=== design 1 ===
### Cell area per tile, design 1

(3 px per um) The die is cut into 11 by 11 equal tiles; white is low, dark blue is high, 0 to 100% covered.
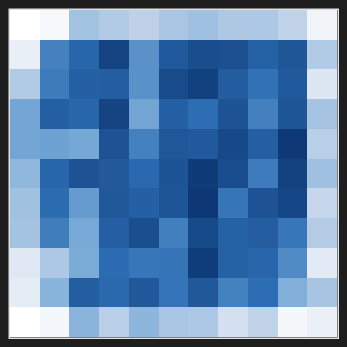

==> src/rtl/fetch_pipe_ctrl.sv <==
// rtl/fetch_pipe_ctrl.sv - PC and IF/ID register owner applying stall, flush and HLT freeze
module fetch_pipe_ctrl #(
    parameter logic [15:0] RESET_PC = 16'h0000,
    parameter logic [15:0] NOP_INST = 16'h0000,
    parameter int          CNT_W    = 16
) (
    input  logic             clk,
    input  logic             rst_n,
    input  logic             stall,
    input  logic             if_flush,
    input  logic [15:0]      br_target,
    input  logic [15:0]      imem_data,
    output logic [15:0]      imem_addr,
    output logic [15:0]      if_id_inst,
    output logic [15:0]      if_id_pc_plus2,
    output logic             if_id_valid,
    output logic             halted,
    output logic [CNT_W-1:0] stall_cnt,
    output logic [CNT_W-1:0] flush_cnt
);

    typedef enum logic [1:0] {
        ST_RUN       = 2'b00,
        ST_HALT_PEND = 2'b01,
        ST_HALTED    = 2'b10,
        ST_BAD       = 2'b11
    } state_t;

    localparam logic [CNT_W-1:0] CNT_ONE = {{(CNT_W-1){1'b0}}, 1'b1};
    localparam logic [3:0]       HLT_OP  = 4'b1111;

    state_t           r_state;
    logic [15:0]      r_pc;
    logic [15:0]      r_inst;
    logic [15:0]      r_pc_plus2;
    logic             r_valid;
    logic [CNT_W-1:0] r_stall_cnt;
    logic [CNT_W-1:0] r_flush_cnt;

    state_t           w_state_next;
    logic [15:0]      w_pc_next;
    logic [15:0]      w_inst_next;
    logic [15:0]      w_pc_plus2_next;
    logic             w_valid_next;
    logic             w_stall_inc;
    logic             w_flush_inc;
    logic [15:0]      w_pc_inc;
    logic             w_is_hlt;

    assign w_pc_inc = r_pc + 16'd2;
    assign w_is_hlt = (imem_data[15:12] == HLT_OP);

    always_ff @(posedge clk or negedge rst_n) begin
        if (!rst_n) begin
            r_state     <= ST_RUN;
            r_pc        <= RESET_PC;
            r_inst      <= NOP_INST;
            r_pc_plus2  <= 16'h0000;
            r_valid     <= 1'b0;
            r_stall_cnt <= '0;
            r_flush_cnt <= '0;
        end else begin
            r_state    <= w_state_next;
            r_pc       <= w_pc_next;
            r_inst     <= w_inst_next;
            r_pc_plus2 <= w_pc_plus2_next;
            r_valid    <= w_valid_next;
            if (w_stall_inc && (r_stall_cnt != {CNT_W{1'b1}})) begin
                r_stall_cnt <= r_stall_cnt + CNT_ONE;
            end
            if (w_flush_inc && (r_flush_cnt != {CNT_W{1'b1}})) begin
                r_flush_cnt <= r_flush_cnt + CNT_ONE;
            end
        end
    end

    // Flush outranks everything, including the HALTED freeze and a concurrent stall.
    always_comb begin
        w_state_next    = r_state;
        w_pc_next       = r_pc;
        w_inst_next     = r_inst;
        w_pc_plus2_next = r_pc_plus2;
        w_valid_next    = r_valid;
        w_stall_inc     = 1'b0;
        w_flush_inc     = 1'b0;

        if (if_flush) begin
            w_pc_next       = br_target;
            w_inst_next     = NOP_INST;
            w_pc_plus2_next = 16'h0000;
            w_valid_next    = 1'b0;
            w_state_next    = ST_RUN;
            w_flush_inc     = 1'b1;
        end else begin
            case (r_state)
                ST_RUN: begin
                    if (stall) begin
                        w_stall_inc = 1'b1;
                    end else begin
                        w_inst_next     = imem_data;
                        w_pc_plus2_next = w_pc_inc;
                        w_valid_next    = 1'b1;
                        if (w_is_hlt) begin
                            w_state_next = ST_HALT_PEND;
                        end else begin
                            w_pc_next = w_pc_inc;
                        end
                    end
                end
                ST_HALT_PEND: begin
                    if (stall) begin
                        w_stall_inc = 1'b1;
                    end else begin
                        w_inst_next     = NOP_INST;
                        w_pc_plus2_next = 16'h0000;
                        w_valid_next    = 1'b0;
                        w_state_next    = ST_HALTED;
                    end
                end
                ST_HALTED: begin
                    w_inst_next  = NOP_INST;
                    w_valid_next = 1'b0;
                end
                default: begin
                    w_state_next = ST_RUN;
                end
            endcase
        end
    end

    assign imem_addr      = r_pc;
    assign if_id_inst     = r_inst;
    assign if_id_pc_plus2 = r_pc_plus2;
    assign if_id_valid    = r_valid;
    assign halted         = (r_state == ST_HALTED);
    assign stall_cnt      = r_stall_cnt;
    assign flush_cnt      = r_flush_cnt;

endmodule

==> config.mk <==
export PLATFORM = sky130hd
export DESIGN_NAME = fetch_pipe_ctrl
export DESIGN_NICKNAME = d
export VERILOG_FILES = /design/src/rtl/fetch_pipe_ctrl.sv
export SDC_FILE = /design/constraint.sdc
export NUM_CORES = 1
export LEC_CHECK = 0
export ABC_AREA = 1
export CAP_MARGIN = 25
export CORE_MARGIN = 4
export CORE_UTILIZATION = 44
export CTS_CLUSTER_DIAMETER = 40
export DETAILED_ROUTE_END_ITERATION = 10
export PLACE_DENSITY = 0.73
export SYNTH_ARGS = -nofsm -noshare
export SYNTH_HDL_FRONTEND = slang
export SYNTH_SLANG_ARGS = --single-unit
==> constraint.sdc <==
create_clock -name clk -period 1.65 [get_ports clk]
set_input_delay 0.2475 -clock clk [delete_from_list [all_inputs] [get_ports clk]]
set_output_delay 0.2475 -clock clk [all_outputs]
set_load 0.1 [all_outputs]
=== design 2 ===
[config.mk]
export PLATFORM = sky130hd
export DESIGN_NAME = jam_cost_table
export DESIGN_NICKNAME = d
export VERILOG_FILES = /design/src/rtl/jam_cost_table.sv
export SDC_FILE = /design/constraint.sdc
export NUM_CORES = 1
export LEC_CHECK = 0
export CORE_ASPECT_RATIO = 2
export CORE_MARGIN = 3
export CORE_UTILIZATION = 25
export CTS_BUF_LIST = sky130_fd_sc_hd__clkbuf_2 sky130_fd_sc_hd__clkbuf_4 sky130_fd_sc_hd__clkbuf_8
export CTS_CLUSTER_DIAMETER = 80
export DETAILED_ROUTE_END_ITERATION = 16
export PLACE_DENSITY = 0.45
export SLEW_MARGIN = 20
export SYNTH_ARGS = -nofsm -noshare
export SYNTH_HDL_FRONTEND = slang
export SYNTH_SLANG_ARGS = --single-unit
[constraint.sdc]
create_clock -name CLK -period 9.6 [get_ports CLK]
set_input_delay 2.88 -clock CLK [delete_from_list [all_inputs] [get_ports CLK]]
set_output_delay 2.88 -clock CLK [all_outputs]
set_load 0.05 [all_outputs]
[src/rtl/jam_cost_table.sv]
// Cost table for the job-assignment engine: a 64-entry row-major load, then
// zero-latency (W,J) lookup while the engine runs, until it reports a result.
module jam_cost_table (
  input  logic        CLK,
  input  logic        RST_N,
  input  logic        in_valid,
  input  logic [6:0]  in_data,
  output logic        in_ready,
  input  logic        new_set,
  input  logic [2:0]  W,
  input  logic [2:0]  J,
  output logic [6:0]  Cost,
  output logic        jam_rst,
  input  logic        jam_valid,
  output logic [12:0] checksum,
  output logic [15:0] read_count,
  output logic        done
);

  typedef enum logic [1:0] {
    LOAD  = 2'd0,
    SERVE = 2'd1,
    DONE  = 2'd2
  } state_e;

  state_e      state_q, state_d;
  logic [5:0]  addr_q, addr_d;
  logic [12:0] checksum_q, checksum_d;
  logic [15:0] read_count_q, read_count_d;
  logic [6:0]  mem_q [64];
  logic        accept;

  // new_set wins over a coincident beat, so that beat is neither written nor summed
  assign accept = (state_q == LOAD) && in_valid && !new_set;

  always_comb begin
    state_d      = state_q;
    addr_d       = addr_q;
    checksum_d   = checksum_q;
    read_count_d = read_count_q;
    if (new_set) begin
      state_d      = LOAD;
      addr_d       = '0;
      checksum_d   = '0;
      read_count_d = '0;
    end else begin
      case (state_q)
        LOAD: begin
          if (in_valid) begin
            addr_d     = addr_q + 6'd1;
            checksum_d = checksum_q + {6'b0, in_data};
            if (addr_q == 6'd63) state_d = SERVE;
          end
        end
        SERVE: begin
          if (read_count_q != '1) read_count_d = read_count_q + 16'd1;
          if (jam_valid) state_d = DONE;
        end
        DONE:    state_d = DONE;
        default: state_d = LOAD;
      endcase
    end
  end

  always_ff @(posedge CLK or negedge RST_N) begin
    if (!RST_N) begin
      state_q      <= LOAD;
      addr_q       <= '0;
      checksum_q   <= '0;
      read_count_q <= '0;
    end else begin
      state_q      <= state_d;
      addr_q       <= addr_d;
      checksum_q   <= checksum_d;
      read_count_q <= read_count_d;
    end
  end

  // Table storage is deliberately not reset; Cost is gated to SERVE so stale data never leaks
  always_ff @(posedge CLK) begin
    if (accept) mem_q[addr_q] <= in_data;
  end

  assign in_ready   = (state_q == LOAD);
  assign jam_rst    = (state_q == LOAD);
  assign done       = (state_q == DONE);
  assign Cost       = (state_q == SERVE) ? mem_q[{W, J}] : '0;
  assign checksum   = checksum_q;
  assign read_count = read_count_q;

endmodule

=== design 3 ===
`src/rtl/instr_fetch_unit_if.sv`:
```
// instr_fetch_unit_if: memory, redirect and decode-side signals of the fetch unit
interface instr_fetch_unit_if #(parameter int DATA_W = 32);
    logic              imem_req;
    logic [DATA_W-1:0] imem_addr;
    logic              imem_gnt;
    logic              imem_rvalid;
    logic [DATA_W-1:0] imem_rdata;
    logic              redirect_valid;
    logic [DATA_W-1:0] redirect_pc;
    logic              if_valid;
    logic              if_ready;
    logic [DATA_W-1:0] if_instr;
    logic [DATA_W-1:0] if_pc;
    modport master (
        output imem_req, imem_addr, if_valid, if_instr, if_pc,
        input  imem_gnt, imem_rvalid, imem_rdata, redirect_valid, redirect_pc, if_ready
    );
    modport slave (
        input  imem_req, imem_addr, if_valid, if_instr, if_pc,
        output imem_gnt, imem_rvalid, imem_rdata, redirect_valid, redirect_pc, if_ready
    );
endinterface

```
`src/rtl/instr_fetch_unit.sv`:
```
// instr_fetch_unit: credit-limited instruction prefetcher with in-order response buffer and redirect flush
module instr_fetch_unit #(
    parameter int                DATA_W    = 32,
    parameter logic [DATA_W-1:0] RESET_PC  = '0,
    parameter int                BUF_DEPTH = 2
) (
    input logic                clk,
    input logic                reset,
    instr_fetch_unit_if.master bus
);
    localparam int PW = $clog2(BUF_DEPTH);
    localparam int CW = PW + 1;
    localparam logic [CW:0] DEPTH_L = BUF_DEPTH[CW:0];
    localparam logic [DATA_W-1:0] RST_PC = {RESET_PC[DATA_W-1:2], 2'b00};

    typedef enum logic {IDLE, REQ} state_t;
    state_t state, state_n;

    logic [DATA_W-1:0] fetch_pc, fetch_pc_n, pend_pc, rtgt;
    logic              redir_pend, redir_pend_n;
    logic [CW-1:0]     live, disc, buf_cnt, live_a, disc_a, live_n, disc_n, buf_n;
    logic [CW:0]       tot, occ_n, tot_n;
    logic [PW-1:0]     rd_ptr, wr_ptr;
    logic              af_rd, af_wr;
    logic [DATA_W-1:0] buf_instr [BUF_DEPTH];
    logic [DATA_W-1:0] buf_pc [BUF_DEPTH];
    logic [DATA_W-1:0] af_pc [2];
    logic              redirect, gnt, gnt_disc, rv_acc, rv_live, push, pop, credit;

    assign redirect      = bus.redirect_valid;
    assign rtgt          = {bus.redirect_pc[DATA_W-1:2], 2'b00};
    assign bus.imem_req  = state == REQ;
    assign bus.imem_addr = {fetch_pc[DATA_W-1:2], 2'b00};
    assign bus.if_valid  = buf_cnt != '0;
    assign bus.if_instr  = bus.if_valid ? buf_instr[rd_ptr] : '0;
    assign bus.if_pc     = bus.if_valid ? buf_pc[rd_ptr] : '0;

    // Discards always drain first: responses return in request order.
    always_comb begin
        gnt          = bus.imem_req & bus.imem_gnt;
        gnt_disc     = gnt & (redirect | redir_pend);
        tot          = {1'b0, live} + {1'b0, disc};
        rv_acc       = bus.imem_rvalid & (tot != '0);
        rv_live      = rv_acc & (disc == '0);
        push         = rv_live & ~redirect;
        pop          = bus.if_valid & bus.if_ready;
        live_a       = live + CW'(gnt & ~gnt_disc) - CW'(rv_live);
        disc_a       = disc + CW'(gnt_disc) - CW'(rv_acc & (disc != '0));
        live_n       = redirect ? '0 : live_a;
        disc_n       = redirect ? disc_a + live_a : disc_a;
        buf_n        = redirect ? '0 : buf_cnt + CW'(push) - CW'(pop);
        occ_n        = {1'b0, buf_n} + {1'b0, live_n};
        tot_n        = {1'b0, live_n} + {1'b0, disc_n};
        credit       = (occ_n < DEPTH_L) & ~|tot_n[CW:1];
        state_n      = (state == IDLE || gnt) ? (credit ? REQ : IDLE) : state;
        fetch_pc_n   = (redirect && (state == IDLE || gnt)) ? rtgt :
                       gnt ? (redir_pend ? pend_pc : fetch_pc + DATA_W'(4)) : fetch_pc;
        redir_pend_n = gnt ? 1'b0 : (redirect && state == REQ) ? 1'b1 : redir_pend;
    end

    always_ff @(posedge clk or posedge reset) begin
        if (reset) begin
            state      <= IDLE;
            fetch_pc   <= RST_PC;
            pend_pc    <= '0;
            redir_pend <= 1'b0;
            live       <= '0;
            disc       <= '0;
            buf_cnt    <= '0;
            rd_ptr     <= '0;
            wr_ptr     <= '0;
            af_rd      <= 1'b0;
            af_wr      <= 1'b0;
        end else begin
            state      <= state_n;
            fetch_pc   <= fetch_pc_n;
            pend_pc    <= redirect ? rtgt : pend_pc;
            redir_pend <= redir_pend_n;
            live       <= live_n;
            disc       <= disc_n;
            buf_cnt    <= buf_n;
            wr_ptr     <= wr_ptr + PW'(push);
            rd_ptr     <= redirect ? wr_ptr : rd_ptr + PW'(pop);
            af_wr      <= af_wr ^ gnt;
            af_rd      <= af_rd ^ rv_acc;
        end
    end

    always_ff @(posedge clk) begin
        if (push) begin
            buf_instr[wr_ptr] <= bus.imem_rdata;
            buf_pc[wr_ptr]    <= af_pc[af_rd];
        end
        if (gnt) af_pc[af_wr] <= bus.imem_addr;
    end
endmodule

```
`src/flat_wrapper.sv`:
```
// flat-port wrapper written by rule: the top's interface ports become plain ports
module instr_fetch_unit_flat 
#(
    parameter int                DATA_W    = 32,
    parameter logic [DATA_W-1:0] RESET_PC  = '0,
    parameter int                BUF_DEPTH = 2
)
  (clk, reset, bus_imem_req, bus_imem_addr, bus_if_valid, bus_if_instr, bus_if_pc, bus_imem_gnt, bus_imem_rvalid, bus_imem_rdata, bus_redirect_valid, bus_redirect_pc, bus_if_ready);
  instr_fetch_unit_if #(.DATA_W(DATA_W)) bus_i ();
  input logic clk;
  input logic reset;
  output wire logic [$bits(bus_i.imem_req)-1:0] bus_imem_req;
  output wire logic [$bits(bus_i.imem_addr)-1:0] bus_imem_addr;
  output wire logic [$bits(bus_i.if_valid)-1:0] bus_if_valid;
  output wire logic [$bits(bus_i.if_instr)-1:0] bus_if_instr;
  output wire logic [$bits(bus_i.if_pc)-1:0] bus_if_pc;
  input wire logic [$bits(bus_i.imem_gnt)-1:0] bus_imem_gnt;
  input wire logic [$bits(bus_i.imem_rvalid)-1:0] bus_imem_rvalid;
  input wire logic [$bits(bus_i.imem_rdata)-1:0] bus_imem_rdata;
  input wire logic [$bits(bus_i.redirect_valid)-1:0] bus_redirect_valid;
  input wire logic [$bits(bus_i.redirect_pc)-1:0] bus_redirect_pc;
  input wire logic [$bits(bus_i.if_ready)-1:0] bus_if_ready;
  assign bus_imem_req = bus_i.imem_req;
  assign bus_imem_addr = bus_i.imem_addr;
  assign bus_if_valid = bus_i.if_valid;
  assign bus_if_instr = bus_i.if_instr;
  assign bus_if_pc = bus_i.if_pc;
  assign bus_i.imem_gnt = bus_imem_gnt;
  assign bus_i.imem_rvalid = bus_imem_rvalid;
  assign bus_i.imem_rdata = bus_imem_rdata;
  assign bus_i.redirect_valid = bus_redirect_valid;
  assign bus_i.redirect_pc = bus_redirect_pc;
  assign bus_i.if_ready = bus_if_ready;
  instr_fetch_unit #(.DATA_W(DATA_W), .RESET_PC(RESET_PC), .BUF_DEPTH(BUF_DEPTH)) u_core (.clk(clk), .reset(reset), .bus(bus_i));
endmodule
```
`config.mk`:
```
export PLATFORM = sky130hd
export DESIGN_NAME = instr_fetch_unit_flat
export DESIGN_NICKNAME = d
export VERILOG_FILES = /design/src/rtl/instr_fetch_unit_if.sv /design/src/rtl/instr_fetch_unit.sv /design/src/flat_wrapper.sv
export SDC_FILE = /design/constraint.sdc
export NUM_CORES = 1
export LEC_CHECK = 0
export CORE_MARGIN = 5
export CORE_UTILIZATION = 49
export DETAILED_ROUTE_END_ITERATION = 6
export PLACE_DENSITY = 0.76
export SYNTH_ARGS = -nofsm -noshare
export SYNTH_HDL_FRONTEND = slang
export SYNTH_SLANG_ARGS = --single-unit
```
`constraint.sdc`:
```
create_clock -name clk -period 3.4 [get_ports clk]
set_clock_uncertainty 0.15 [all_clocks]
set_input_delay 0.34 -clock clk [delete_from_list [all_inputs] [get_ports clk]]
set_output_delay 0.34 -clock clk [all_outputs]
set_load 0.05 [all_outputs]
```
=== design 4 ===
[src/rtl/seg_pkg.sv]
// seg_pkg: shared seven-segment constants and the display arbiter state
// encoding. Segment bytes are active-high {dp,g,f,e,d,c,b,a}.
package seg_pkg;

    localparam logic [7:0] SEG_0     = 8'h3F;
    localparam logic [7:0] SEG_1     = 8'h06;
    localparam logic [7:0] SEG_2     = 8'h5B;
    localparam logic [7:0] SEG_3     = 8'h4F;
    localparam logic [7:0] SEG_4     = 8'h66;
    localparam logic [7:0] SEG_5     = 8'h6D;
    localparam logic [7:0] SEG_6     = 8'h7D;
    localparam logic [7:0] SEG_7     = 8'h07;
    localparam logic [7:0] SEG_8     = 8'h7F;
    localparam logic [7:0] SEG_9     = 8'h6F;
    localparam logic [7:0] SEG_A     = 8'h77;
    localparam logic [7:0] SEG_B     = 8'h7C;
    localparam logic [7:0] SEG_C     = 8'h39;
    localparam logic [7:0] SEG_D     = 8'h5E;
    localparam logic [7:0] SEG_E     = 8'h79;
    localparam logic [7:0] SEG_F     = 8'h71;
    localparam logic [7:0] SEG_BLANK = 8'h00;

    // Arbiter ownership phases: nobody owns, an owner is shown, dark gap.
    typedef enum logic [1:0] {
        IDLE  = 2'd0,
        GRANT = 2'd1,
        BLANK = 2'd2
    } arb_state_e;

endpackage

[src/rtl/seg_hex_decoder.sv]
// seg_hex_decoder: combinational hex nibble to seven-segment pattern map.
// Usable by any block that drives a seven-segment digit.
module seg_hex_decoder
    import seg_pkg::*;
(
    input  logic [3:0] hex_i,
    output logic [7:0] seg_o
);

    // Translate one nibble into its lit-segment pattern.
    always_comb begin
        seg_o = SEG_BLANK;
        case (hex_i)
            4'h0:    seg_o = SEG_0;
            4'h1:    seg_o = SEG_1;
            4'h2:    seg_o = SEG_2;
            4'h3:    seg_o = SEG_3;
            4'h4:    seg_o = SEG_4;
            4'h5:    seg_o = SEG_5;
            4'h6:    seg_o = SEG_6;
            4'h7:    seg_o = SEG_7;
            4'h8:    seg_o = SEG_8;
            4'h9:    seg_o = SEG_9;
            4'hA:    seg_o = SEG_A;
            4'hB:    seg_o = SEG_B;
            4'hC:    seg_o = SEG_C;
            4'hD:    seg_o = SEG_D;
            4'hE:    seg_o = SEG_E;
            4'hF:    seg_o = SEG_F;
            default: seg_o = SEG_BLANK;
        endcase
    end

endmodule

[src/rtl/seg_display_arbiter.sv]
// seg_display_arbiter: hands the shared multiplexed seven-segment display to
// one requester at a time, enforces a minimum hold time before preemption and
// a one-slot dark gap between owners, and scans the owner's enabled digits
// onto the segment / digit-select pins.
// Build option SEG_ROUND_ROBIN_EN: rotating priority starting after the most
// recent owner; any other pending requester preempts once the hold expires.
module seg_display_arbiter
    import seg_pkg::*;
#(
    parameter int NUM_REQ     = 3,
    parameter int NUM_DIGITS  = 8,
    parameter int SCAN_DIV    = 50000,
    parameter int HOLD_CYCLES = 100_000_000
) (
    input  logic                            clk,
    input  logic                            rst_n,
    input  logic [NUM_REQ-1:0]              req,
    input  logic [NUM_REQ*NUM_DIGITS*4-1:0] digits,
    input  logic [NUM_REQ*NUM_DIGITS-1:0]   digit_en,
    output logic [NUM_REQ-1:0]              grant,
    output logic                            busy,
    output logic [7:0]                      seg_out,
    output logic [NUM_DIGITS-1:0]           digit_sel
);

    localparam int REQ_W  = (NUM_REQ     > 1) ? $clog2(NUM_REQ)     : 1;
    localparam int DIG_W  = (NUM_DIGITS  > 1) ? $clog2(NUM_DIGITS)  : 1;
    localparam int SCAN_W = (SCAN_DIV    > 1) ? $clog2(SCAN_DIV)    : 1;
    localparam int HOLD_W = (HOLD_CYCLES > 1) ? $clog2(HOLD_CYCLES) : 1;

    arb_state_e             state_q,     state_d;
    logic [REQ_W-1:0]       owner_q,     owner_d;
    logic [NUM_REQ-1:0]     grant_q,     grant_d;
    logic [HOLD_W-1:0]      hold_cnt_q,  hold_cnt_d;
    logic [SCAN_W-1:0]      scan_cnt_q,  scan_cnt_d;
    logic [DIG_W-1:0]       digit_idx_q, digit_idx_d;
    logic [7:0]             seg_q,       seg_d;
    logic [NUM_DIGITS-1:0]  digit_sel_q, digit_sel_d;
    logic                   busy_q,      busy_d;
`ifdef SEG_ROUND_ROBIN_EN
    logic [REQ_W-1:0]       last_owner_q;
`endif

    logic                   win_valid_s;
    logic [REQ_W-1:0]       win_idx_s;
    logic                   scan_tick_s;
    logic                   hold_expired_s;
    logic                   release_s;
    logic                   preempt_s;
    logic [3:0]             owner_hex_s;
    logic                   owner_en_s;
    logic [7:0]             dec_seg_s;

    assign scan_tick_s    = (scan_cnt_q == SCAN_W'(SCAN_DIV - 1));
    assign hold_expired_s = (hold_cnt_q == HOLD_W'(HOLD_CYCLES - 1));
    // The owner is the only set bit of grant_q while in GRANT.
    assign release_s      = ~|(req & grant_q);

`ifdef SEG_ROUND_ROBIN_EN
    assign preempt_s = hold_expired_s && (|(req & ~grant_q));
`else
    assign preempt_s = hold_expired_s && win_valid_s && (win_idx_s != owner_q);
`endif

    // Select the requester that wins arbitration on the present req vector.
    always_comb begin
        win_valid_s = 1'b0;
        win_idx_s   = '0;
`ifdef SEG_ROUND_ROBIN_EN
        // Farthest rotation distance first, so the nearest index after
        // last_owner is the one left standing.
        for (int k = NUM_REQ; k >= 1; k--) begin
            for (int j = 0; j < NUM_REQ; j++) begin
                win_valid_s = win_valid_s |
                              (req[j] && (j == ((int'(last_owner_q) + k) % NUM_REQ)));
                win_idx_s   = (req[j] && (j == ((int'(last_owner_q) + k) % NUM_REQ)))
                              ? REQ_W'(j) : win_idx_s;
            end
        end
`else
        // Highest index first, so the lowest requesting index is left standing.
        for (int j = NUM_REQ - 1; j >= 0; j--) begin
            win_valid_s = win_valid_s | req[j];
            win_idx_s   = req[j] ? REQ_W'(j) : win_idx_s;
        end
`endif
    end

    // Ownership FSM next state: grant, release/preempt into the dark gap, rearbitrate.
    always_comb begin
        state_d    = state_q;
        owner_d    = owner_q;
        grant_d    = grant_q;
        hold_cnt_d = hold_cnt_q;
        case (state_q)
            IDLE: begin
                if (win_valid_s) begin
                    state_d    = GRANT;
                    owner_d    = win_idx_s;
                    grant_d    = NUM_REQ'(1) << win_idx_s;
                    hold_cnt_d = '0;
                end else begin
                    grant_d    = '0;
                end
            end
            GRANT: begin
                // Release and preemption both end ownership the same way.
                if (release_s || preempt_s) begin
                    state_d    = BLANK;
                    grant_d    = '0;
                end else begin
                    hold_cnt_d = hold_expired_s ? hold_cnt_q : hold_cnt_q + HOLD_W'(1);
                end
            end
            BLANK: begin
                if (scan_tick_s && win_valid_s) begin
                    state_d    = GRANT;
                    owner_d    = win_idx_s;
                    grant_d    = NUM_REQ'(1) << win_idx_s;
                    hold_cnt_d = '0;
                end else if (scan_tick_s) begin
                    state_d    = IDLE;
                    grant_d    = '0;
                end else begin
                    state_d    = BLANK;
                    grant_d    = '0;
                end
            end
            default: begin
                state_d    = IDLE;
                grant_d    = '0;
                hold_cnt_d = '0;
            end
        endcase
    end

    // Free-running slot counter and digit index that advances at each slot end.
    always_comb begin
        scan_cnt_d  = scan_cnt_q + SCAN_W'(1);
        digit_idx_d = digit_idx_q;
        if (scan_tick_s) begin
            scan_cnt_d  = '0;
            digit_idx_d = (digit_idx_q == DIG_W'(NUM_DIGITS - 1)) ? '0
                                                                  : digit_idx_q + DIG_W'(1);
        end else begin
            digit_idx_d = digit_idx_q;
        end
    end

    // Fetch the owner's nibble and enable for the digit shown in the next slot.
    always_comb begin
        owner_hex_s = 4'h0;
        owner_en_s  = 1'b0;
        for (int r = 0; r < NUM_REQ; r++) begin
            for (int d = 0; d < NUM_DIGITS; d++) begin
                owner_hex_s = owner_hex_s |
                              (((r == int'(owner_q)) && (d == int'(digit_idx_d)))
                               ? digits[(r*NUM_DIGITS + d)*4 +: 4] : 4'h0);
                owner_en_s  = owner_en_s |
                              ((r == int'(owner_q)) && (d == int'(digit_idx_d)) &&
                               digit_en[r*NUM_DIGITS + d]);
            end
        end
    end

    seg_hex_decoder u_hex_decoder (
        .hex_i (owner_hex_s),
        .seg_o (dec_seg_s)
    );

    // Display drive: dark the moment ownership ends, otherwise refresh per slot.
    always_comb begin
        seg_d       = seg_q;
        digit_sel_d = digit_sel_q;
        if (state_d != GRANT) begin
            seg_d       = SEG_BLANK;
            digit_sel_d = '0;
        end else if (scan_tick_s && (state_q == GRANT) && owner_en_s) begin
            // Decimal point is never lit.
            seg_d       = dec_seg_s & 8'h7F;
            digit_sel_d = NUM_DIGITS'(1) << digit_idx_d;
        end else if (scan_tick_s) begin
            seg_d       = SEG_BLANK;
            digit_sel_d = '0;
        end else begin
            seg_d       = seg_q;
            digit_sel_d = digit_sel_q;
        end
    end

    assign busy_d = (state_d != IDLE);

    // State, scanner and registered pin drivers; reset darkens the display at once.
    always_ff @(posedge clk or negedge rst_n) begin
        if (!rst_n) begin
            state_q      <= IDLE;
            owner_q      <= '0;
            grant_q      <= '0;
            hold_cnt_q   <= '0;
            scan_cnt_q   <= '0;
            digit_idx_q  <= '0;
            seg_q        <= SEG_BLANK;
            digit_sel_q  <= '0;
            busy_q       <= 1'b0;
`ifdef SEG_ROUND_ROBIN_EN
            last_owner_q <= '0;
`endif
        end else begin
            state_q      <= state_d;
            owner_q      <= owner_d;
            grant_q      <= grant_d;
            hold_cnt_q   <= hold_cnt_d;
            scan_cnt_q   <= scan_cnt_d;
            digit_idx_q  <= digit_idx_d;
            seg_q        <= seg_d;
            digit_sel_q  <= digit_sel_d;
            busy_q       <= busy_d;
`ifdef SEG_ROUND_ROBIN_EN
            if ((state_q != GRANT) && (state_d == GRANT)) begin
                last_owner_q <= win_idx_s;
            end else begin
                last_owner_q <= last_owner_q;
            end
`endif
        end
    end

    assign grant     = grant_q;
    assign busy      = busy_q;
    assign seg_out   = seg_q;
    assign digit_sel = digit_sel_q;

endmodule
[config.mk]
export PLATFORM = sky130hd
export DESIGN_NAME = seg_display_arbiter
export DESIGN_NICKNAME = d
export VERILOG_FILES = /design/src/rtl/seg_pkg.sv /design/src/rtl/seg_hex_decoder.sv /design/src/rtl/seg_display_arbiter.sv
export SDC_FILE = /design/constraint.sdc
export NUM_CORES = 1
export LEC_CHECK = 0
export ABC_AREA = 1
export ABC_CLOCK_PERIOD_IN_PS = 3100
export CORE_MARGIN = 5
export CORE_UTILIZATION = 30
export DETAILED_ROUTE_END_ITERATION = 8
export GPL_TIMING_DRIVEN = 0
export PLACE_DENSITY_LB_ADDON = 0.05
export SETUP_SLACK_MARGIN = 0.1
export SKIP_CTS_REPAIR_TIMING = 1
export SLEW_MARGIN = 30
export SYNTH_ARGS = -nofsm -noshare
export SYNTH_HDL_FRONTEND = slang
export SYNTH_SLANG_ARGS = --single-unit
[constraint.sdc]
create_clock -name clk -period 3.1 [get_ports clk]
set_clock_uncertainty 0.15 [all_clocks]
set_input_delay 0.62 -clock clk [delete_from_list [all_inputs] [get_ports clk]]
set_output_delay 0.62 -clock clk [all_outputs]
set_load 0.03 [all_outputs]

==> screenshots <==
Register map, names as in the netlist.
picture 1
(1.5 px per um)
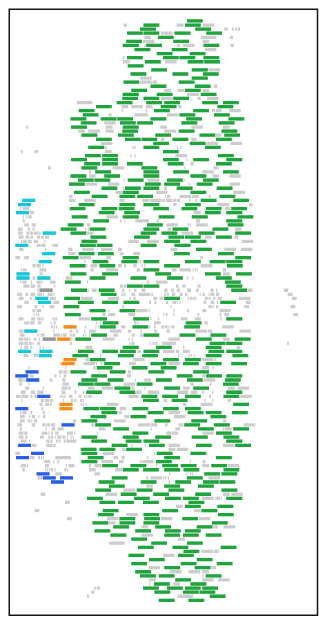
picture 2
(3 px per um)
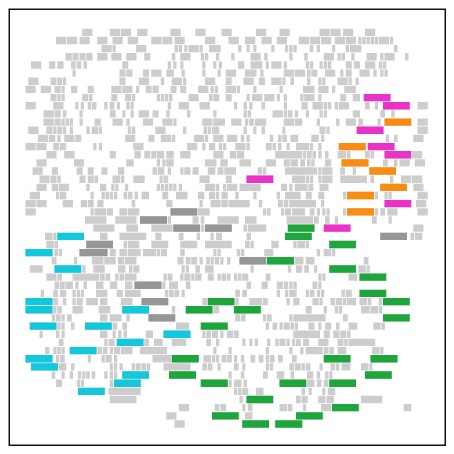
picture 3
(3 px per um)
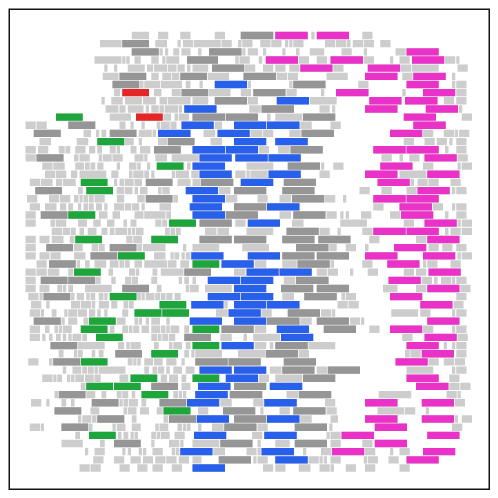
- picture 1 = design 2
- picture 2 = design 4
- picture 3 = design 3
The one with the largest die is picture 1.

Key to picture 2:
name in the netlist	color	sequential cells
seg_out	orange	7
hold_cnt_q	green	27
scan_cnt_q	cyan	16
digit_sel	magenta	8
not colored	11

### The clock network, design 1

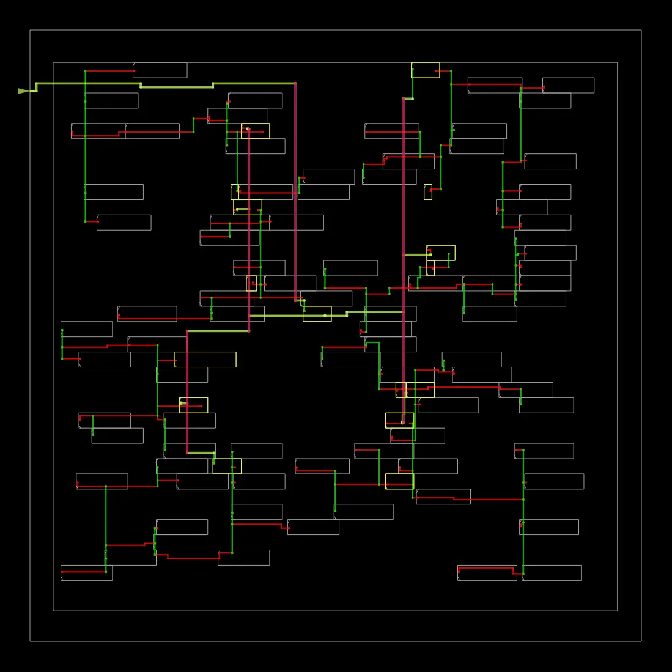
clkbuf count: 13
Worst-Skew Late Latency: 0.36 ns
Fin Clk Skew: 0.0125 ns
clk sink count: 83
TritonCTS Buffers: 9

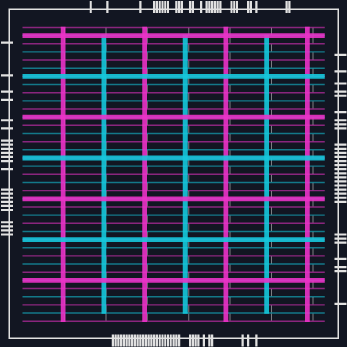
*Supply network, design 1*
(3 px per um) Pins as bars on the die edge. Tap cells in gray.
net	color
VDD	cyan
VSS	magenta
met1 rails	37
signal pins	118

About 'Cell area per tile' of design 1:
tiles over 75% full	46%
mean over tiles	60%
fullest tile	97%

==> job_summary.md, design 1 <==
### Flow metrics

| Metric | Value |
|---|---|
| Clock-cell share | 2.57% |
| Top pwr grp | combinational cells |
| Top cells, area | dfrtp_1 46%, nand2_1 23%, nand3_1 6.4% |
| M2 GR Usage | 39.3% |
| DRT iter0 DRCs | 193 |
| WP data required | 1.90 ns |
| Avg Vias per Cell | 5.06 |
| Comb/total area | 30.9% |
| Fp_density | 45.6% |
| WL met3 | 831 um |
| CP endpoint | imem_addr[12]$_DFFE_PN0P_ |
| Synth Seq Share | 46.1% |
| Sequential cell area | 2180 sq um |
| Cell type with the largest total area | dfrtp_1 |
| Status | finished clean |
| Mi-comb count | 469 |
| Wire length on met2 | 6580 um |
| Mapped Nets | 647 |
| Antenna viol nets, final | 0 |
| Reg power frac | 25.5% |
| Die Size | 11900 sq um |
| Post-synthesis compound-gate area fraction | 5.70% |
| Final Cycle Share | 97.4% |
| Post-synth EDFFs | 0 |
| Final Hold Viols | 0 |
| Async set or reset register ratio after synthesis | 100% |
| Total power | 13.9 mW |
| Drt drc | 0 |
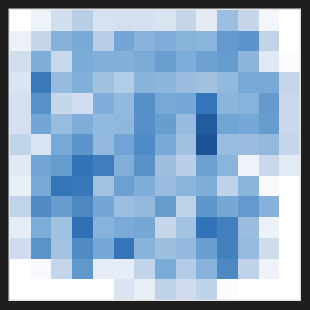
*Cell area per tile, design 4*
(2 px per um) The die is cut into 14 by 14 equal tiles; white is low, dark blue is high, 0 to 100% covered.
densest ninth of the die	middle
nearly empty tiles	9.2%
fullest tile	86%
tiles over 75% full	1.0%
mean over tiles	37%

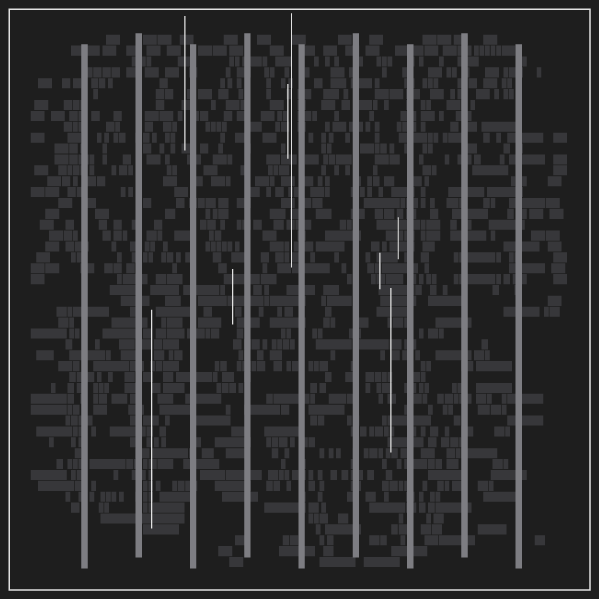
*Met4 routing, design 4*
(4 px per um) Supply wires on this layer in gray. Cells faint in the background.
main direction	vertical
longest straight run	63.2 um

==> job_summary.md, design 4 <==
### Flow metrics

| Metric | Value |
|---|---|
| Status | finished with violations |
| Failing checks | setup timing |
| I/O Buffers | 143 |
| Crit Path Max Fanout | 5 |
| Synth Seq Share | 31.7% |
| Vias in the first global route | 5534 |
| Max reg flops | 27 |
| HPWL after DPL | 15600 um |
| Yosys Instances | 826 |
| Met1 Use GR | 25.7% |
| Initial antenna violation count | 1 |
| # diodes | 1 |
| Comb power | 1.49 mW |
| Leak | 3.57 nW |
| HP Class | primary input to async pin |
| Mapped Nets | 962 |
| # setup viols final | 1 |
| Top class by area | logic gates |
| Boundary Pins | 145 |
| Final worst slack | -0.00160 ns |
| Die Ht | 145 um |
| Clock Power Share | 32.9% |
| Yosys adder share | 2.52% |
| Instance count on the critical path | 23 |
| Uppermost layer routed | met4 |
| Worst IR Drop VDD | 322 uV |
| Fp_density | 30.5% |
| # H-tree levels | 3 |
| Chip width | 145 um |
| Wire length on met2 | 9520 um |
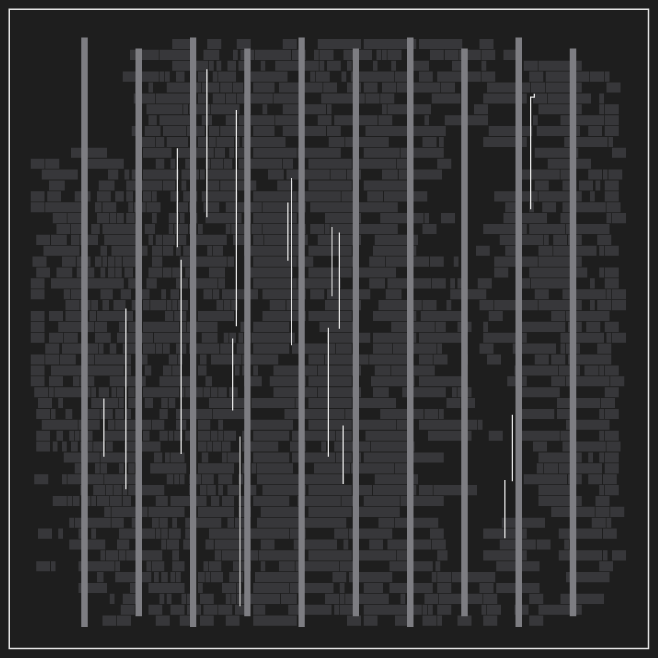
*Met4 routing, design 3*
(4 px per um) Supply wires on this layer in gray. Cells faint in the background.
nets with wire on the layer	12
main direction	vertical
longest straight run	53.7 um
share of all routed wire	2.0%

==> job_summary.md, design 3 <==
### Flow metrics

| Metric | Value |
|---|---|
| Max_slew headroom | 47.0% |
| HP Class | primary input to register |
| MI comb area | 3340 sq um |
| Avg Vias per Cell | 5.48 |
| Netlist cell types | 52 |
| Comb/total area | 24.1% |
| Final Cycle Share | 102% |
| Crit Path Max Fanout | 3 |
| Post-Synthesis Cells | 805 |
| CTS Hold Bufs | 0 |
| Total power | 13.4 mW |
| Final worst slack | -0.0686 ns |
| Post-CTS resize count | 6 |
| Layout non-clock buf frac | 13.5% |
| Clk sink count | 256 |
| Failing checks | setup timing |
| Area grow syn2layout | 26.8% |
| Postcts setup bufs | 2 |
| # setup viols final | 1 |
| Mi-comb count | 468 |
| Top cells, area | edfxtp_1 50%, dfrtp_1 16%, mux2i_1 6.1% |
| Power share of the combinational group | 43.3% |
| Status | finished with violations |
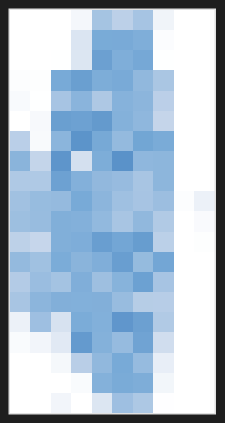
*Cell area per tile, design 2*
(1 px per um) The die is cut into 10 by 20 equal tiles; white is low, dark blue is high, 0 to 100% covered.
fullest tile	60%
nearly empty tiles	31%
mean over tiles	26%

==> job_summary.md, design 2 <==
### Flow metrics

| Metric | Value |
|---|---|
| Achievable Freq | 0.110 GHz |
| Status | finished clean |
| Uppermost layer routed | met5 |
| Maxcap violations | 0 |
| Final Core Density | 29.2% |
| WP data required | 6.72 ns |
| Crit-path most repeated cell | clkdlybuf4s50_1 |
| CP top delay family | buffers and inverters |
| Worst Hold End | read_count[13]$_DFFE_PN0P_ |
| Reg2reg path depth | 6 |
| Area of the mapped netlist | 19700 sq um |
| Core footprint | 78200 sq um |
| Yosys synthesis chip area | 19700 sq um |
| Wl on met1 | 19100 um |
| Busiest grt layer | met2 |
| M2 GR Usage | 27.6% |
| Reg power frac | 54.1% |
| Worst IR Drop VDD | 95.8 uV |
| Drt drc | 0 |
| Yosys warning total | 0 |
| TritonCTS Buffers | 70 |
| Layout Nets | 1191 |
| Reg-to-Reg End | mem_q[55][2]$_DFFE_PP_ |
| GP Congestion | 0.847 |
| Global route overflow | 0 |
| Rows | 145 |
| Synth Seq Share | 73.0% |
| Tap Count | 1029 |
| Comb power | 0.252 mW |
| MI comb area | 4950 sq um |
| # H-tree levels | 3 |
| Worst-Skew Late Latency | 0.70 ns |
| Pre-CTS setup slack | 0.539 ns |
| Final Cell Area | 22900 sq um |
| Post-CTS resize count | 0 |

=== design 5 ===
**src/rtl/store_buffer.sv**
```systemverilog
// Posted-write store buffer: in-order circular FIFO that drains to data memory one
// entry per accepted cycle, with youngest-match store-to-load forwarding and a fence FSM.
module store_buffer #(
  parameter int DEPTH = 4,
  parameter int AW    = 32,
  parameter int DW    = 32
) (
  input  logic                       clk,
  input  logic                       reset,
  input  logic                       st_valid,
  input  logic [AW-1:0]              st_addr,
  input  logic [DW-1:0]              st_data,
  output logic                       st_ready,
  input  logic                       ld_valid,
  input  logic [AW-1:0]              ld_addr,
  output logic                       ld_hit,
  output logic [DW-1:0]              ld_data,
  output logic                       mem_we,
  output logic [AW-1:0]              mem_addr,
  output logic [DW-1:0]              mem_wdata,
  input  logic                       mem_ready,
  input  logic                       flush,
  output logic                       empty,
  output logic [$clog2(DEPTH):0]     count
);

  localparam int PW = $clog2(DEPTH);
  localparam int CW = PW + 1;

  typedef enum logic {IDLE, DRAIN} state_t;

  logic [AW-3:0] ent_addr [DEPTH];
  logic [DW-1:0] ent_data [DEPTH];
  logic [PW-1:0] wr_ptr;
  logic [PW-1:0] rd_ptr;
  logic [CW-1:0] cnt_nxt;
  logic [PW-1:0] idx;
  logic          push;
  logic          pop;
  logic          flush_pending;
  logic          fwd_hit;
  logic [DW-1:0] fwd_data;
  state_t        state;

  // Sub-word address bits play no part in whole-word matching or storage.
  logic unused_ok;
  assign unused_ok = ^{st_addr[1:0], ld_addr[1:0]};

  assign empty         = (count == '0);
  assign mem_we        = !empty;
  assign mem_addr      = {ent_addr[rd_ptr], 2'b00};
  assign mem_wdata     = ent_data[rd_ptr];
  assign flush_pending = (state == DRAIN) || (flush && !empty);
  assign st_ready      = (count != CW'(DEPTH)) && !flush_pending;
  assign push          = st_valid && st_ready;
  assign pop           = mem_we && mem_ready;

  always_comb begin
    cnt_nxt = count;
    case ({push, pop})
      2'b10:   cnt_nxt = count + 1'b1;
      2'b01:   cnt_nxt = count - 1'b1;
      default: cnt_nxt = count;
    endcase
  end

  // Walk oldest to youngest so the last match seen is the youngest store.
  always_comb begin
    fwd_hit  = 1'b0;
    fwd_data = '0;
    idx      = '0;
    for (int k = 0; k < DEPTH; k++) begin
      idx = rd_ptr + PW'(k);
      if ((CW'(k) < count) && (ent_addr[idx] == ld_addr[AW-1:2])) begin
        fwd_hit  = 1'b1;
        fwd_data = ent_data[idx];
      end
    end
  end

  assign ld_hit  = ld_valid && fwd_hit;
  assign ld_data = fwd_data;

  always_ff @(posedge clk) begin
    if (push) begin
      ent_addr[wr_ptr] <= st_addr[AW-1:2];
      ent_data[wr_ptr] <= st_data;
    end
  end

  always_ff @(posedge clk or negedge reset) begin
    if (!reset) begin
      wr_ptr <= '0;
      rd_ptr <= '0;
      count  <= '0;
      state  <= IDLE;
    end else begin
      if (push) wr_ptr <= wr_ptr + 1'b1;
      if (pop)  rd_ptr <= rd_ptr + 1'b1;
      count <= cnt_nxt;
      case (state)
        IDLE:    if (flush && !empty) state <= DRAIN;
        DRAIN:   if (cnt_nxt == '0)   state <= IDLE;
        default: state <= IDLE;
      endcase
    end
  end

endmodule

```
**config.mk**
```make
export PLATFORM = sky130hd
export DESIGN_NAME = store_buffer
export DESIGN_NICKNAME = d
export VERILOG_FILES = /design/src/rtl/store_buffer.sv
export SDC_FILE = /design/constraint.sdc
export NUM_CORES = 1
export LEC_CHECK = 0
export CAP_MARGIN = 30
export CORE_ASPECT_RATIO = 0.6
export CORE_MARGIN = 2
export CORE_UTILIZATION = 39
export CTS_CLUSTER_DIAMETER = 200
export DETAILED_ROUTE_END_ITERATION = 8
export HOLD_SLACK_MARGIN = 0.03
export PLACE_DENSITY_LB_ADDON = 0.2
export SLEW_MARGIN = 0
export SYNTH_ARGS = -nofsm -noshare
export SYNTH_HDL_FRONTEND = slang
export SYNTH_SLANG_ARGS = --single-unit
```
**constraint.sdc**
```tcl
create_clock -name clk -period 8.3 [get_ports clk]
set_input_delay 1.245 -clock clk [delete_from_list [all_inputs] [get_ports clk]]
set_output_delay 1.245 -clock clk [all_outputs]
set_load 0.005 [all_outputs]
```
=== design 6 ===
$ cat src/rtl/pe_row_sched.sv
// pe_row_sched: PE row sequencer (load/MAC/drain per pixel)
// with ifmap/weight address generation and psum credit flow control.
module pe_row_sched #(
  parameter int ADDR_W  = 12,
  parameter int PIX_W   = 10,
  parameter int CREDITS = 4
) (
  input  logic              clk,
  input  logic              rstn,
  input  logic              start,
  input  logic [7:0]        kernel_size,
  input  logic [PIX_W-1:0]  num_pix,
  input  logic [3:0]        stride,
  input  logic [ADDR_W-1:0] if_base,
  input  logic [ADDR_W-1:0] w_base,
  input  logic              credit_return,
  output logic              pe_en,
  output logic              ipsum_load,
  output logic              mac_valid,
  output logic [ADDR_W-1:0] if_addr,
  output logic [ADDR_W-1:0] w_addr,
  output logic              psum_capture,
  output logic [PIX_W-1:0]  out_pix,
  output logic              busy,
  output logic              done,
  output logic              cfg_err
);

  typedef enum logic [2:0] {
    S_IDLE,
    S_LOAD,
    S_MAC,
    S_DRAIN,
    S_WAIT,
    S_DONE
  } state_e;

  localparam logic [3:0] CRED_MAX = 4'(CREDITS);

  state_e            state_q, state_d;
  logic [7:0]        k_q, k_d;
  logic [7:0]        ksz_q, ksz_d;
  logic [PIX_W-1:0]  npix_q, npix_d;
  logic [PIX_W-1:0]  pix_q, pix_d;
  logic [3:0]        stride_q, stride_d;
  logic [ADDR_W-1:0] wbase_q, wbase_d;
  logic [ADDR_W-1:0] pbase_q, pbase_d;
  logic [ADDR_W-1:0] ifa_q, ifa_d;
  logic [ADDR_W-1:0] wa_q, wa_d;
  logic [3:0]        cred_q, cred_d;
  logic              err_q, err_d;
  logic              drain;
  logic              cred_ok;

  assign drain   = (state_q == S_DRAIN);
  assign cred_ok = (cred_d != 4'd0);

  // Credit: a drain consumes one entry, a return frees one (saturating).
  always_comb begin
    cred_d = cred_q;
    if (drain && !credit_return) begin
      cred_d = cred_q - 4'd1;
    end else if (!drain && credit_return
                 && cred_q != CRED_MAX) begin
      cred_d = cred_q + 4'd1;
    end
  end

  // Next-state, counters, config latch and address generation.
  always_comb begin
    state_d  = state_q;
    k_d      = k_q;
    ksz_d    = ksz_q;
    npix_d   = npix_q;
    pix_d    = pix_q;
    stride_d = stride_q;
    wbase_d  = wbase_q;
    pbase_d  = pbase_q;
    ifa_d    = ifa_q;
    wa_d     = wa_q;
    err_d    = err_q;
    unique case (state_q)
      S_IDLE: begin
        if (start) begin
          if (kernel_size == 8'd0 || num_pix == '0) begin
            err_d   = 1'b1;
            state_d = S_DONE;
          end else begin
            err_d    = 1'b0;
            ksz_d    = kernel_size;
            npix_d   = num_pix;
            stride_d = stride;
            wbase_d  = w_base;
            pbase_d  = if_base;
            pix_d    = '0;
            k_d      = 8'd0;
            state_d  = cred_ok ? S_LOAD : S_WAIT;
          end
        end
      end
      S_LOAD: begin
        k_d     = 8'd0;
        ifa_d   = pbase_q;
        wa_d    = wbase_q;
        state_d = S_MAC;
      end
      S_MAC: begin
        if (k_q == ksz_q - 8'd1) begin
          state_d = S_DRAIN;
        end else begin
          k_d   = k_q + 8'd1;
          ifa_d = ifa_q + ADDR_W'(1);
          wa_d  = wa_q + ADDR_W'(1);
        end
      end
      S_DRAIN: begin
        if (pix_q == npix_q - PIX_W'(1)) begin
          state_d = S_DONE;
        end else begin
          pix_d   = pix_q + PIX_W'(1);
          pbase_d = pbase_q + ADDR_W'(stride_q);
          state_d = cred_ok ? S_LOAD : S_WAIT;
        end
      end
      S_WAIT: begin
        if (cred_ok) state_d = S_LOAD;
      end
      S_DONE: begin
        state_d = S_IDLE;
      end
      default: begin
        state_d = S_IDLE;
      end
    endcase
  end

  // State, counter and config registers.
  always_ff @(posedge clk or negedge rstn) begin
    if (!rstn) begin
      state_q  <= S_IDLE;
      k_q      <= 8'd0;
      ksz_q    <= 8'd0;
      npix_q   <= '0;
      pix_q    <= '0;
      stride_q <= 4'd0;
      wbase_q  <= '0;
      pbase_q  <= '0;
      ifa_q    <= '0;
      wa_q     <= '0;
      cred_q   <= CRED_MAX;
      err_q    <= 1'b0;
    end else begin
      state_q  <= state_d;
      k_q      <= k_d;
      ksz_q    <= ksz_d;
      npix_q   <= npix_d;
      pix_q    <= pix_d;
      stride_q <= stride_d;
      wbase_q  <= wbase_d;
      pbase_q  <= pbase_d;
      ifa_q    <= ifa_d;
      wa_q     <= wa_d;
      cred_q   <= cred_d;
      err_q    <= err_d;
    end
  end

  assign pe_en        = (state_q == S_LOAD) || (state_q == S_MAC)
                        || drain;
  assign ipsum_load   = (state_q == S_LOAD);
  assign mac_valid    = (state_q == S_MAC);
  assign psum_capture = drain;
  assign out_pix      = drain ? pix_q : '0;
  assign if_addr      = ifa_q;
  assign w_addr       = wa_q;
  assign busy         = (state_q != S_IDLE);
  assign done         = (state_q == S_DONE);
  assign cfg_err      = (state_q == S_DONE) && err_q;

endmodule

$ cat config.mk
export PLATFORM = sky130hd
export DESIGN_NAME = pe_row_sched
export DESIGN_NICKNAME = d
export VERILOG_FILES = /design/src/rtl/pe_row_sched.sv
export SDC_FILE = /design/constraint.sdc
export NUM_CORES = 1
export LEC_CHECK = 0
export CORE_UTILIZATION = 49
export DETAILED_ROUTE_END_ITERATION = 10
export PLACE_DENSITY = 0.84
export SLEW_MARGIN = 25
export SYNTH_ARGS = -nofsm -noshare
export SYNTH_HDL_FRONTEND = slang
export SYNTH_SLANG_ARGS = --single-unit
$ cat constraint.sdc
create_clock -name clk -period 2.7 [get_ports clk]
set_clock_uncertainty 0.1 [all_clocks]
set_input_delay 0.54 -clock clk [delete_from_list [all_inputs] [get_ports clk]]
set_output_delay 0.54 -clock clk [all_outputs]
set_load 0.02 [all_outputs]
=== design 7 ===
**config.mk**
```make
export PLATFORM = sky130hd
export DESIGN_NAME = inv_shift_rows_stage
export DESIGN_NICKNAME = d
export VERILOG_FILES = /design/src/rtl/aes_pkg.sv /design/src/rtl/state_row_rotate.sv /design/src/rtl/inv_shift_rows_stage.sv
export SDC_FILE = /design/constraint.sdc
export NUM_CORES = 1
export LEC_CHECK = 0
export CORE_MARGIN = 5
export CORE_UTILIZATION = 25
export CTS_BUF_LIST = sky130_fd_sc_hd__clkbuf_2
export DETAILED_ROUTE_END_ITERATION = 8
export HOLD_SLACK_MARGIN = 0.12
export PLACE_DENSITY = 0.52
export REMOVE_ABC_BUFFERS = 1
export SLEW_MARGIN = 25
export SYNTH_ARGS = -nofsm -noshare
export SYNTH_HDL_FRONTEND = slang
export SYNTH_SLANG_ARGS = --single-unit
export TNS_END_PERCENT = 1
```
**constraint.sdc**
```tcl
create_clock -name clk -period 2.39 [get_ports clk]
set_clock_uncertainty 0.15 [all_clocks]
set_input_delay 0.239 -clock clk [delete_from_list [all_inputs] [get_ports clk]]
set_output_delay 0.239 -clock clk [all_outputs]
set_load 0.005 [all_outputs]
```
**src/rtl/aes_pkg.sv**
```systemverilog
// Shared AES datapath types: byte/state typedefs, buffer occupancy enum.
// Optional macro SHIFT_ROWS_FWD_EN adds a forward ShiftRows select in users.
package aes_pkg;

    localparam int AES_STATE_W = 128;

    typedef logic [7:0] aes_byte_t;

    // Index 0 is the most significant byte (b0 = [127:120]).
    typedef aes_byte_t [0:15] aes_state_t;

    typedef enum logic [1:0] {
        EMPTY,
        ONE,
        FULL
    } occ_e;

endpackage

```
**src/rtl/state_row_rotate.sv**
```systemverilog
// Combinational AES row rotation (InvShiftRows, or ShiftRows via dir).
// dir exists only when SHIFT_ROWS_FWD_EN is defined.
module state_row_rotate
    import aes_pkg::*;
(
`ifdef SHIFT_ROWS_FWD_EN
    input  logic                   dir,
`endif
    input  logic [AES_STATE_W-1:0] state,
    output logic [AES_STATE_W-1:0] shifted
);

    aes_state_t src;
    aes_state_t dst;

    assign src     = state;
    assign shifted = dst;

    // Byte 4c+r is row r, column c of the column-major state.
    for (genvar c = 0; c < 4; c++) begin : g_col
        for (genvar r = 0; r < 4; r++) begin : g_row
            localparam int INV = 4 * ((c + 4 - r) % 4) + r;
`ifdef SHIFT_ROWS_FWD_EN
            localparam int FWD = 4 * ((c + r) % 4) + r;
            assign dst[4*c+r] = dir ? src[FWD] : src[INV];
`else
            assign dst[4*c+r] = src[INV];
`endif
        end
    end

endmodule

```
**src/rtl/inv_shift_rows_stage.sv**
```systemverilog
// InvShiftRows pipeline stage with a 2-entry output buffer.
// SHIFT_ROWS_FWD_EN adds in_fwd to select forward ShiftRows per state.
module inv_shift_rows_stage
    import aes_pkg::*;
(
    input  logic                   clk,
    input  logic                   rst_n,
    input  logic                   in_valid,
    output logic                   in_ready,
    input  logic [AES_STATE_W-1:0] in_data,
`ifdef SHIFT_ROWS_FWD_EN
    input  logic                   in_fwd,
`endif
    output logic                   out_valid,
    input  logic                   out_ready,
    output logic [AES_STATE_W-1:0] out_data
);

    occ_e                   state_q;
    occ_e                   state_d;
    logic                   wr_ptr;
    logic                   rd_ptr;
    logic [AES_STATE_W-1:0] entry [2];
    logic [AES_STATE_W-1:0] shifted;
    logic                   push;
    logic                   pop;

    state_row_rotate u_rotate (
`ifdef SHIFT_ROWS_FWD_EN
        .dir     (in_fwd),
`endif
        .state   (in_data),
        .shifted (shifted)
    );

    // Handshake outputs come from registered occupancy only.
    assign in_ready  = (state_q != FULL);
    assign out_valid = (state_q != EMPTY);
    assign out_data  = entry[rd_ptr];

    assign push = in_valid && in_ready;
    assign pop  = out_valid && out_ready;

    always_comb begin
        state_d = state_q;
        unique case (state_q)
            EMPTY: if (push) state_d = ONE;
            ONE: begin
                if (push && !pop) state_d = FULL;
                else if (pop && !push) state_d = EMPTY;
            end
            FULL: if (pop) state_d = ONE;
            default: state_d = EMPTY;
        endcase
    end

    always_ff @(posedge clk or negedge rst_n) begin
        if (!rst_n) begin
            state_q  <= EMPTY;
            wr_ptr   <= 1'b0;
            rd_ptr   <= 1'b0;
            entry[0] <= '0;
            entry[1] <= '0;
        end else begin
            state_q <= state_d;
            if (push) begin
                entry[wr_ptr] <= shifted;
                wr_ptr        <= wr_ptr + 1'b1;
            end
            if (pop) begin
                rd_ptr <= rd_ptr + 1'b1;
            end
        end
    end

endmodule

```
=== design 8 ===
`config.mk`:
```
export PLATFORM = sky130hd
export DESIGN_NAME = lsu_dma_flat
export DESIGN_NICKNAME = d
export VERILOG_FILES = /design/src/rtl/bitty_dma_pkg.sv /design/src/rtl/lsu_dma_if.sv /design/src/rtl/lsu_dma.sv /design/src/flat_wrapper.sv
export SDC_FILE = /design/constraint.sdc
export NUM_CORES = 1
export LEC_CHECK = 0
export ABC_AREA = 1
export CELL_PAD_IN_SITES_DETAIL_PLACEMENT = 1
export CELL_PAD_IN_SITES_GLOBAL_PLACEMENT = 2
export CORE_MARGIN = 1.5
export CORE_UTILIZATION = 27
export DETAILED_ROUTE_END_ITERATION = 8
export PLACE_DENSITY = 0.77
export REMOVE_ABC_BUFFERS = 1
export SETUP_SLACK_MARGIN = 0.5
export SLEW_MARGIN = 40
export SYNTH_ARGS = -nofsm -noshare
export SYNTH_HDL_FRONTEND = slang
export SYNTH_SLANG_ARGS = --single-unit
```
`constraint.sdc`:
```
create_clock -name clk -period 4.7 [get_ports clk]
set_input_delay 0.94 -clock clk [delete_from_list [all_inputs] [get_ports clk]]
set_output_delay 0.94 -clock clk [all_outputs]
set_load 0.01 [all_outputs]
```
`src/rtl/bitty_dma_pkg.sv`:
```
`default_nettype none
// +----------------------------------------------------------------------------+
// | bitty_dma_pkg : shared state encoding and mode constants for lsu_dma       |
// | Rev 1.0                                                                    |
// +----------------------------------------------------------------------------+
package bitty_dma_pkg;

    typedef enum logic [2:0] {
        IDLE = 3'd0,
        RD   = 3'd1,
        WR   = 3'd2,
        FL   = 3'd3,
        DONE = 3'd4
    } dma_state_t;

    localparam logic MODE_COPY = 1'b0;
    localparam logic MODE_FILL = 1'b1;

endpackage
`default_nettype wire

```
`src/rtl/lsu_dma_if.sv`:
```
`default_nettype none
// +----------------------------------------------------------------------------+
// | lsu_dma_if : data-memory LSU port; master = DMA initiator, slave = LSU     |
// | Rev 1.0                                                                    |
// +----------------------------------------------------------------------------+
interface lsu_dma_if #(
    parameter int ADDR_W = 16,
    parameter int DATA_W = 16
);
    logic              mem_en;
    logic              mem_we;
    logic [ADDR_W-1:0] mem_addr;
    logic [DATA_W-1:0] mem_wdata;
    logic [DATA_W-1:0] mem_rdata;

    modport master (
        output mem_en, mem_we, mem_addr, mem_wdata,
        input  mem_rdata
    );

    modport slave (
        input  mem_en, mem_we, mem_addr, mem_wdata,
        output mem_rdata
    );
endinterface
`default_nettype wire

```
`src/rtl/lsu_dma.sv`:
```
`default_nettype none
// +----------------------------------------------------------------------------+
// | lsu_dma : block copy / fill engine driving the data-memory LSU port         |
// | Rev 1.0                                                                    |
// +----------------------------------------------------------------------------+
module lsu_dma
    import bitty_dma_pkg::*;
#(
    parameter int ADDR_W = 16,
    parameter int DATA_W = 16,
    parameter int LEN_W  = 16
) (
    input  wire logic              clk,
    input  wire logic              reset,
    input  wire logic              start,
    input  wire logic              mode_fill,
    input  wire logic [ADDR_W-1:0] src,
    input  wire logic [ADDR_W-1:0] dst,
    input  wire logic [LEN_W-1:0]  len,
    input  wire logic [DATA_W-1:0] pattern,
    input  wire logic              abort,
    output logic                   busy,
    output logic                   done,
    output logic                   aborted,
    output logic [LEN_W-1:0]       words_done,
    lsu_dma_if.master              mem
);

    dma_state_t        state_q,      state_d;
    logic [ADDR_W-1:0] src_ptr_q,    src_ptr_d;
    logic [ADDR_W-1:0] dst_ptr_q,    dst_ptr_d;
    logic [LEN_W-1:0]  remaining_q,  remaining_d;
    logic [LEN_W-1:0]  words_done_q, words_done_d;
    logic [DATA_W-1:0] buf_q,        buf_d;
    logic [DATA_W-1:0] pattern_q,    pattern_d;
    logic              aborted_q,    aborted_d;

    always_comb begin
        state_d      = state_q;
        src_ptr_d    = src_ptr_q;
        dst_ptr_d    = dst_ptr_q;
        remaining_d  = remaining_q;
        words_done_d = words_done_q;
        buf_d        = buf_q;
        pattern_d    = pattern_q;
        aborted_d    = aborted_q;
        case (state_q)
            IDLE: begin
                if (start) begin
                    src_ptr_d    = src;
                    dst_ptr_d    = dst;
                    remaining_d  = len;
                    pattern_d    = pattern;
                    words_done_d = '0;
                    aborted_d    = 1'b0;
                    if (len == '0)
                        state_d = DONE;
                    else if (mode_fill == MODE_FILL)
                        state_d = FL;
                    else
                        state_d = RD;
                end
            end
            RD: begin
                buf_d = mem.mem_rdata;
                // An aborted read is dropped: no matching write is issued.
                if (abort) begin
                    aborted_d = 1'b1;
                    state_d   = DONE;
                end else begin
                    state_d = WR;
                end
            end
            WR, FL: begin
                if (state_q == WR)
                    src_ptr_d = src_ptr_q + ADDR_W'(1);
                dst_ptr_d    = dst_ptr_q + ADDR_W'(1);
                remaining_d  = remaining_q - LEN_W'(1);
                words_done_d = words_done_q + LEN_W'(1);
                if (abort) begin
                    aborted_d = 1'b1;
                    state_d   = DONE;
                end else if (remaining_q == LEN_W'(1)) begin
                    state_d = DONE;
                end else begin
                    state_d = (state_q == WR) ? RD : FL;
                end
            end
            DONE:    state_d = IDLE;
            default: state_d = IDLE;
        endcase
    end

    always_ff @(posedge clk or posedge reset) begin
        if (reset) begin
            state_q      <= IDLE;
            src_ptr_q    <= '0;
            dst_ptr_q    <= '0;
            remaining_q  <= '0;
            words_done_q <= '0;
            buf_q        <= '0;
            pattern_q    <= '0;
            aborted_q    <= 1'b0;
        end else begin
            state_q      <= state_d;
            src_ptr_q    <= src_ptr_d;
            dst_ptr_q    <= dst_ptr_d;
            remaining_q  <= remaining_d;
            words_done_q <= words_done_d;
            buf_q        <= buf_d;
            pattern_q    <= pattern_d;
            aborted_q    <= aborted_d;
        end
    end

    // All outputs are pure decodes of registered state (Moore).
    always_comb begin
        busy          = (state_q != IDLE);
        done          = (state_q == DONE);
        aborted       = aborted_q;
        words_done    = words_done_q;
        mem.mem_en    = (state_q == RD) || (state_q == WR) || (state_q == FL);
        mem.mem_we    = (state_q == WR) || (state_q == FL);
        mem.mem_addr  = '0;
        mem.mem_wdata = '0;
        case (state_q)
            RD:      mem.mem_addr = src_ptr_q;
            WR: begin
                mem.mem_addr  = dst_ptr_q;
                mem.mem_wdata = buf_q;
            end
            FL: begin
                mem.mem_addr  = dst_ptr_q;
                mem.mem_wdata = pattern_q;
            end
            default: begin
                mem.mem_addr  = '0;
                mem.mem_wdata = '0;
            end
        endcase
    end

endmodule
`default_nettype wire

```
`src/flat_wrapper.sv`:
```
// flat-port wrapper written by rule: the top's interface ports become plain ports
module lsu_dma_flat import bitty_dma_pkg::*;
#(
    parameter int ADDR_W = 16,
    parameter int DATA_W = 16,
    parameter int LEN_W  = 16
)
  (clk, reset, start, mode_fill, src, dst, len, pattern, abort, busy, done, aborted, words_done, mem_mem_en, mem_mem_we, mem_mem_addr, mem_mem_wdata, mem_mem_rdata);
  lsu_dma_if #(.ADDR_W(ADDR_W), .DATA_W(DATA_W)) mem_i ();
  input  wire logic clk;
  input  wire logic reset;
  input  wire logic start;
  input  wire logic mode_fill;
  input  wire logic [ADDR_W-1:0] src;
  input  wire logic [ADDR_W-1:0] dst;
  input  wire logic [LEN_W-1:0] len;
  input  wire logic [DATA_W-1:0] pattern;
  input  wire logic abort;
  output logic busy;
  output logic done;
  output logic aborted;
  output logic [LEN_W-1:0] words_done;
  output wire logic [$bits(mem_i.mem_en)-1:0] mem_mem_en;
  output wire logic [$bits(mem_i.mem_we)-1:0] mem_mem_we;
  output wire logic [$bits(mem_i.mem_addr)-1:0] mem_mem_addr;
  output wire logic [$bits(mem_i.mem_wdata)-1:0] mem_mem_wdata;
  input wire logic [$bits(mem_i.mem_rdata)-1:0] mem_mem_rdata;
  assign mem_mem_en = mem_i.mem_en;
  assign mem_mem_we = mem_i.mem_we;
  assign mem_mem_addr = mem_i.mem_addr;
  assign mem_mem_wdata = mem_i.mem_wdata;
  assign mem_i.mem_rdata = mem_mem_rdata;
  lsu_dma #(.ADDR_W(ADDR_W), .DATA_W(DATA_W), .LEN_W(LEN_W)) u_core (.clk(clk), .reset(reset), .start(start), .mode_fill(mode_fill), .src(src), .dst(dst), .len(len), .pattern(pattern), .abort(abort), .busy(busy), .done(done), .aborted(aborted), .words_done(words_done), .mem(mem_i));
endmodule
```
### Met4 routing, design 8

(4 px per um) Supply wires on this layer in gray. Cells faint in the background.
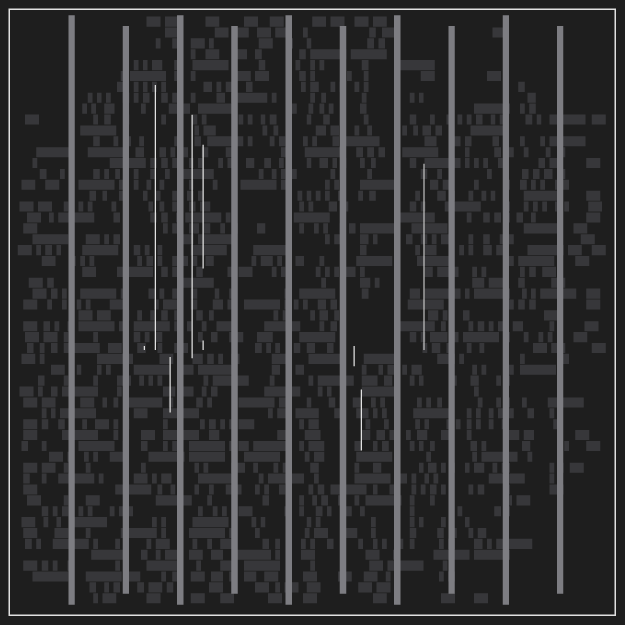
main direction	vertical
wire length on this layer	239 um
longest straight run	66.0 um
share of all routed wire	1.2%
nets with wire on the layer	4

==> job_summary.md, design 8 <==
### Flow metrics

| Metric | Value |
|---|---|
| HPWL after DPL | 14500 um |
| Flop share of the area | 31.8% |
| Count of non-CTS inverters in the layout | 109 |
| Fin Clk Skew | 0.0135 ns |
| Post-synth EDFFs | 0 |
| Wl on met1 | 9460 um |
| Postcts setup bufs | 0 |
| Area share, top type | 42.2% |
| Via count | 5996 |
| Cell type with the largest total area | dfrtp_1 |
| Async set or reset register ratio after synthesis | 100% |
| Vias in the first global route | 6238 |
| Min Tclk post-route | 3.53 ns |
| Top cells, area | dfrtp_1 42%, nand2_1 16%, nor2_1 6.7% |
| Leak | 3.53 nW |
| Cells along the critical path | inv_2, nor2_4, buf_4, nand2_1, o21ai_0, clkdlybuf4s50_1 |
| Reg power frac | 33.0% |
| Power share of the combinational group | 51.2% |
| DR pass1 iterations | 4 |
| Worst hold stages | 2 |
| Status | finished clean |
| Chip width | 151 um |
| I/O Buffers | 137 |
| Clock-cell share | 3.70% |
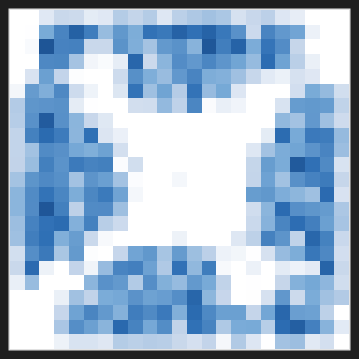
*Cell area per tile, design 7*
(1.5 px per um) The die is cut into 23 by 23 equal tiles; white is low, dark blue is high, 0 to 100% covered.
densest ninth of the die	left middle
tiles over 75% full	4.9%
nearly empty tiles	25%
mean over tiles	33%

==> job_summary.md, design 7 <==
### Flow metrics

| Metric | Value |
|---|---|
| DRT iter0 DRCs | 193 |
| Async set or reset register ratio after synthesis | 100% |
| Most common cell in the synthesized netlist | mux2_2 |
| Die Ht | 226 um |
| WP data required | 2.00 ns |
| Signal buffers | 492 |
| Layout Nets | 1360 |
| Final Hold Viols | 0 |
| Max Transition Viols Final | 0 |
| M2 GR Usage | 19.2% |
| Status | finished with violations |
| TritonCTS Buffers | 75 |
| Post-place instance area | 15200 sq um |
| Top class by area | flip-flops and latches |
| Top cells by count | 277 x mux2_2, 260 x dfrtp_1, 103 x mux2_4, 14 x buf_2, 14 x buf_6 |
| Yosys adder share | 0.107% |
| Crit Path Class | register to primary output |
| Area share, top type | 55.8% |
| Count of non-CTS inverters in the layout | 1 |
| Reg power frac | 34.1% |
| Final Cycle Share | 115% |
| Clock network power | 3.05 mW |
| Yosys Instances | 700 |
| Uppermost layer routed | met4 |
| Post-Synthesis Cells | 700 |
| Top reg by flops | entry |
| Drt drc | 0 |
| Failing checks | setup timing |
| Pwr Density | 1300 nW/um^2 |
| Boundary Pins | 262 |
| HP Class | register to register |
| Top cells, area | dfrtp_1 56%, mux2_2 27%, mux2_4 13% |
| Instance count on the critical path | 5 |
| Chip width | 226 um |
| Worst flop-to-flop path startpoint | state_q[1]$_DFFE_PN0P_ |
| Final worst slack | -0.348 ns |
| Synth Seq Share | 55.8% |
| CTS Hold Bufs | 157 |
| Yosys synthesis chip area | 11700 sq um |
| # setup viols final | 128 |
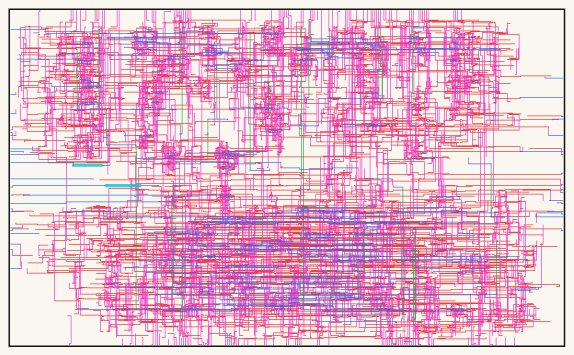
*Routed metal, one color a layer, design 5*
(2 px per um)
layer	color	wire length
M4	green	1000 um
M2	magenta	24.1 mm
M5	cyan	30.4 um
M1	red	27.4 mm
M3	blue	5580 um

==> job_summary.md, design 5 <==
### Flow metrics

| Metric | Value |
|---|---|
| Status | finished clean |
| Post-Synthesis Cells | 1561 |
| Reg power frac | 27.0% |
| Worst Setup Start Kind | register |
| Core footprint | 43700 sq um |
| MI comb area | 9000 sq um |
| Slowest-stage cell, CP | o41ai_1 |
| Count of non-CTS inverters in the layout | 30 |
| Maxcap violations | 0 |
| Final Hold Viols | 0 |
| Main logic family | multiplexers |
| HP Start | state$_DFF_PN0_ |
| Yosys warning total | 0 |
| HPWL after DPL | 40700 um |
| Power share of the combinational group | 55.1% |
| Top reg by flops | ent_data |
| Die Ht | 168 um |
| RSZ-0062 raised after global routing | false |
| Crit-path most repeated cell | o21ai_0 |
| Comb/total area | 43.6% |
| Internal power | 4.09 mW |
| Final worst slack | 0.918 ns |
| Sequential cell area | 7650 sq um |
| Mi-comb count | 1134 |
| DR WL/cell | 25.6 um |
| Fin Hold WS | 0.506 ns |
| Cells along the critical path | buf_12, inv_4, o21ai_0, o41ai_1, o21ai_0, or4_1, o211ai_2, o221a_2, o32a_1, clkdlybuf4s50_1 |
| WL met3 | 5580 um |
| Tool Warnings | 40 |
| Area grow syn2layout | 18.5% |
| CTS Hold Bufs | 0 |
| Clock network power | 1.26 mW |
| Pwr Density | 340 nW/um^2 |
| Biggest regs | ent_data x128, ent_addr x120, count x3 |
| Fin cells | 2276 |
| CP endpoint | ld_data[6] |
| Cell type with the largest total area | edfxtp_1 |
| Chip width | 277 um |
| Clock Power Share | 18.0% |
| CTS tree | yes |
| Yosys synthesis chip area | 17400 sq um |
| R2R Setup Slk | 4.95 ns |
| Root Driver | clkbuf_16 |
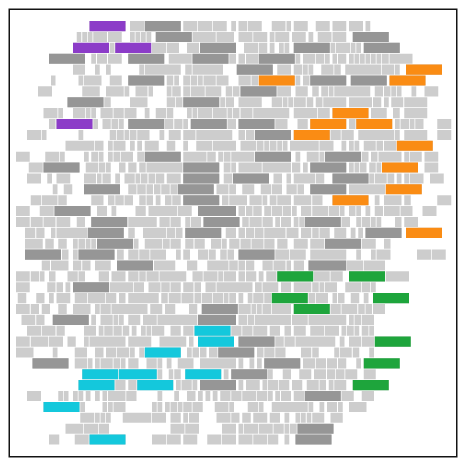
*Register map, names as in the netlist, design 6*
(4 px per um)
name in the netlist	color	sequential cells
k_q	green	8
stride_q	purple	4
w_addr	orange	12
npix_q	cyan	10

==> job_summary.md, design 6 <==
### Flow metrics

| Metric | Value |
|---|---|
| Post-Synthesis Cells | 722 |
| Async set or reset register ratio after synthesis | 100% |
| Postcts setup bufs | 7 |
| Reg2reg path depth | 12 |
| MI comb area | 3720 sq um |
| Worst Setup Start Kind | register |
| Fp_density | 50.8% |
| Core footprint | 11600 sq um |
| Worst flop-to-flop path startpoint | ksz_q[1]$_DFFE_PN0P_ |
| Drt drc | 2 |
| Max stage delay on crit path | 0.40 ns |
| Arrival @ worst endpoint | 3.11 ns |
| Status | finished with violations |
| Area of the mapped netlist | 5870 sq um |
| # diodes | 0 |
| Initial antenna violation count | 0 |
| Met3 track demand over resource | 4.95% |
| Final Core Density | 72.6% |
| # setup viols final | 33 |
| Failing checks | DRC, setup timing |
| Area share, top type | 40.5% |
| Yosys adder share | 2.90% |
| Uppermost layer routed | met4 |
| Final worst slack | -0.229 ns |
| Maxcap violations | 0 |
| Synth Seq Share | 40.9% |

=== design 9 ===
===== src/rtl/led_pkg.sv =====
`default_nettype none
// ============================================================================
// Module      : led_pkg
// Description : Shared constants and types for the LED activity stretcher and
//               the downstream LED register stage.
// Revision    : 1.0 - initial release
// ============================================================================
package led_pkg;

    // LEDs per colour bank
    localparam int LED_CNT = 10;

    // Green channel that carries the heartbeat when it is enabled
    localparam int HB_CH = LED_CNT - 1;

    // Default timing shared with the LED register stage
    localparam int DEF_TICK_DIV   = 50000;
    localparam int DEF_HOLD_TICKS = 100;

    // Combined LED pattern carried by one update transfer
    typedef struct packed {
        logic [LED_CNT-1:0] ledg;
        logic [LED_CNT-1:0] ledr;
    } led_pattern_t;

    // Update-port handshake state
    typedef enum logic [0:0] {
        HS_IDLE = 1'b0,
        HS_PEND = 1'b1
    } hs_state_t;

endpackage : led_pkg
`default_nettype wire


===== src/rtl/led_hold_counter.sv =====
`default_nettype none
// ============================================================================
// Module      : led_hold_counter
// Description : Per-LED hold counter. An activity pulse reloads the full hold
//               time; each stretch tick counts it down to zero, where it
//               stays. The LED is lit while the count is non-zero.
// Revision    : 1.0 - initial release
// ============================================================================
module led_hold_counter
    import led_pkg::*;
#(
    parameter int CNT_W      = 8,
    parameter int HOLD_TICKS = DEF_HOLD_TICKS
) (
    input  logic clk,
    input  logic rst,
    input  logic load,
    input  logic dec,
    output logic lit
);

    localparam logic [CNT_W-1:0] HOLD_VAL = CNT_W'(HOLD_TICKS);

    logic [CNT_W-1:0] r_cnt;

    // Reload takes priority over a decrement landing in the same cycle
    always_ff @(posedge clk) begin
        if (rst) begin
            r_cnt <= '0;
        end else if (load) begin
            r_cnt <= HOLD_VAL;
        end else if (dec && (r_cnt != '0)) begin
            r_cnt <= r_cnt - CNT_W'(1);
        end
    end

    assign lit = (r_cnt != '0);

endmodule : led_hold_counter
`default_nettype wire


===== src/rtl/led_activity_stretcher.sv =====
`default_nettype none
// ============================================================================
// Module      : led_activity_stretcher
// Description : Stretches single-cycle activity pulses on 10 green and 10 red
//               channels into visible LED on-times, optionally replaces green
//               channel 9 with a heartbeat, and publishes pattern changes to
//               the LED register stage over a valid/ready update port.
// Revision    : 1.0 - initial release
// ============================================================================
module led_activity_stretcher
    import led_pkg::*;
#(
    parameter int TICK_DIV   = DEF_TICK_DIV,
    parameter int HOLD_TICKS = DEF_HOLD_TICKS,
    parameter int CNT_W      = 8,
    parameter int HB_EN      = 1,
    parameter int HB_TICKS   = 250
) (
    input  logic               clk,
    input  logic               rst,
    input  logic [LED_CNT-1:0] act_g,
    input  logic [LED_CNT-1:0] act_r,
    output logic               upd_valid,
    input  logic               upd_ready,
    output logic [LED_CNT-1:0] upd_ledg,
    output logic [LED_CNT-1:0] upd_ledr,
    output logic               tick_o
);

    // ------------------------------------------------------------------
    // Prescaler: one-cycle tick every TICK_DIV clocks
    // ------------------------------------------------------------------
    localparam int                PRE_W    = (TICK_DIV > 1) ? $clog2(TICK_DIV) : 1;
    localparam logic [PRE_W-1:0]  PRE_LAST = PRE_W'(TICK_DIV - 1);

    logic [PRE_W-1:0] r_pre;
    logic             w_tick;

    assign w_tick = (r_pre == PRE_LAST);

    // Free-running prescaler that wraps on the tick cycle
    always_ff @(posedge clk) begin
        if (rst) begin
            r_pre <= '0;
        end else if (w_tick) begin
            r_pre <= '0;
        end else begin
            r_pre <= r_pre + PRE_W'(1);
        end
    end

    // ------------------------------------------------------------------
    // Heartbeat: phase toggles every HB_TICKS ticks
    // ------------------------------------------------------------------
    localparam int               HB_W    = (HB_TICKS > 1) ? $clog2(HB_TICKS) : 1;
    localparam logic [HB_W-1:0]  HB_LAST = HB_W'(HB_TICKS - 1);

    logic [HB_W-1:0] r_hb_cnt;
    logic            r_hb_phase;
    logic            w_hb_wrap;

    assign w_hb_wrap = w_tick && (r_hb_cnt == HB_LAST);

    // Tick counter and phase bit; the phase flips on the wrapping tick
    always_ff @(posedge clk) begin
        if (rst) begin
            r_hb_cnt   <= '0;
            r_hb_phase <= 1'b0;
        end else if (w_hb_wrap) begin
            r_hb_cnt   <= '0;
            r_hb_phase <= ~r_hb_phase;
        end else if (w_tick) begin
            r_hb_cnt   <= r_hb_cnt + HB_W'(1);
        end
    end

    // ------------------------------------------------------------------
    // Per-channel hold counters
    // ------------------------------------------------------------------
    logic [LED_CNT-1:0] w_load_g;
    logic [LED_CNT-1:0] w_lit_g;
    logic [LED_CNT-1:0] w_lit_r;
    logic [LED_CNT-1:0] w_live_g;

    // The heartbeat channel ignores its activity input when enabled
    always_comb begin
        w_load_g = act_g;
        if (HB_EN != 0) begin
            w_load_g[HB_CH] = 1'b0;
        end
    end

    for (genvar i = 0; i < LED_CNT; i++) begin : g_chan
        led_hold_counter #(
            .CNT_W      (CNT_W),
            .HOLD_TICKS (HOLD_TICKS)
        ) u_hold_g (
            .clk  (clk),
            .rst  (rst),
            .load (w_load_g[i]),
            .dec  (w_tick),
            .lit  (w_lit_g[i])
        );

        led_hold_counter #(
            .CNT_W      (CNT_W),
            .HOLD_TICKS (HOLD_TICKS)
        ) u_hold_r (
            .clk  (clk),
            .rst  (rst),
            .load (act_r[i]),
            .dec  (w_tick),
            .lit  (w_lit_r[i])
        );
    end

    // Live green pattern, with the heartbeat substituted on its channel
    always_comb begin
        w_live_g = w_lit_g;
        if (HB_EN != 0) begin
            w_live_g[HB_CH] = r_hb_phase;
        end
    end

    led_pattern_t w_live;
    assign w_live.ledg = w_live_g;
    assign w_live.ledr = w_lit_r;

    // ------------------------------------------------------------------
    // Update handshake
    // ------------------------------------------------------------------
    hs_state_t    r_state;
    hs_state_t    w_state_nxt;
    logic         w_capture;
    logic         w_accept;
    led_pattern_t r_upd;
    led_pattern_t r_last;

    // Next-state: capture a changed pattern when idle, retire it on ready
    always_comb begin
        w_state_nxt = r_state;
        w_capture   = 1'b0;
        w_accept    = 1'b0;
        case (r_state)
            HS_IDLE: begin
                if (w_live != r_last) begin
                    w_capture   = 1'b1;
                    w_state_nxt = HS_PEND;
                end
            end
            HS_PEND: begin
                if (upd_ready) begin
                    w_accept    = 1'b1;
                    w_state_nxt = HS_IDLE;
                end
            end
            default: begin
                w_state_nxt = HS_IDLE;
            end
        endcase
    end

    // Handshake state register
    always_ff @(posedge clk) begin
        if (rst) begin
            r_state <= HS_IDLE;
        end else begin
            r_state <= w_state_nxt;
        end
    end

    // Pending pattern is frozen while it waits; last_sent updates on accept
    always_ff @(posedge clk) begin
        if (rst) begin
            r_upd  <= '0;
            r_last <= '0;
        end else begin
            if (w_capture) begin
                r_upd <= w_live;
            end
            if (w_accept) begin
                r_last <= r_upd;
            end
        end
    end

    assign upd_valid = (r_state == HS_PEND);
    assign upd_ledg  = r_upd.ledg;
    assign upd_ledr  = r_upd.ledr;
    assign tick_o    = w_tick;

endmodule : led_activity_stretcher
`default_nettype wire


===== config.mk =====
export PLATFORM = sky130hd
export DESIGN_NAME = led_activity_stretcher
export DESIGN_NICKNAME = d
export VERILOG_FILES = /design/src/rtl/led_pkg.sv /design/src/rtl/led_hold_counter.sv /design/src/rtl/led_activity_stretcher.sv
export SDC_FILE = /design/constraint.sdc
export NUM_CORES = 1
export LEC_CHECK = 0
export CAP_MARGIN = 20
export CORE_MARGIN = 5
export CORE_UTILIZATION = 45
export DETAILED_ROUTE_END_ITERATION = 16
export GPL_ROUTABILITY_DRIVEN = 0
export PLACE_DENSITY_LB_ADDON = 0.12
export SYNTH_ARGS = -nofsm -noshare
export SYNTH_HDL_FRONTEND = slang
export SYNTH_SLANG_ARGS = --single-unit

===== constraint.sdc =====
create_clock -name clk -period 4.7 [get_ports clk]
set_clock_uncertainty 0.15 [all_clocks]
set_input_delay 0.94 -clock clk [delete_from_list [all_inputs] [get_ports clk]]
set_output_delay 0.94 -clock clk [all_outputs]
set_load 0.02 [all_outputs]

=== design 10 ===
[config.mk]
export PLATFORM = sky130hd
export DESIGN_NAME = seq_serializer
export DESIGN_NICKNAME = d
export VERILOG_FILES = /design/src/rtl/seq_serializer.sv
export SDC_FILE = /design/constraint.sdc
export NUM_CORES = 1
export LEC_CHECK = 0
export ABC_AREA = 1
export CAP_MARGIN = 40
export CORE_MARGIN = 5
export CORE_UTILIZATION = 55
export DETAILED_ROUTE_END_ITERATION = 6
export PLACE_DENSITY = 0.84
export SKIP_LAST_GASP = 1
export SYNTH_ARGS = -nofsm -noshare
export SYNTH_HDL_FRONTEND = slang
export SYNTH_SLANG_ARGS = --single-unit
[constraint.sdc]
create_clock -name clk -period 5.6 [get_ports clk]
set_input_delay 1.4 -clock clk [delete_from_list [all_inputs] [get_ports clk]]
set_output_delay 1.4 -clock clk [all_outputs]
set_load 0.02 [all_outputs]
[src/rtl/seq_serializer.sv]
`default_nettype none
`timescale 1ns/1ps
// +--------------------------------------------------------------------------+
// | seq_serializer : FIFO-buffered parallel-to-serial front end; words are   |
// | shifted out back-to-back on p. Optional macro SER_PARITY_EN appends an   |
// | even-parity bit per word. Revision: 1.0                                  |
// +--------------------------------------------------------------------------+
module seq_serializer #(
  parameter int   WIDTH     = 8,
  parameter int   DEPTH     = 4,
  parameter int   MSB_FIRST = 1,
  parameter logic IDLE_BIT  = 1'b0
) (
  input  logic                       clk,
  input  logic                       rst,
  input  logic [WIDTH-1:0]           din,
  input  logic                       din_valid,
  output logic                       din_ready,
  input  logic                       flush,
  output logic                       p,
  output logic                       p_valid,
  output logic                       busy,
  output logic [$clog2(DEPTH):0]     level
);

  localparam int AW = $clog2(DEPTH);
  localparam int LW = AW + 1;
  localparam int CW = $clog2(WIDTH + 1);

  localparam logic [1:0] c_IDLE   = 2'd0;
  localparam logic [1:0] c_SHIFT  = 2'd1;
`ifdef SER_PARITY_EN
  localparam logic [1:0] c_PARITY = 2'd2;
`endif

  logic [WIDTH-1:0] mem_q [DEPTH];
  logic [AW-1:0]    wr_ptr_q, wr_ptr_d;
  logic [AW-1:0]    rd_ptr_q, rd_ptr_d;
  logic [LW-1:0]    level_q, level_d;
  logic [1:0]       state_q, state_d;
  logic [CW-1:0]    cnt_q, cnt_d;
  logic [WIDTH-1:0] sreg_q, sreg_d;
  logic             p_q, p_d;
  logic             p_valid_q, p_valid_d;
`ifdef SER_PARITY_EN
  logic             par_q, par_d;
`endif

  logic             w_full;
  logic             w_empty;
  logic             w_push;
  logic             w_pop;
  logic             w_load;
  logic [WIDTH-1:0] w_head;

  assign w_full    = (level_q == LW'(DEPTH));
  assign w_empty   = (level_q == '0);
  assign din_ready = !w_full && !flush;
  assign w_push    = din_valid && din_ready;
  assign w_head    = mem_q[rd_ptr_q];

  assign p       = p_q;
  assign p_valid = p_valid_q;
  assign busy    = (state_q != c_IDLE);
  assign level   = level_q;

  // Shift register always holds the bits still to be emitted, aligned so the
  // next one sits at the output end.
  always_comb begin
    state_d = state_q;
    cnt_d   = cnt_q;
    sreg_d  = sreg_q;
    p_d     = IDLE_BIT;
    w_load  = 1'b0;
`ifdef SER_PARITY_EN
    par_d   = par_q;
`endif
    case (state_q)
      c_IDLE: begin
        if (!w_empty) w_load = 1'b1;
      end
      c_SHIFT: begin
        if (cnt_q != '0) begin
          p_d    = (MSB_FIRST != 0) ? sreg_q[WIDTH-1] : sreg_q[0];
          sreg_d = (MSB_FIRST != 0) ? (sreg_q << 1) : (sreg_q >> 1);
          cnt_d  = cnt_q - 1'b1;
        end else begin
`ifdef SER_PARITY_EN
          state_d = c_PARITY;
          p_d     = par_q;
`else
          if (!w_empty) w_load = 1'b1;
          else          state_d = c_IDLE;
`endif
        end
      end
`ifdef SER_PARITY_EN
      c_PARITY: begin
        if (!w_empty) w_load = 1'b1;
        else          state_d = c_IDLE;
      end
`endif
      default: state_d = c_IDLE;
    endcase

    if (w_load) begin
      p_d     = (MSB_FIRST != 0) ? w_head[WIDTH-1] : w_head[0];
      sreg_d  = (MSB_FIRST != 0) ? (w_head << 1) : (w_head >> 1);
      cnt_d   = CW'(WIDTH - 1);
      state_d = c_SHIFT;
`ifdef SER_PARITY_EN
      par_d   = ^w_head;
`endif
    end

    if (flush) begin
      state_d = c_IDLE;
      p_d     = IDLE_BIT;
    end
    p_valid_d = (state_d != c_IDLE);
  end

  assign w_pop = w_load && !flush;

  always_comb begin
    wr_ptr_d = w_push ? wr_ptr_q + 1'b1 : wr_ptr_q;
    rd_ptr_d = w_pop  ? rd_ptr_q + 1'b1 : rd_ptr_q;
    level_d  = level_q;
    case ({w_push, w_pop})
      2'b10:   level_d = level_q + 1'b1;
      2'b01:   level_d = level_q - 1'b1;
      default: level_d = level_q;
    endcase
    if (flush) begin
      wr_ptr_d = '0;
      rd_ptr_d = '0;
      level_d  = '0;
    end
  end

  always_ff @(posedge clk) begin
    if (w_push) mem_q[wr_ptr_q] <= din;
  end

  always_ff @(posedge clk or negedge rst) begin
    if (!rst) begin
      wr_ptr_q  <= '0;
      rd_ptr_q  <= '0;
      level_q   <= '0;
      state_q   <= c_IDLE;
      cnt_q     <= '0;
      sreg_q    <= '0;
      p_q       <= IDLE_BIT;
      p_valid_q <= 1'b0;
`ifdef SER_PARITY_EN
      par_q     <= 1'b0;
`endif
    end else begin
      wr_ptr_q  <= wr_ptr_d;
      rd_ptr_q  <= rd_ptr_d;
      level_q   <= level_d;
      state_q   <= state_d;
      cnt_q     <= cnt_d;
      sreg_q    <= sreg_d;
      p_q       <= p_d;
      p_valid_q <= p_valid_d;
`ifdef SER_PARITY_EN
      par_q     <= par_d;
`endif
    end
  end

endmodule
`default_nettype wire

=== design 11 ===
<file path="src/rtl/frq_sweep_ctrl.sv">
// rtl/frq_sweep_ctrl.sv - frequency-select sweep sequencer for the ROM-controlled divider
module frq_sweep_ctrl #(
  parameter int SEL_W   = 5,
  parameter int DWELL_W = 8
) (
  input  logic               clk,
  input  logic               reset_n,
  input  logic               start,
  input  logic               abort,
  input  logic [SEL_W-1:0]   lo_sel,
  input  logic [SEL_W-1:0]   hi_sel,
  input  logic [DWELL_W-1:0] dwell,
  input  logic               pingpong,
  input  logic               continuous,
  input  logic               div_clk,
  output logic [SEL_W-1:0]   f_select,
  output logic               busy,
  output logic               step_strobe,
  output logic               done,
  output logic               cfg_err
);

  typedef enum logic [1:0] {IDLE, DWELL, STEP, DONE} state_t;

  state_t             state, state_nxt;
  logic [SEL_W-1:0]   lo_q, hi_q, f_nxt;
  logic [DWELL_W-1:0] dwell_q, dwell_last, cnt, cnt_nxt;
  logic               pp_q, cont_q, dir, dir_nxt;
  logic               latch_cfg, cfg_err_nxt;
  logic               sync1, sync2, sync3, rise;

  always_ff @(posedge clk or negedge reset_n) begin
    if (!reset_n) begin
      sync1 <= 1'b0;
      sync2 <= 1'b0;
      sync3 <= 1'b0;
    end else begin
      sync1 <= div_clk;
      sync2 <= sync1;
      sync3 <= sync2;
    end
  end

  assign rise = sync2 & ~sync3;

  // A programmed dwell of zero behaves as one divided period.
  assign dwell_last = (dwell_q == '0) ? '0 : dwell_q - DWELL_W'(1);

  always_comb begin
    state_nxt   = state;
    f_nxt       = f_select;
    dir_nxt     = dir;
    cnt_nxt     = cnt;
    latch_cfg   = 1'b0;
    cfg_err_nxt = 1'b0;
    if (state != IDLE && abort) begin
      state_nxt = IDLE;
    end else begin
      case (state)
        IDLE: begin
          if (start && !abort) begin
            if (lo_sel > hi_sel) begin
              cfg_err_nxt = 1'b1;
            end else begin
              latch_cfg = 1'b1;
              f_nxt     = lo_sel;
              dir_nxt   = 1'b0;
              cnt_nxt   = '0;
              state_nxt = DWELL;
            end
          end
        end
        DWELL: begin
          if (rise) begin
            if (cnt == dwell_last) begin
              cnt_nxt = '0;
              if (!dir && f_select < hi_q) begin
                f_nxt     = f_select + SEL_W'(1);
                state_nxt = STEP;
              end else if (!dir && pp_q && lo_q != hi_q) begin
                dir_nxt   = 1'b1;
                f_nxt     = f_select - SEL_W'(1);
                state_nxt = STEP;
              end else if (dir && f_select > lo_q) begin
                f_nxt     = f_select - SEL_W'(1);
                state_nxt = STEP;
              end else if (cont_q) begin
                f_nxt     = lo_q;
                dir_nxt   = 1'b0;
                state_nxt = STEP;
              end else begin
                state_nxt = DONE;
              end
            end else begin
              cnt_nxt = cnt + DWELL_W'(1);
            end
          end
        end
        STEP: begin
          cnt_nxt   = '0;
          state_nxt = DWELL;
        end
        DONE:    state_nxt = IDLE;
        default: state_nxt = IDLE;
      endcase
    end
  end

  always_ff @(posedge clk or negedge reset_n) begin
    if (!reset_n) begin
      state    <= IDLE;
      f_select <= '0;
      dir      <= 1'b0;
      cnt      <= '0;
      cfg_err  <= 1'b0;
      lo_q     <= '0;
      hi_q     <= '0;
      dwell_q  <= '0;
      pp_q     <= 1'b0;
      cont_q   <= 1'b0;
    end else begin
      state    <= state_nxt;
      f_select <= f_nxt;
      dir      <= dir_nxt;
      cnt      <= cnt_nxt;
      cfg_err  <= cfg_err_nxt;
      if (latch_cfg) begin
        lo_q    <= lo_sel;
        hi_q    <= hi_sel;
        dwell_q <= dwell;
        pp_q    <= pingpong;
        cont_q  <= continuous;
      end
    end
  end

  assign busy        = (state != IDLE);
  assign step_strobe = (state == STEP);
  assign done        = (state == DONE);

endmodule

</file>
<file path="config.mk">
export PLATFORM = sky130hd
export DESIGN_NAME = frq_sweep_ctrl
export DESIGN_NICKNAME = d
export VERILOG_FILES = /design/src/rtl/frq_sweep_ctrl.sv
export SDC_FILE = /design/constraint.sdc
export NUM_CORES = 1
export LEC_CHECK = 0
export CAP_MARGIN = 20
export CORE_ASPECT_RATIO = 1.25
export CORE_MARGIN = 3
export CORE_UTILIZATION = 60
export DETAILED_ROUTE_END_ITERATION = 8
export PLACE_DENSITY = 0.86
export SETUP_SLACK_MARGIN = 0.3
export SYNTH_ARGS = -nofsm -noshare
export SYNTH_HDL_FRONTEND = slang
export SYNTH_SLANG_ARGS = --single-unit
</file>
<file path="constraint.sdc">
create_clock -name clk -period 5.8 [get_ports clk]
set_clock_uncertainty 0.1 [all_clocks]
set_input_delay 0.58 -clock clk [delete_from_list [all_inputs] [get_ports clk]]
set_output_delay 0.58 -clock clk [all_outputs]
set_load 0.1 [all_outputs]
</file>
=== design 12 ===
[src/rtl/reg_alu_ctrl_pkg.sv]
// Shared definitions for the register-file ALU controller.
// Holds the widths, the op/kind/state encodings and the command payload.
package reg_alu_ctrl_pkg;

  localparam int unsigned DATA_W = 16;
  localparam int unsigned REG_N  = 4;
  localparam int unsigned IDX_W  = 2;
  localparam int unsigned OP_W   = 2;

  typedef enum logic [OP_W-1:0] {
    OP_AND = 2'b00,
    OP_OR  = 2'b01,
    OP_ADD = 2'b10,
    OP_SUB = 2'b11
  } op_e;

  typedef enum logic {
    KIND_ALU   = 1'b0,
    KIND_LOADI = 1'b1
  } kind_e;

  typedef enum logic [1:0] {
    S_IDLE = 2'd0,
    S_READ = 2'd1,
    S_EXEC = 2'd2,
    S_RESP = 2'd3
  } state_e;

  // Command captured at the accepting edge.
  typedef struct packed {
    kind_e             kind;
    op_e               op;
    logic [IDX_W-1:0]  rd;
    logic [IDX_W-1:0]  rs1;
    logic [IDX_W-1:0]  rs2;
    logic [DATA_W-1:0] imm;
  } cmd_t;

endpackage

[src/rtl/reg_alu_ctrl_alu_exec.sv]
// Combinational result evaluation for one command.
// Ports: i_op/i_kind select the operation, i_a/i_b are the latched operands,
//        i_imm the load immediate; o_result/o_cout are the result and carry.
module alu_exec
  import reg_alu_ctrl_pkg::*;
(
  input  op_e               i_op,
  input  kind_e             i_kind,
  input  logic [DATA_W-1:0] i_a,
  input  logic [DATA_W-1:0] i_b,
  input  logic [DATA_W-1:0] i_imm,
  output logic [DATA_W-1:0] o_result,
  output logic              o_cout
);

  logic [DATA_W:0] w_sum;

  always_comb begin
    w_sum    = '0;
    o_result = '0;
    o_cout   = 1'b0;
    if (i_kind == KIND_LOADI) begin
      o_result = i_imm;
    end else begin
      case (i_op)
        OP_AND: o_result = i_a & i_b;
        OP_OR:  o_result = i_a | i_b;
        OP_ADD: begin
          w_sum    = {1'b0, i_a} + {1'b0, i_b};
          o_result = w_sum[DATA_W-1:0];
          o_cout   = w_sum[DATA_W];
        end
        OP_SUB: begin
          // Two's-complement subtract; carry out is the "no borrow" flag (A >= B).
          w_sum    = {1'b0, i_a} + {1'b0, ~i_b} + (DATA_W+1)'(1);
          o_result = w_sum[DATA_W-1:0];
          o_cout   = w_sum[DATA_W];
        end
        default: o_result = '0;
      endcase
    end
  end

endmodule

[src/rtl/reg_alu_ctrl.sv]
// Register-file ALU controller: accepts one command at a time, reads two
// operands, evaluates, writes back and presents the result with handshake.
// Ports: clk/reset (sync, active high); in_* command handshake and payload;
//        out_* result handshake (data, carry, destination);
//        dbg_addr/dbg_data combinational register-file read.
module reg_alu_ctrl
  import reg_alu_ctrl_pkg::*;
(
  input  logic              clk,
  input  logic              reset,
  input  logic              in_valid,
  output logic              in_ready,
  input  logic              in_kind,
  input  logic [OP_W-1:0]   in_op,
  input  logic [IDX_W-1:0]  in_rd,
  input  logic [IDX_W-1:0]  in_rs1,
  input  logic [IDX_W-1:0]  in_rs2,
  input  logic [DATA_W-1:0] in_imm,
  output logic              out_valid,
  input  logic              out_ready,
  output logic [DATA_W-1:0] out_data,
  output logic              out_cout,
  output logic [IDX_W-1:0]  out_rd,
  input  logic [IDX_W-1:0]  dbg_addr,
  output logic [DATA_W-1:0] dbg_data
);

  state_e            r_state;
  state_e            w_state_nxt;
  cmd_t              r_cmd;
  cmd_t              w_cmd_in;
  logic [DATA_W-1:0] r_rf [REG_N];
  logic [DATA_W-1:0] r_op_a;
  logic [DATA_W-1:0] r_op_b;
  logic              r_in_ready;
  logic              r_out_valid;
  logic [DATA_W-1:0] r_out_data;
  logic              r_out_cout;
  logic [IDX_W-1:0]  r_out_rd;
  logic              w_accept;
  logic [DATA_W-1:0] w_alu_res;
  logic              w_alu_cout;

  assign w_accept = in_valid & r_in_ready;

  assign w_cmd_in = '{kind: kind_e'(in_kind), op: op_e'(in_op), rd: in_rd,
                      rs1: in_rs1, rs2: in_rs2, imm: in_imm};

  // Next-state logic.
  always_comb begin
    w_state_nxt = r_state;
    case (r_state)
      S_IDLE:  if (w_accept) w_state_nxt = S_READ;
      S_READ:  w_state_nxt = S_EXEC;
      S_EXEC:  w_state_nxt = S_RESP;
      S_RESP:  if (out_ready) w_state_nxt = S_IDLE;
      default: w_state_nxt = S_IDLE;
    endcase
  end

  // State, register file, operand latches and registered outputs.
  always_ff @(posedge clk) begin
    if (reset) begin
      r_state     <= S_IDLE;
      r_cmd       <= '0;
      r_rf        <= '{default: '0};
      r_op_a      <= '0;
      r_op_b      <= '0;
      r_in_ready  <= 1'b1;
      r_out_valid <= 1'b0;
      r_out_data  <= '0;
      r_out_cout  <= 1'b0;
      r_out_rd    <= '0;
    end else begin
      r_state    <= w_state_nxt;
      r_in_ready <= (w_state_nxt == S_IDLE);
      if (w_accept) r_cmd <= w_cmd_in;
      // Operands are latched before write-back, so rd aliasing rs1/rs2 sees old values.
      if (r_state == S_READ) begin
        r_op_a <= r_rf[r_cmd.rs1];
        r_op_b <= r_rf[r_cmd.rs2];
      end
      if (r_state == S_EXEC) begin
        r_out_data       <= w_alu_res;
        r_out_cout       <= w_alu_cout;
        r_out_rd         <= r_cmd.rd;
        r_out_valid      <= 1'b1;
        r_rf[r_cmd.rd]   <= w_alu_res;
      end
      if ((r_state == S_RESP) && out_ready) r_out_valid <= 1'b0;
    end
  end

  alu_exec u_alu_exec (
    .i_op     (r_cmd.op),
    .i_kind   (r_cmd.kind),
    .i_a      (r_op_a),
    .i_b      (r_op_b),
    .i_imm    (r_cmd.imm),
    .o_result (w_alu_res),
    .o_cout   (w_alu_cout)
  );

  assign in_ready  = r_in_ready;
  assign out_valid = r_out_valid;
  assign out_data  = r_out_data;
  assign out_cout  = r_out_cout;
  assign out_rd    = r_out_rd;
  assign dbg_data  = r_rf[dbg_addr];

endmodule
[config.mk]
export PLATFORM = sky130hd
export DESIGN_NAME = reg_alu_ctrl
export DESIGN_NICKNAME = d
export VERILOG_FILES = /design/src/rtl/reg_alu_ctrl_pkg.sv /design/src/rtl/reg_alu_ctrl_alu_exec.sv /design/src/rtl/reg_alu_ctrl.sv
export SDC_FILE = /design/constraint.sdc
export NUM_CORES = 1
export LEC_CHECK = 0
export CAP_MARGIN = 20
export CORE_ASPECT_RATIO = 0.9
export CORE_UTILIZATION = 54
export DETAILED_ROUTE_END_ITERATION = 16
export PLACE_DENSITY = 0.78
export SYNTH_ARGS = -nofsm -noshare
export SYNTH_HDL_FRONTEND = slang
export SYNTH_SLANG_ARGS = --single-unit
[constraint.sdc]
create_clock -name clk -period 2.5 [get_ports clk]
set_input_delay 0.25 -clock clk [delete_from_list [all_inputs] [get_ports clk]]
set_output_delay 0.25 -clock clk [all_outputs]
set_load 0.1 [all_outputs]
### Routed metal, one color a layer, design 11

(6 px per um)
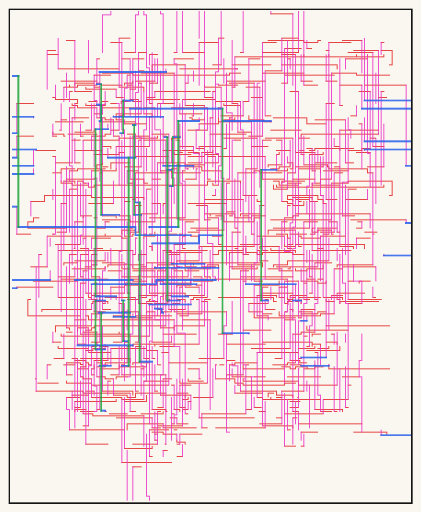
layer	color	wire length
M4	green	300 um
M2	magenta	3530 um
M1	red	2540 um
M3	blue	310 um

==> job_summary.md, design 11 <==
### Flow metrics

| Metric | Value |
|---|---|
| Status | finished clean |
| Final Hold Viols | 0 |
| Worst IR Drop VDD | 476 uV |
| DR WL/cell | 16.9 um |
| Worst Hold End | sync2$_DFF_PN0_ |
| Clk sink count | 40 |
| Max stage delay on crit path | 0.48 ns |
| M2 GR Usage | 47.3% |
| R2R Setup Slk | 2.34 ns |
| RSZ-0062 raised after global routing | false |
| Power share of the combinational group | 54.3% |
| GP Congestion | 0.967 |
| Worst-Margin Slew | 1.02 ns |
| Slowest-stage cell, CP | nor3b_1 |
| Vias in the first global route | 2384 |
| Yosys synthesis chip area | 2780 sq um |
| Arrival @ worst endpoint | 3.80 ns |
| Met3 track demand over resource | 3.69% |
| Yosys Instances | 304 |
| Worst flop-to-flop path startpoint | dwell_q[0]$_DFFE_PN0P_ |
| Cell type with the largest total area | dfrtp_1 |
| Uppermost layer routed | met4 |
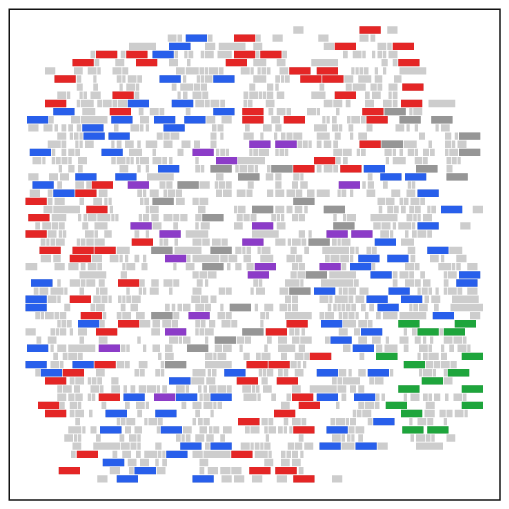
*Register map, names as in the netlist, design 9*
(3 px per um)
name in the netlist	color	sequential cells	where
g_chan.u_hold_r.r_cnt	blue	80	widely spread
g_chan.u_hold_g.r_cnt	red	72	widely spread
r_last	purple	20	middle
r_pre	green	16	bottom right

==> job_summary.md, design 9 <==
### Flow metrics

| Metric | Value |
|---|---|
| Status | finished clean |
| Netlist cell types | 48 |
| Yosys synthesis chip area | 10500 sq um |
| Worst hold stages | 2 |
| Top cells by count | 218 x dfxtp_1, 114 x nor2_1, 105 x nand2_1, 101 x xor2_1, 99 x nor3_1 |
| # diodes | 0 |
| Post-synth EDFFs | 0 |
| Top cell excl fill/tap | dfxtp_1 |
| Mux share | 0% |
| Sequential cell area | 4360 sq um |
| Worst Setup Start Kind | register |
| MI comb area | 5720 sq um |
| HP Start | r_last[13]$_SDFFE_PP0P_ |
| Die Size | 26600 sq um |
| CTS Hold Bufs | 0 |
| Reg power frac | 46.0% |
| Wl on met1 | 11400 um |
| Fin Hold WS | 0.307 ns |
| WL met3 | 1020 um |
| Clock Power Share | 44.6% |
| Top pwr grp | sequential cells |
| Biggest regs | g_chan.u_hold_r.r_cnt x80, g_chan.u_hold_g.r_cnt x72, r_last x20 |
| Achievable Freq | 0.279 GHz |
| Sequential power | 1.99 mW |
| # H-tree levels | 1 |
| Max_slew headroom | 33.9% |
| Yosys warning total | 0 |
| Setup TNS | 0 ns |
| Rows | 56 |
| Global-route wire length before repair | 40500 um |
| Clock-cell share | 6.76% |
| Num sequential | 218 |
| Yosys adder share | 3.68% |
| Layout non-clock buf frac | 4.33% |
| Total track usage | 17.9% |
| Via count | 8552 |
| Main logic family | simple AND/OR/NAND/NOR gates |
| Worst flop-to-flop path startpoint | g_chan[5].u_hold_r.r_cnt[0]$_SDFFE_PP0P_ |
| XOR/XNOR Fraction of Synth Area | 13.1% |
| Met1 Use GR | 24.3% |
| Critical path startpoint | r_pre[0]$_SDFF_PP0_ |
| Cells along the critical path | ha_1, and3_1, nand4_1, buf_4, inv_1, clkdlybuf4s50_1 |
| Clk sink count | 218 |
| Yosys reg bits | 218 |
| Pre-CTS setup slack | 1.34 ns |
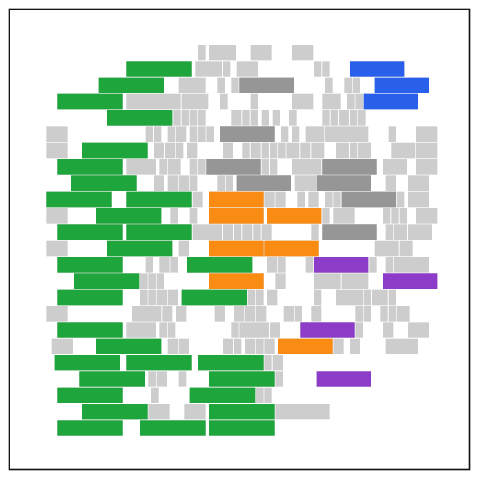
*Register map, names as in the netlist, design 10*
(6 px per um)
name in the netlist	color	sequential cells
mem_q	green	32
cnt_q	purple	4
level	blue	3
sreg_q	orange	7

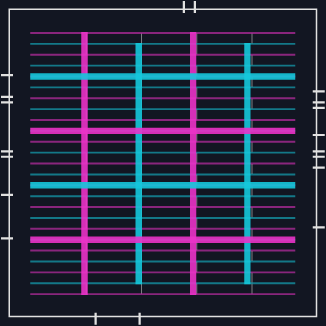
*Supply network, design 10*
(4 px per um) Pins as bars on the die edge. Tap cells in gray.
net	color
VDD	cyan
VSS	magenta
tap cells	52
rows	24

==> job_summary.md, design 10 <==
### Flow metrics

| Metric | Value |
|---|---|
| Max_slew headroom | 44.2% |
| Tap Count | 52 |
| Global route overflow | 0 |
| Power share of the combinational group | 31.1% |
| Flop share of the area | 54.5% |
| Post-synthesis compound-gate area fraction | 8.60% |
| Yosys synthesis chip area | 2430 sq um |
| M2 GR Usage | 26.9% |
| Signal buffers | 19 |
| Status | finished clean |
| Root Driver | clkbuf_8 |
| Final worst slack | 1.35 ns |
| Cells along the critical path | clkdlybuf4s50_1, inv_1, nand2_1, inv_1, clkdlybuf4s50_1 |
| Max Transition Viols Final | 0 |
| Total power | 1.21 mW |
| Via count | 1632 |
| Comb/total area | 28.5% |
| Min Tclk post-route | 4.25 ns |
| Post-Synthesis Cells | 231 |
| Boundary Pins | 19 |
| Reg2reg path depth | 13 |
| Mapped Nets | 250 |
| DR pass1 iterations | 4 |
| DRT iter0 DRCs | 132 |
| Layout non-clock buf frac | 7.04% |
| Max stage delay on crit path | 0.59 ns |
| Cell type with the largest total area | edfxtp_1 |
| Fp_density | 56.2% |
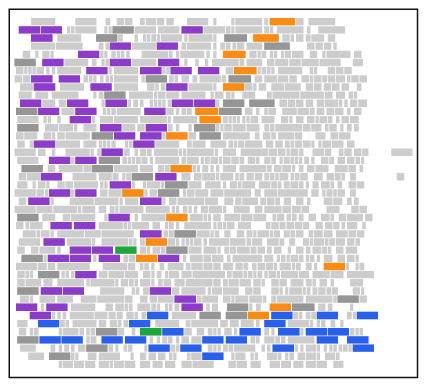
*Register map, names as in the netlist, design 12*
(3 px per um)
name in the netlist	color	sequential cells
r_cmd	blue	25
r_op_b	orange	16
out_rd	green	2
r_rf	purple	64
not colored	37

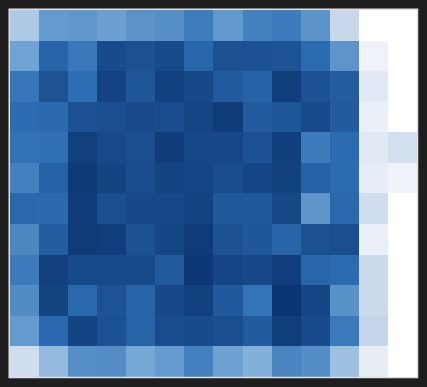
*Cell area per tile, design 12*
(3 px per um) The die is cut into 14 by 12 equal tiles; white is low, dark blue is high, 0 to 100% covered.
mean over tiles	69%
tiles over 75% full	62%
fullest tile	98%
nearly empty tiles	6.5%

==> job_summary.md, design 12 <==
### Flow metrics

| Metric | Value |
|---|---|
| Status | finished with violations |
| Failing checks | setup timing |
| CTS Buffer Depth | 2 |
| Clkbuf count | 20 |
| Tool Warnings | 64 |
| Switching Share | 33.5% |
| Sequential power | 2.55 mW |
| Yosys adder share | 7.68% |
| Final Cell Area | 11700 sq um |
| # setup viols final | 44 |
| Total Wirelength | 28700 um |
| Main logic family | AND-OR/OR-AND gates |
| Arrival @ worst endpoint | 3.19 ns |
| Max Transition Viols Final | 0 |
| Final Core Density | 75.2% |
| Busiest grt layer | met2 |
| # diodes | 0 |
| DR pass1 iterations | 6 |
| R2R Setup Slk | -0.38 ns |
| Worst-Skew Late Latency | 0.43 ns |
| Async set or reset register ratio after synthesis | 0% |
| Met1 Use GR | 45.6% |
| Most frequent cells in the layout | 161 x nand2_1, 136 x buf_4, 132 x dfxtp_1 |
| WP buf/inv | 3 |
| Max stage delay on crit path | 0.36 ns |
| Top class by area | logic gates |
| Chip width | 136 um |
| Layout Nets | 1249 |
| Reg2reg path depth | 12 |
| Fin Hold WS | 0.271 ns |
| Top cells, area | dfxtp_1 33%, mux4_2 13%, ha_1 7.2% |
| Final worst slack | -0.379 ns |
| Reg power frac | 36.0% |
| Post-place instance area | 10400 sq um |
| Instance count on the critical path | 12 |
| Clock-cell share | 5.16% |
| Sequential cell area | 2910 sq um |
| Die Size | 16600 sq um |
| CP endpoint | r_rf[30]$_SDFFE_PP0P_ |
| Boundary Pins | 68 |
| Layout non-clock buf frac | 15.8% |

## Gallery

Met4 routing.
shot_01.png
(3 px per um) Supply wires on this layer in gray. Cells faint in the background.
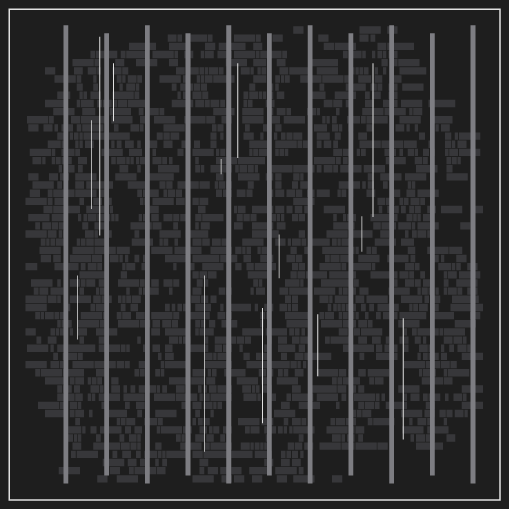
shot_02.png
(6 px per um) Supply wires on this layer in gray. Cells faint in the background.
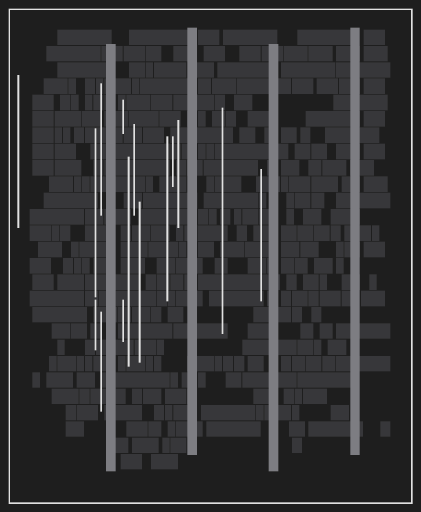
shot_03.png
(4 px per um) Supply wires on this layer in gray. Cells faint in the background.
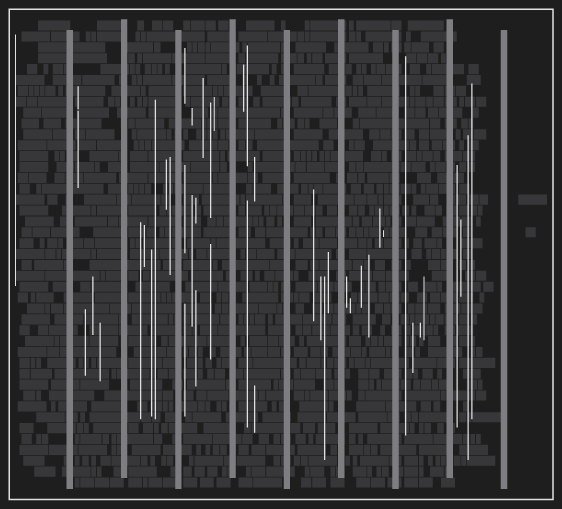
- largest die: shot_01.png
- smallest die: shot_02.png
shot_01.png -> design 9
shot_03.png -> design 12
shot_02.png -> design 11



==> screenshots <==
The clock network.
(a)
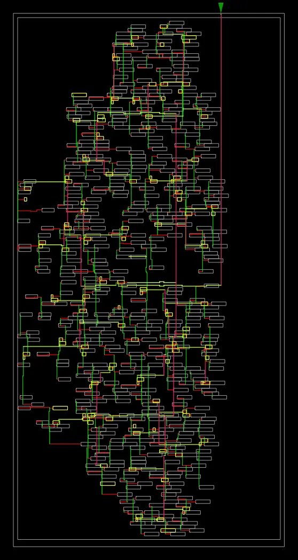
(b)
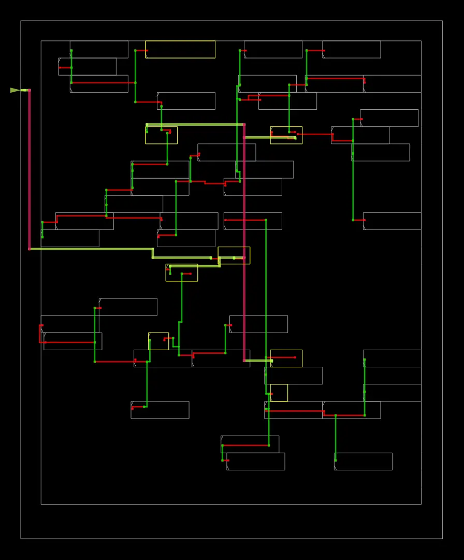
(c)
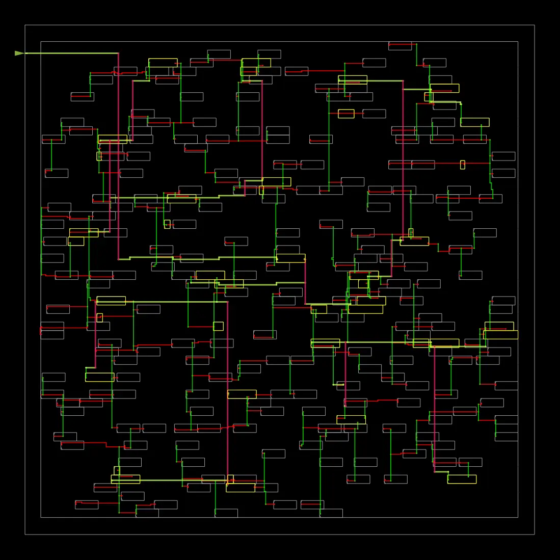
(d)
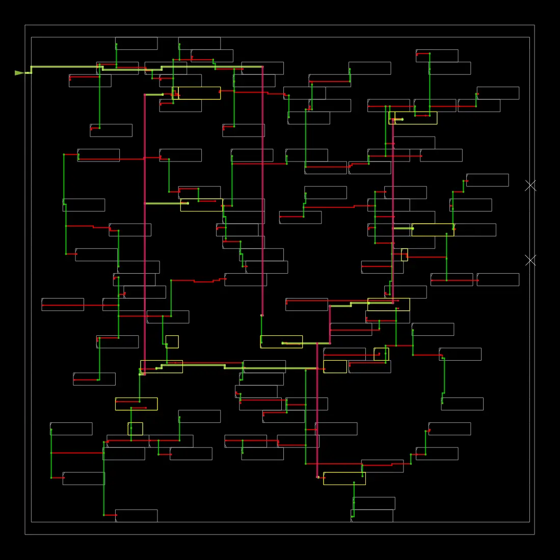
(e)
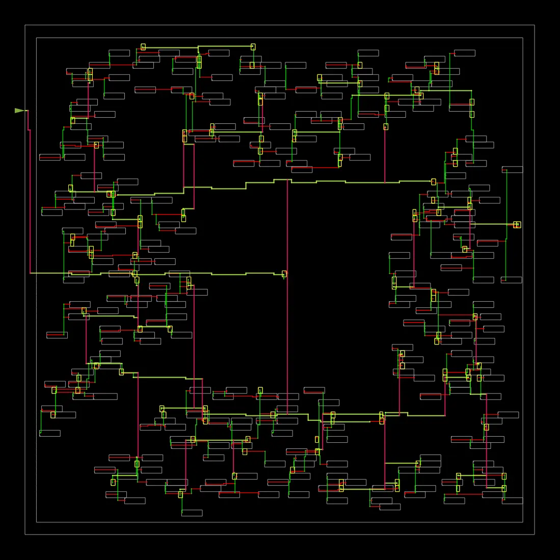
(f)
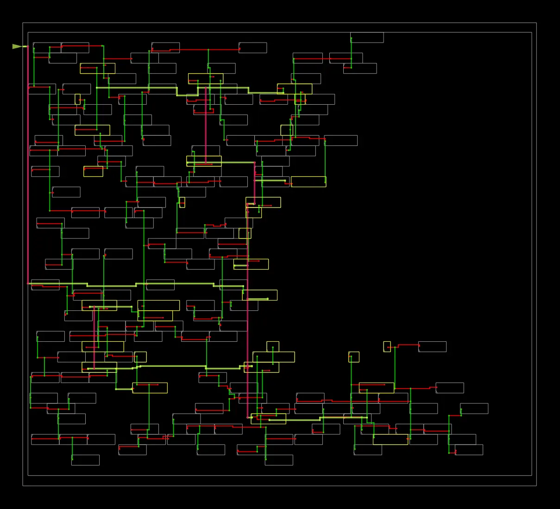
Of these, fewest sequential cells: (b)
Of these, fewest clock buffers: (b)
design 2: (a)
design 12: (f)
design 9: (c)
design 11: (b)
design 7: (e)
design 6: (d)


## Gallery

Cell area per tile.
Plate I
(2 px per um) The die is cut into 15 by 15 equal tiles; white is low, dark blue is high, 0 to 100% covered.
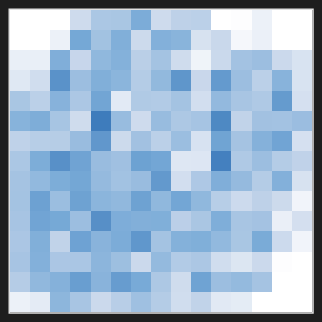
Plate II
(4 px per um) The die is cut into 8 by 8 equal tiles; white is low, dark blue is high, 0 to 100% covered.
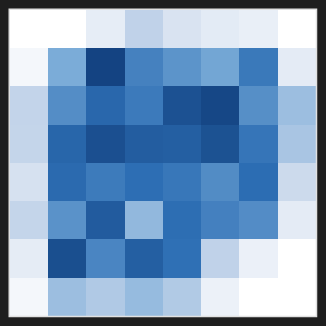
Plate III
(3 px per um) The die is cut into 11 by 11 equal tiles; white is low, dark blue is high, 0 to 100% covered.
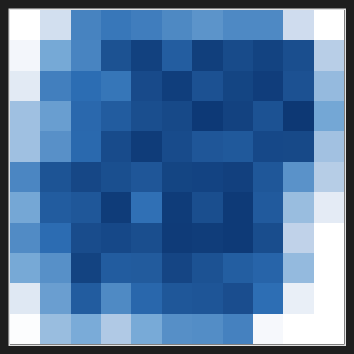
Plate IV
(2 px per um) The die is cut into 16 by 16 equal tiles; white is low, dark blue is high, 0 to 100% covered.
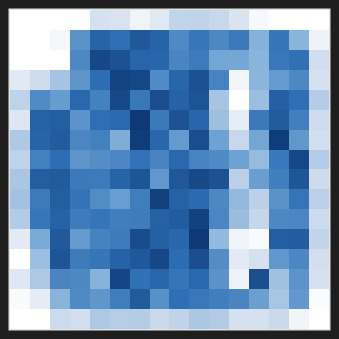
Plate V
(2 px per um) The die is cut into 16 by 16 equal tiles; white is low, dark blue is high, 0 to 100% covered.
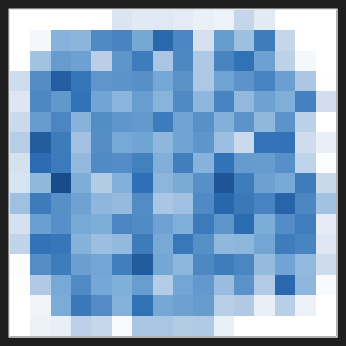
Plate VI
(4 px per um) The die is cut into 7 by 8 equal tiles; white is low, dark blue is high, 0 to 100% covered.
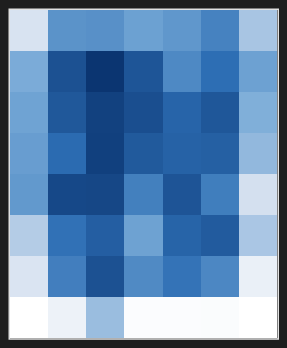
design 6 -> Plate III
design 10 -> Plate II
design 11 -> Plate VI
design 9 -> Plate V
design 8 -> Plate I
design 3 -> Plate IV
Of these, lowest utilization: Plate I

Key to Plate III:
emptiest ninth of the die	bottom right
mean over tiles	66%
nearly empty tiles	6.6%
tiles over 75% full	54%

Power figures rest on the tool's default switching activity, not on a simulated workload.
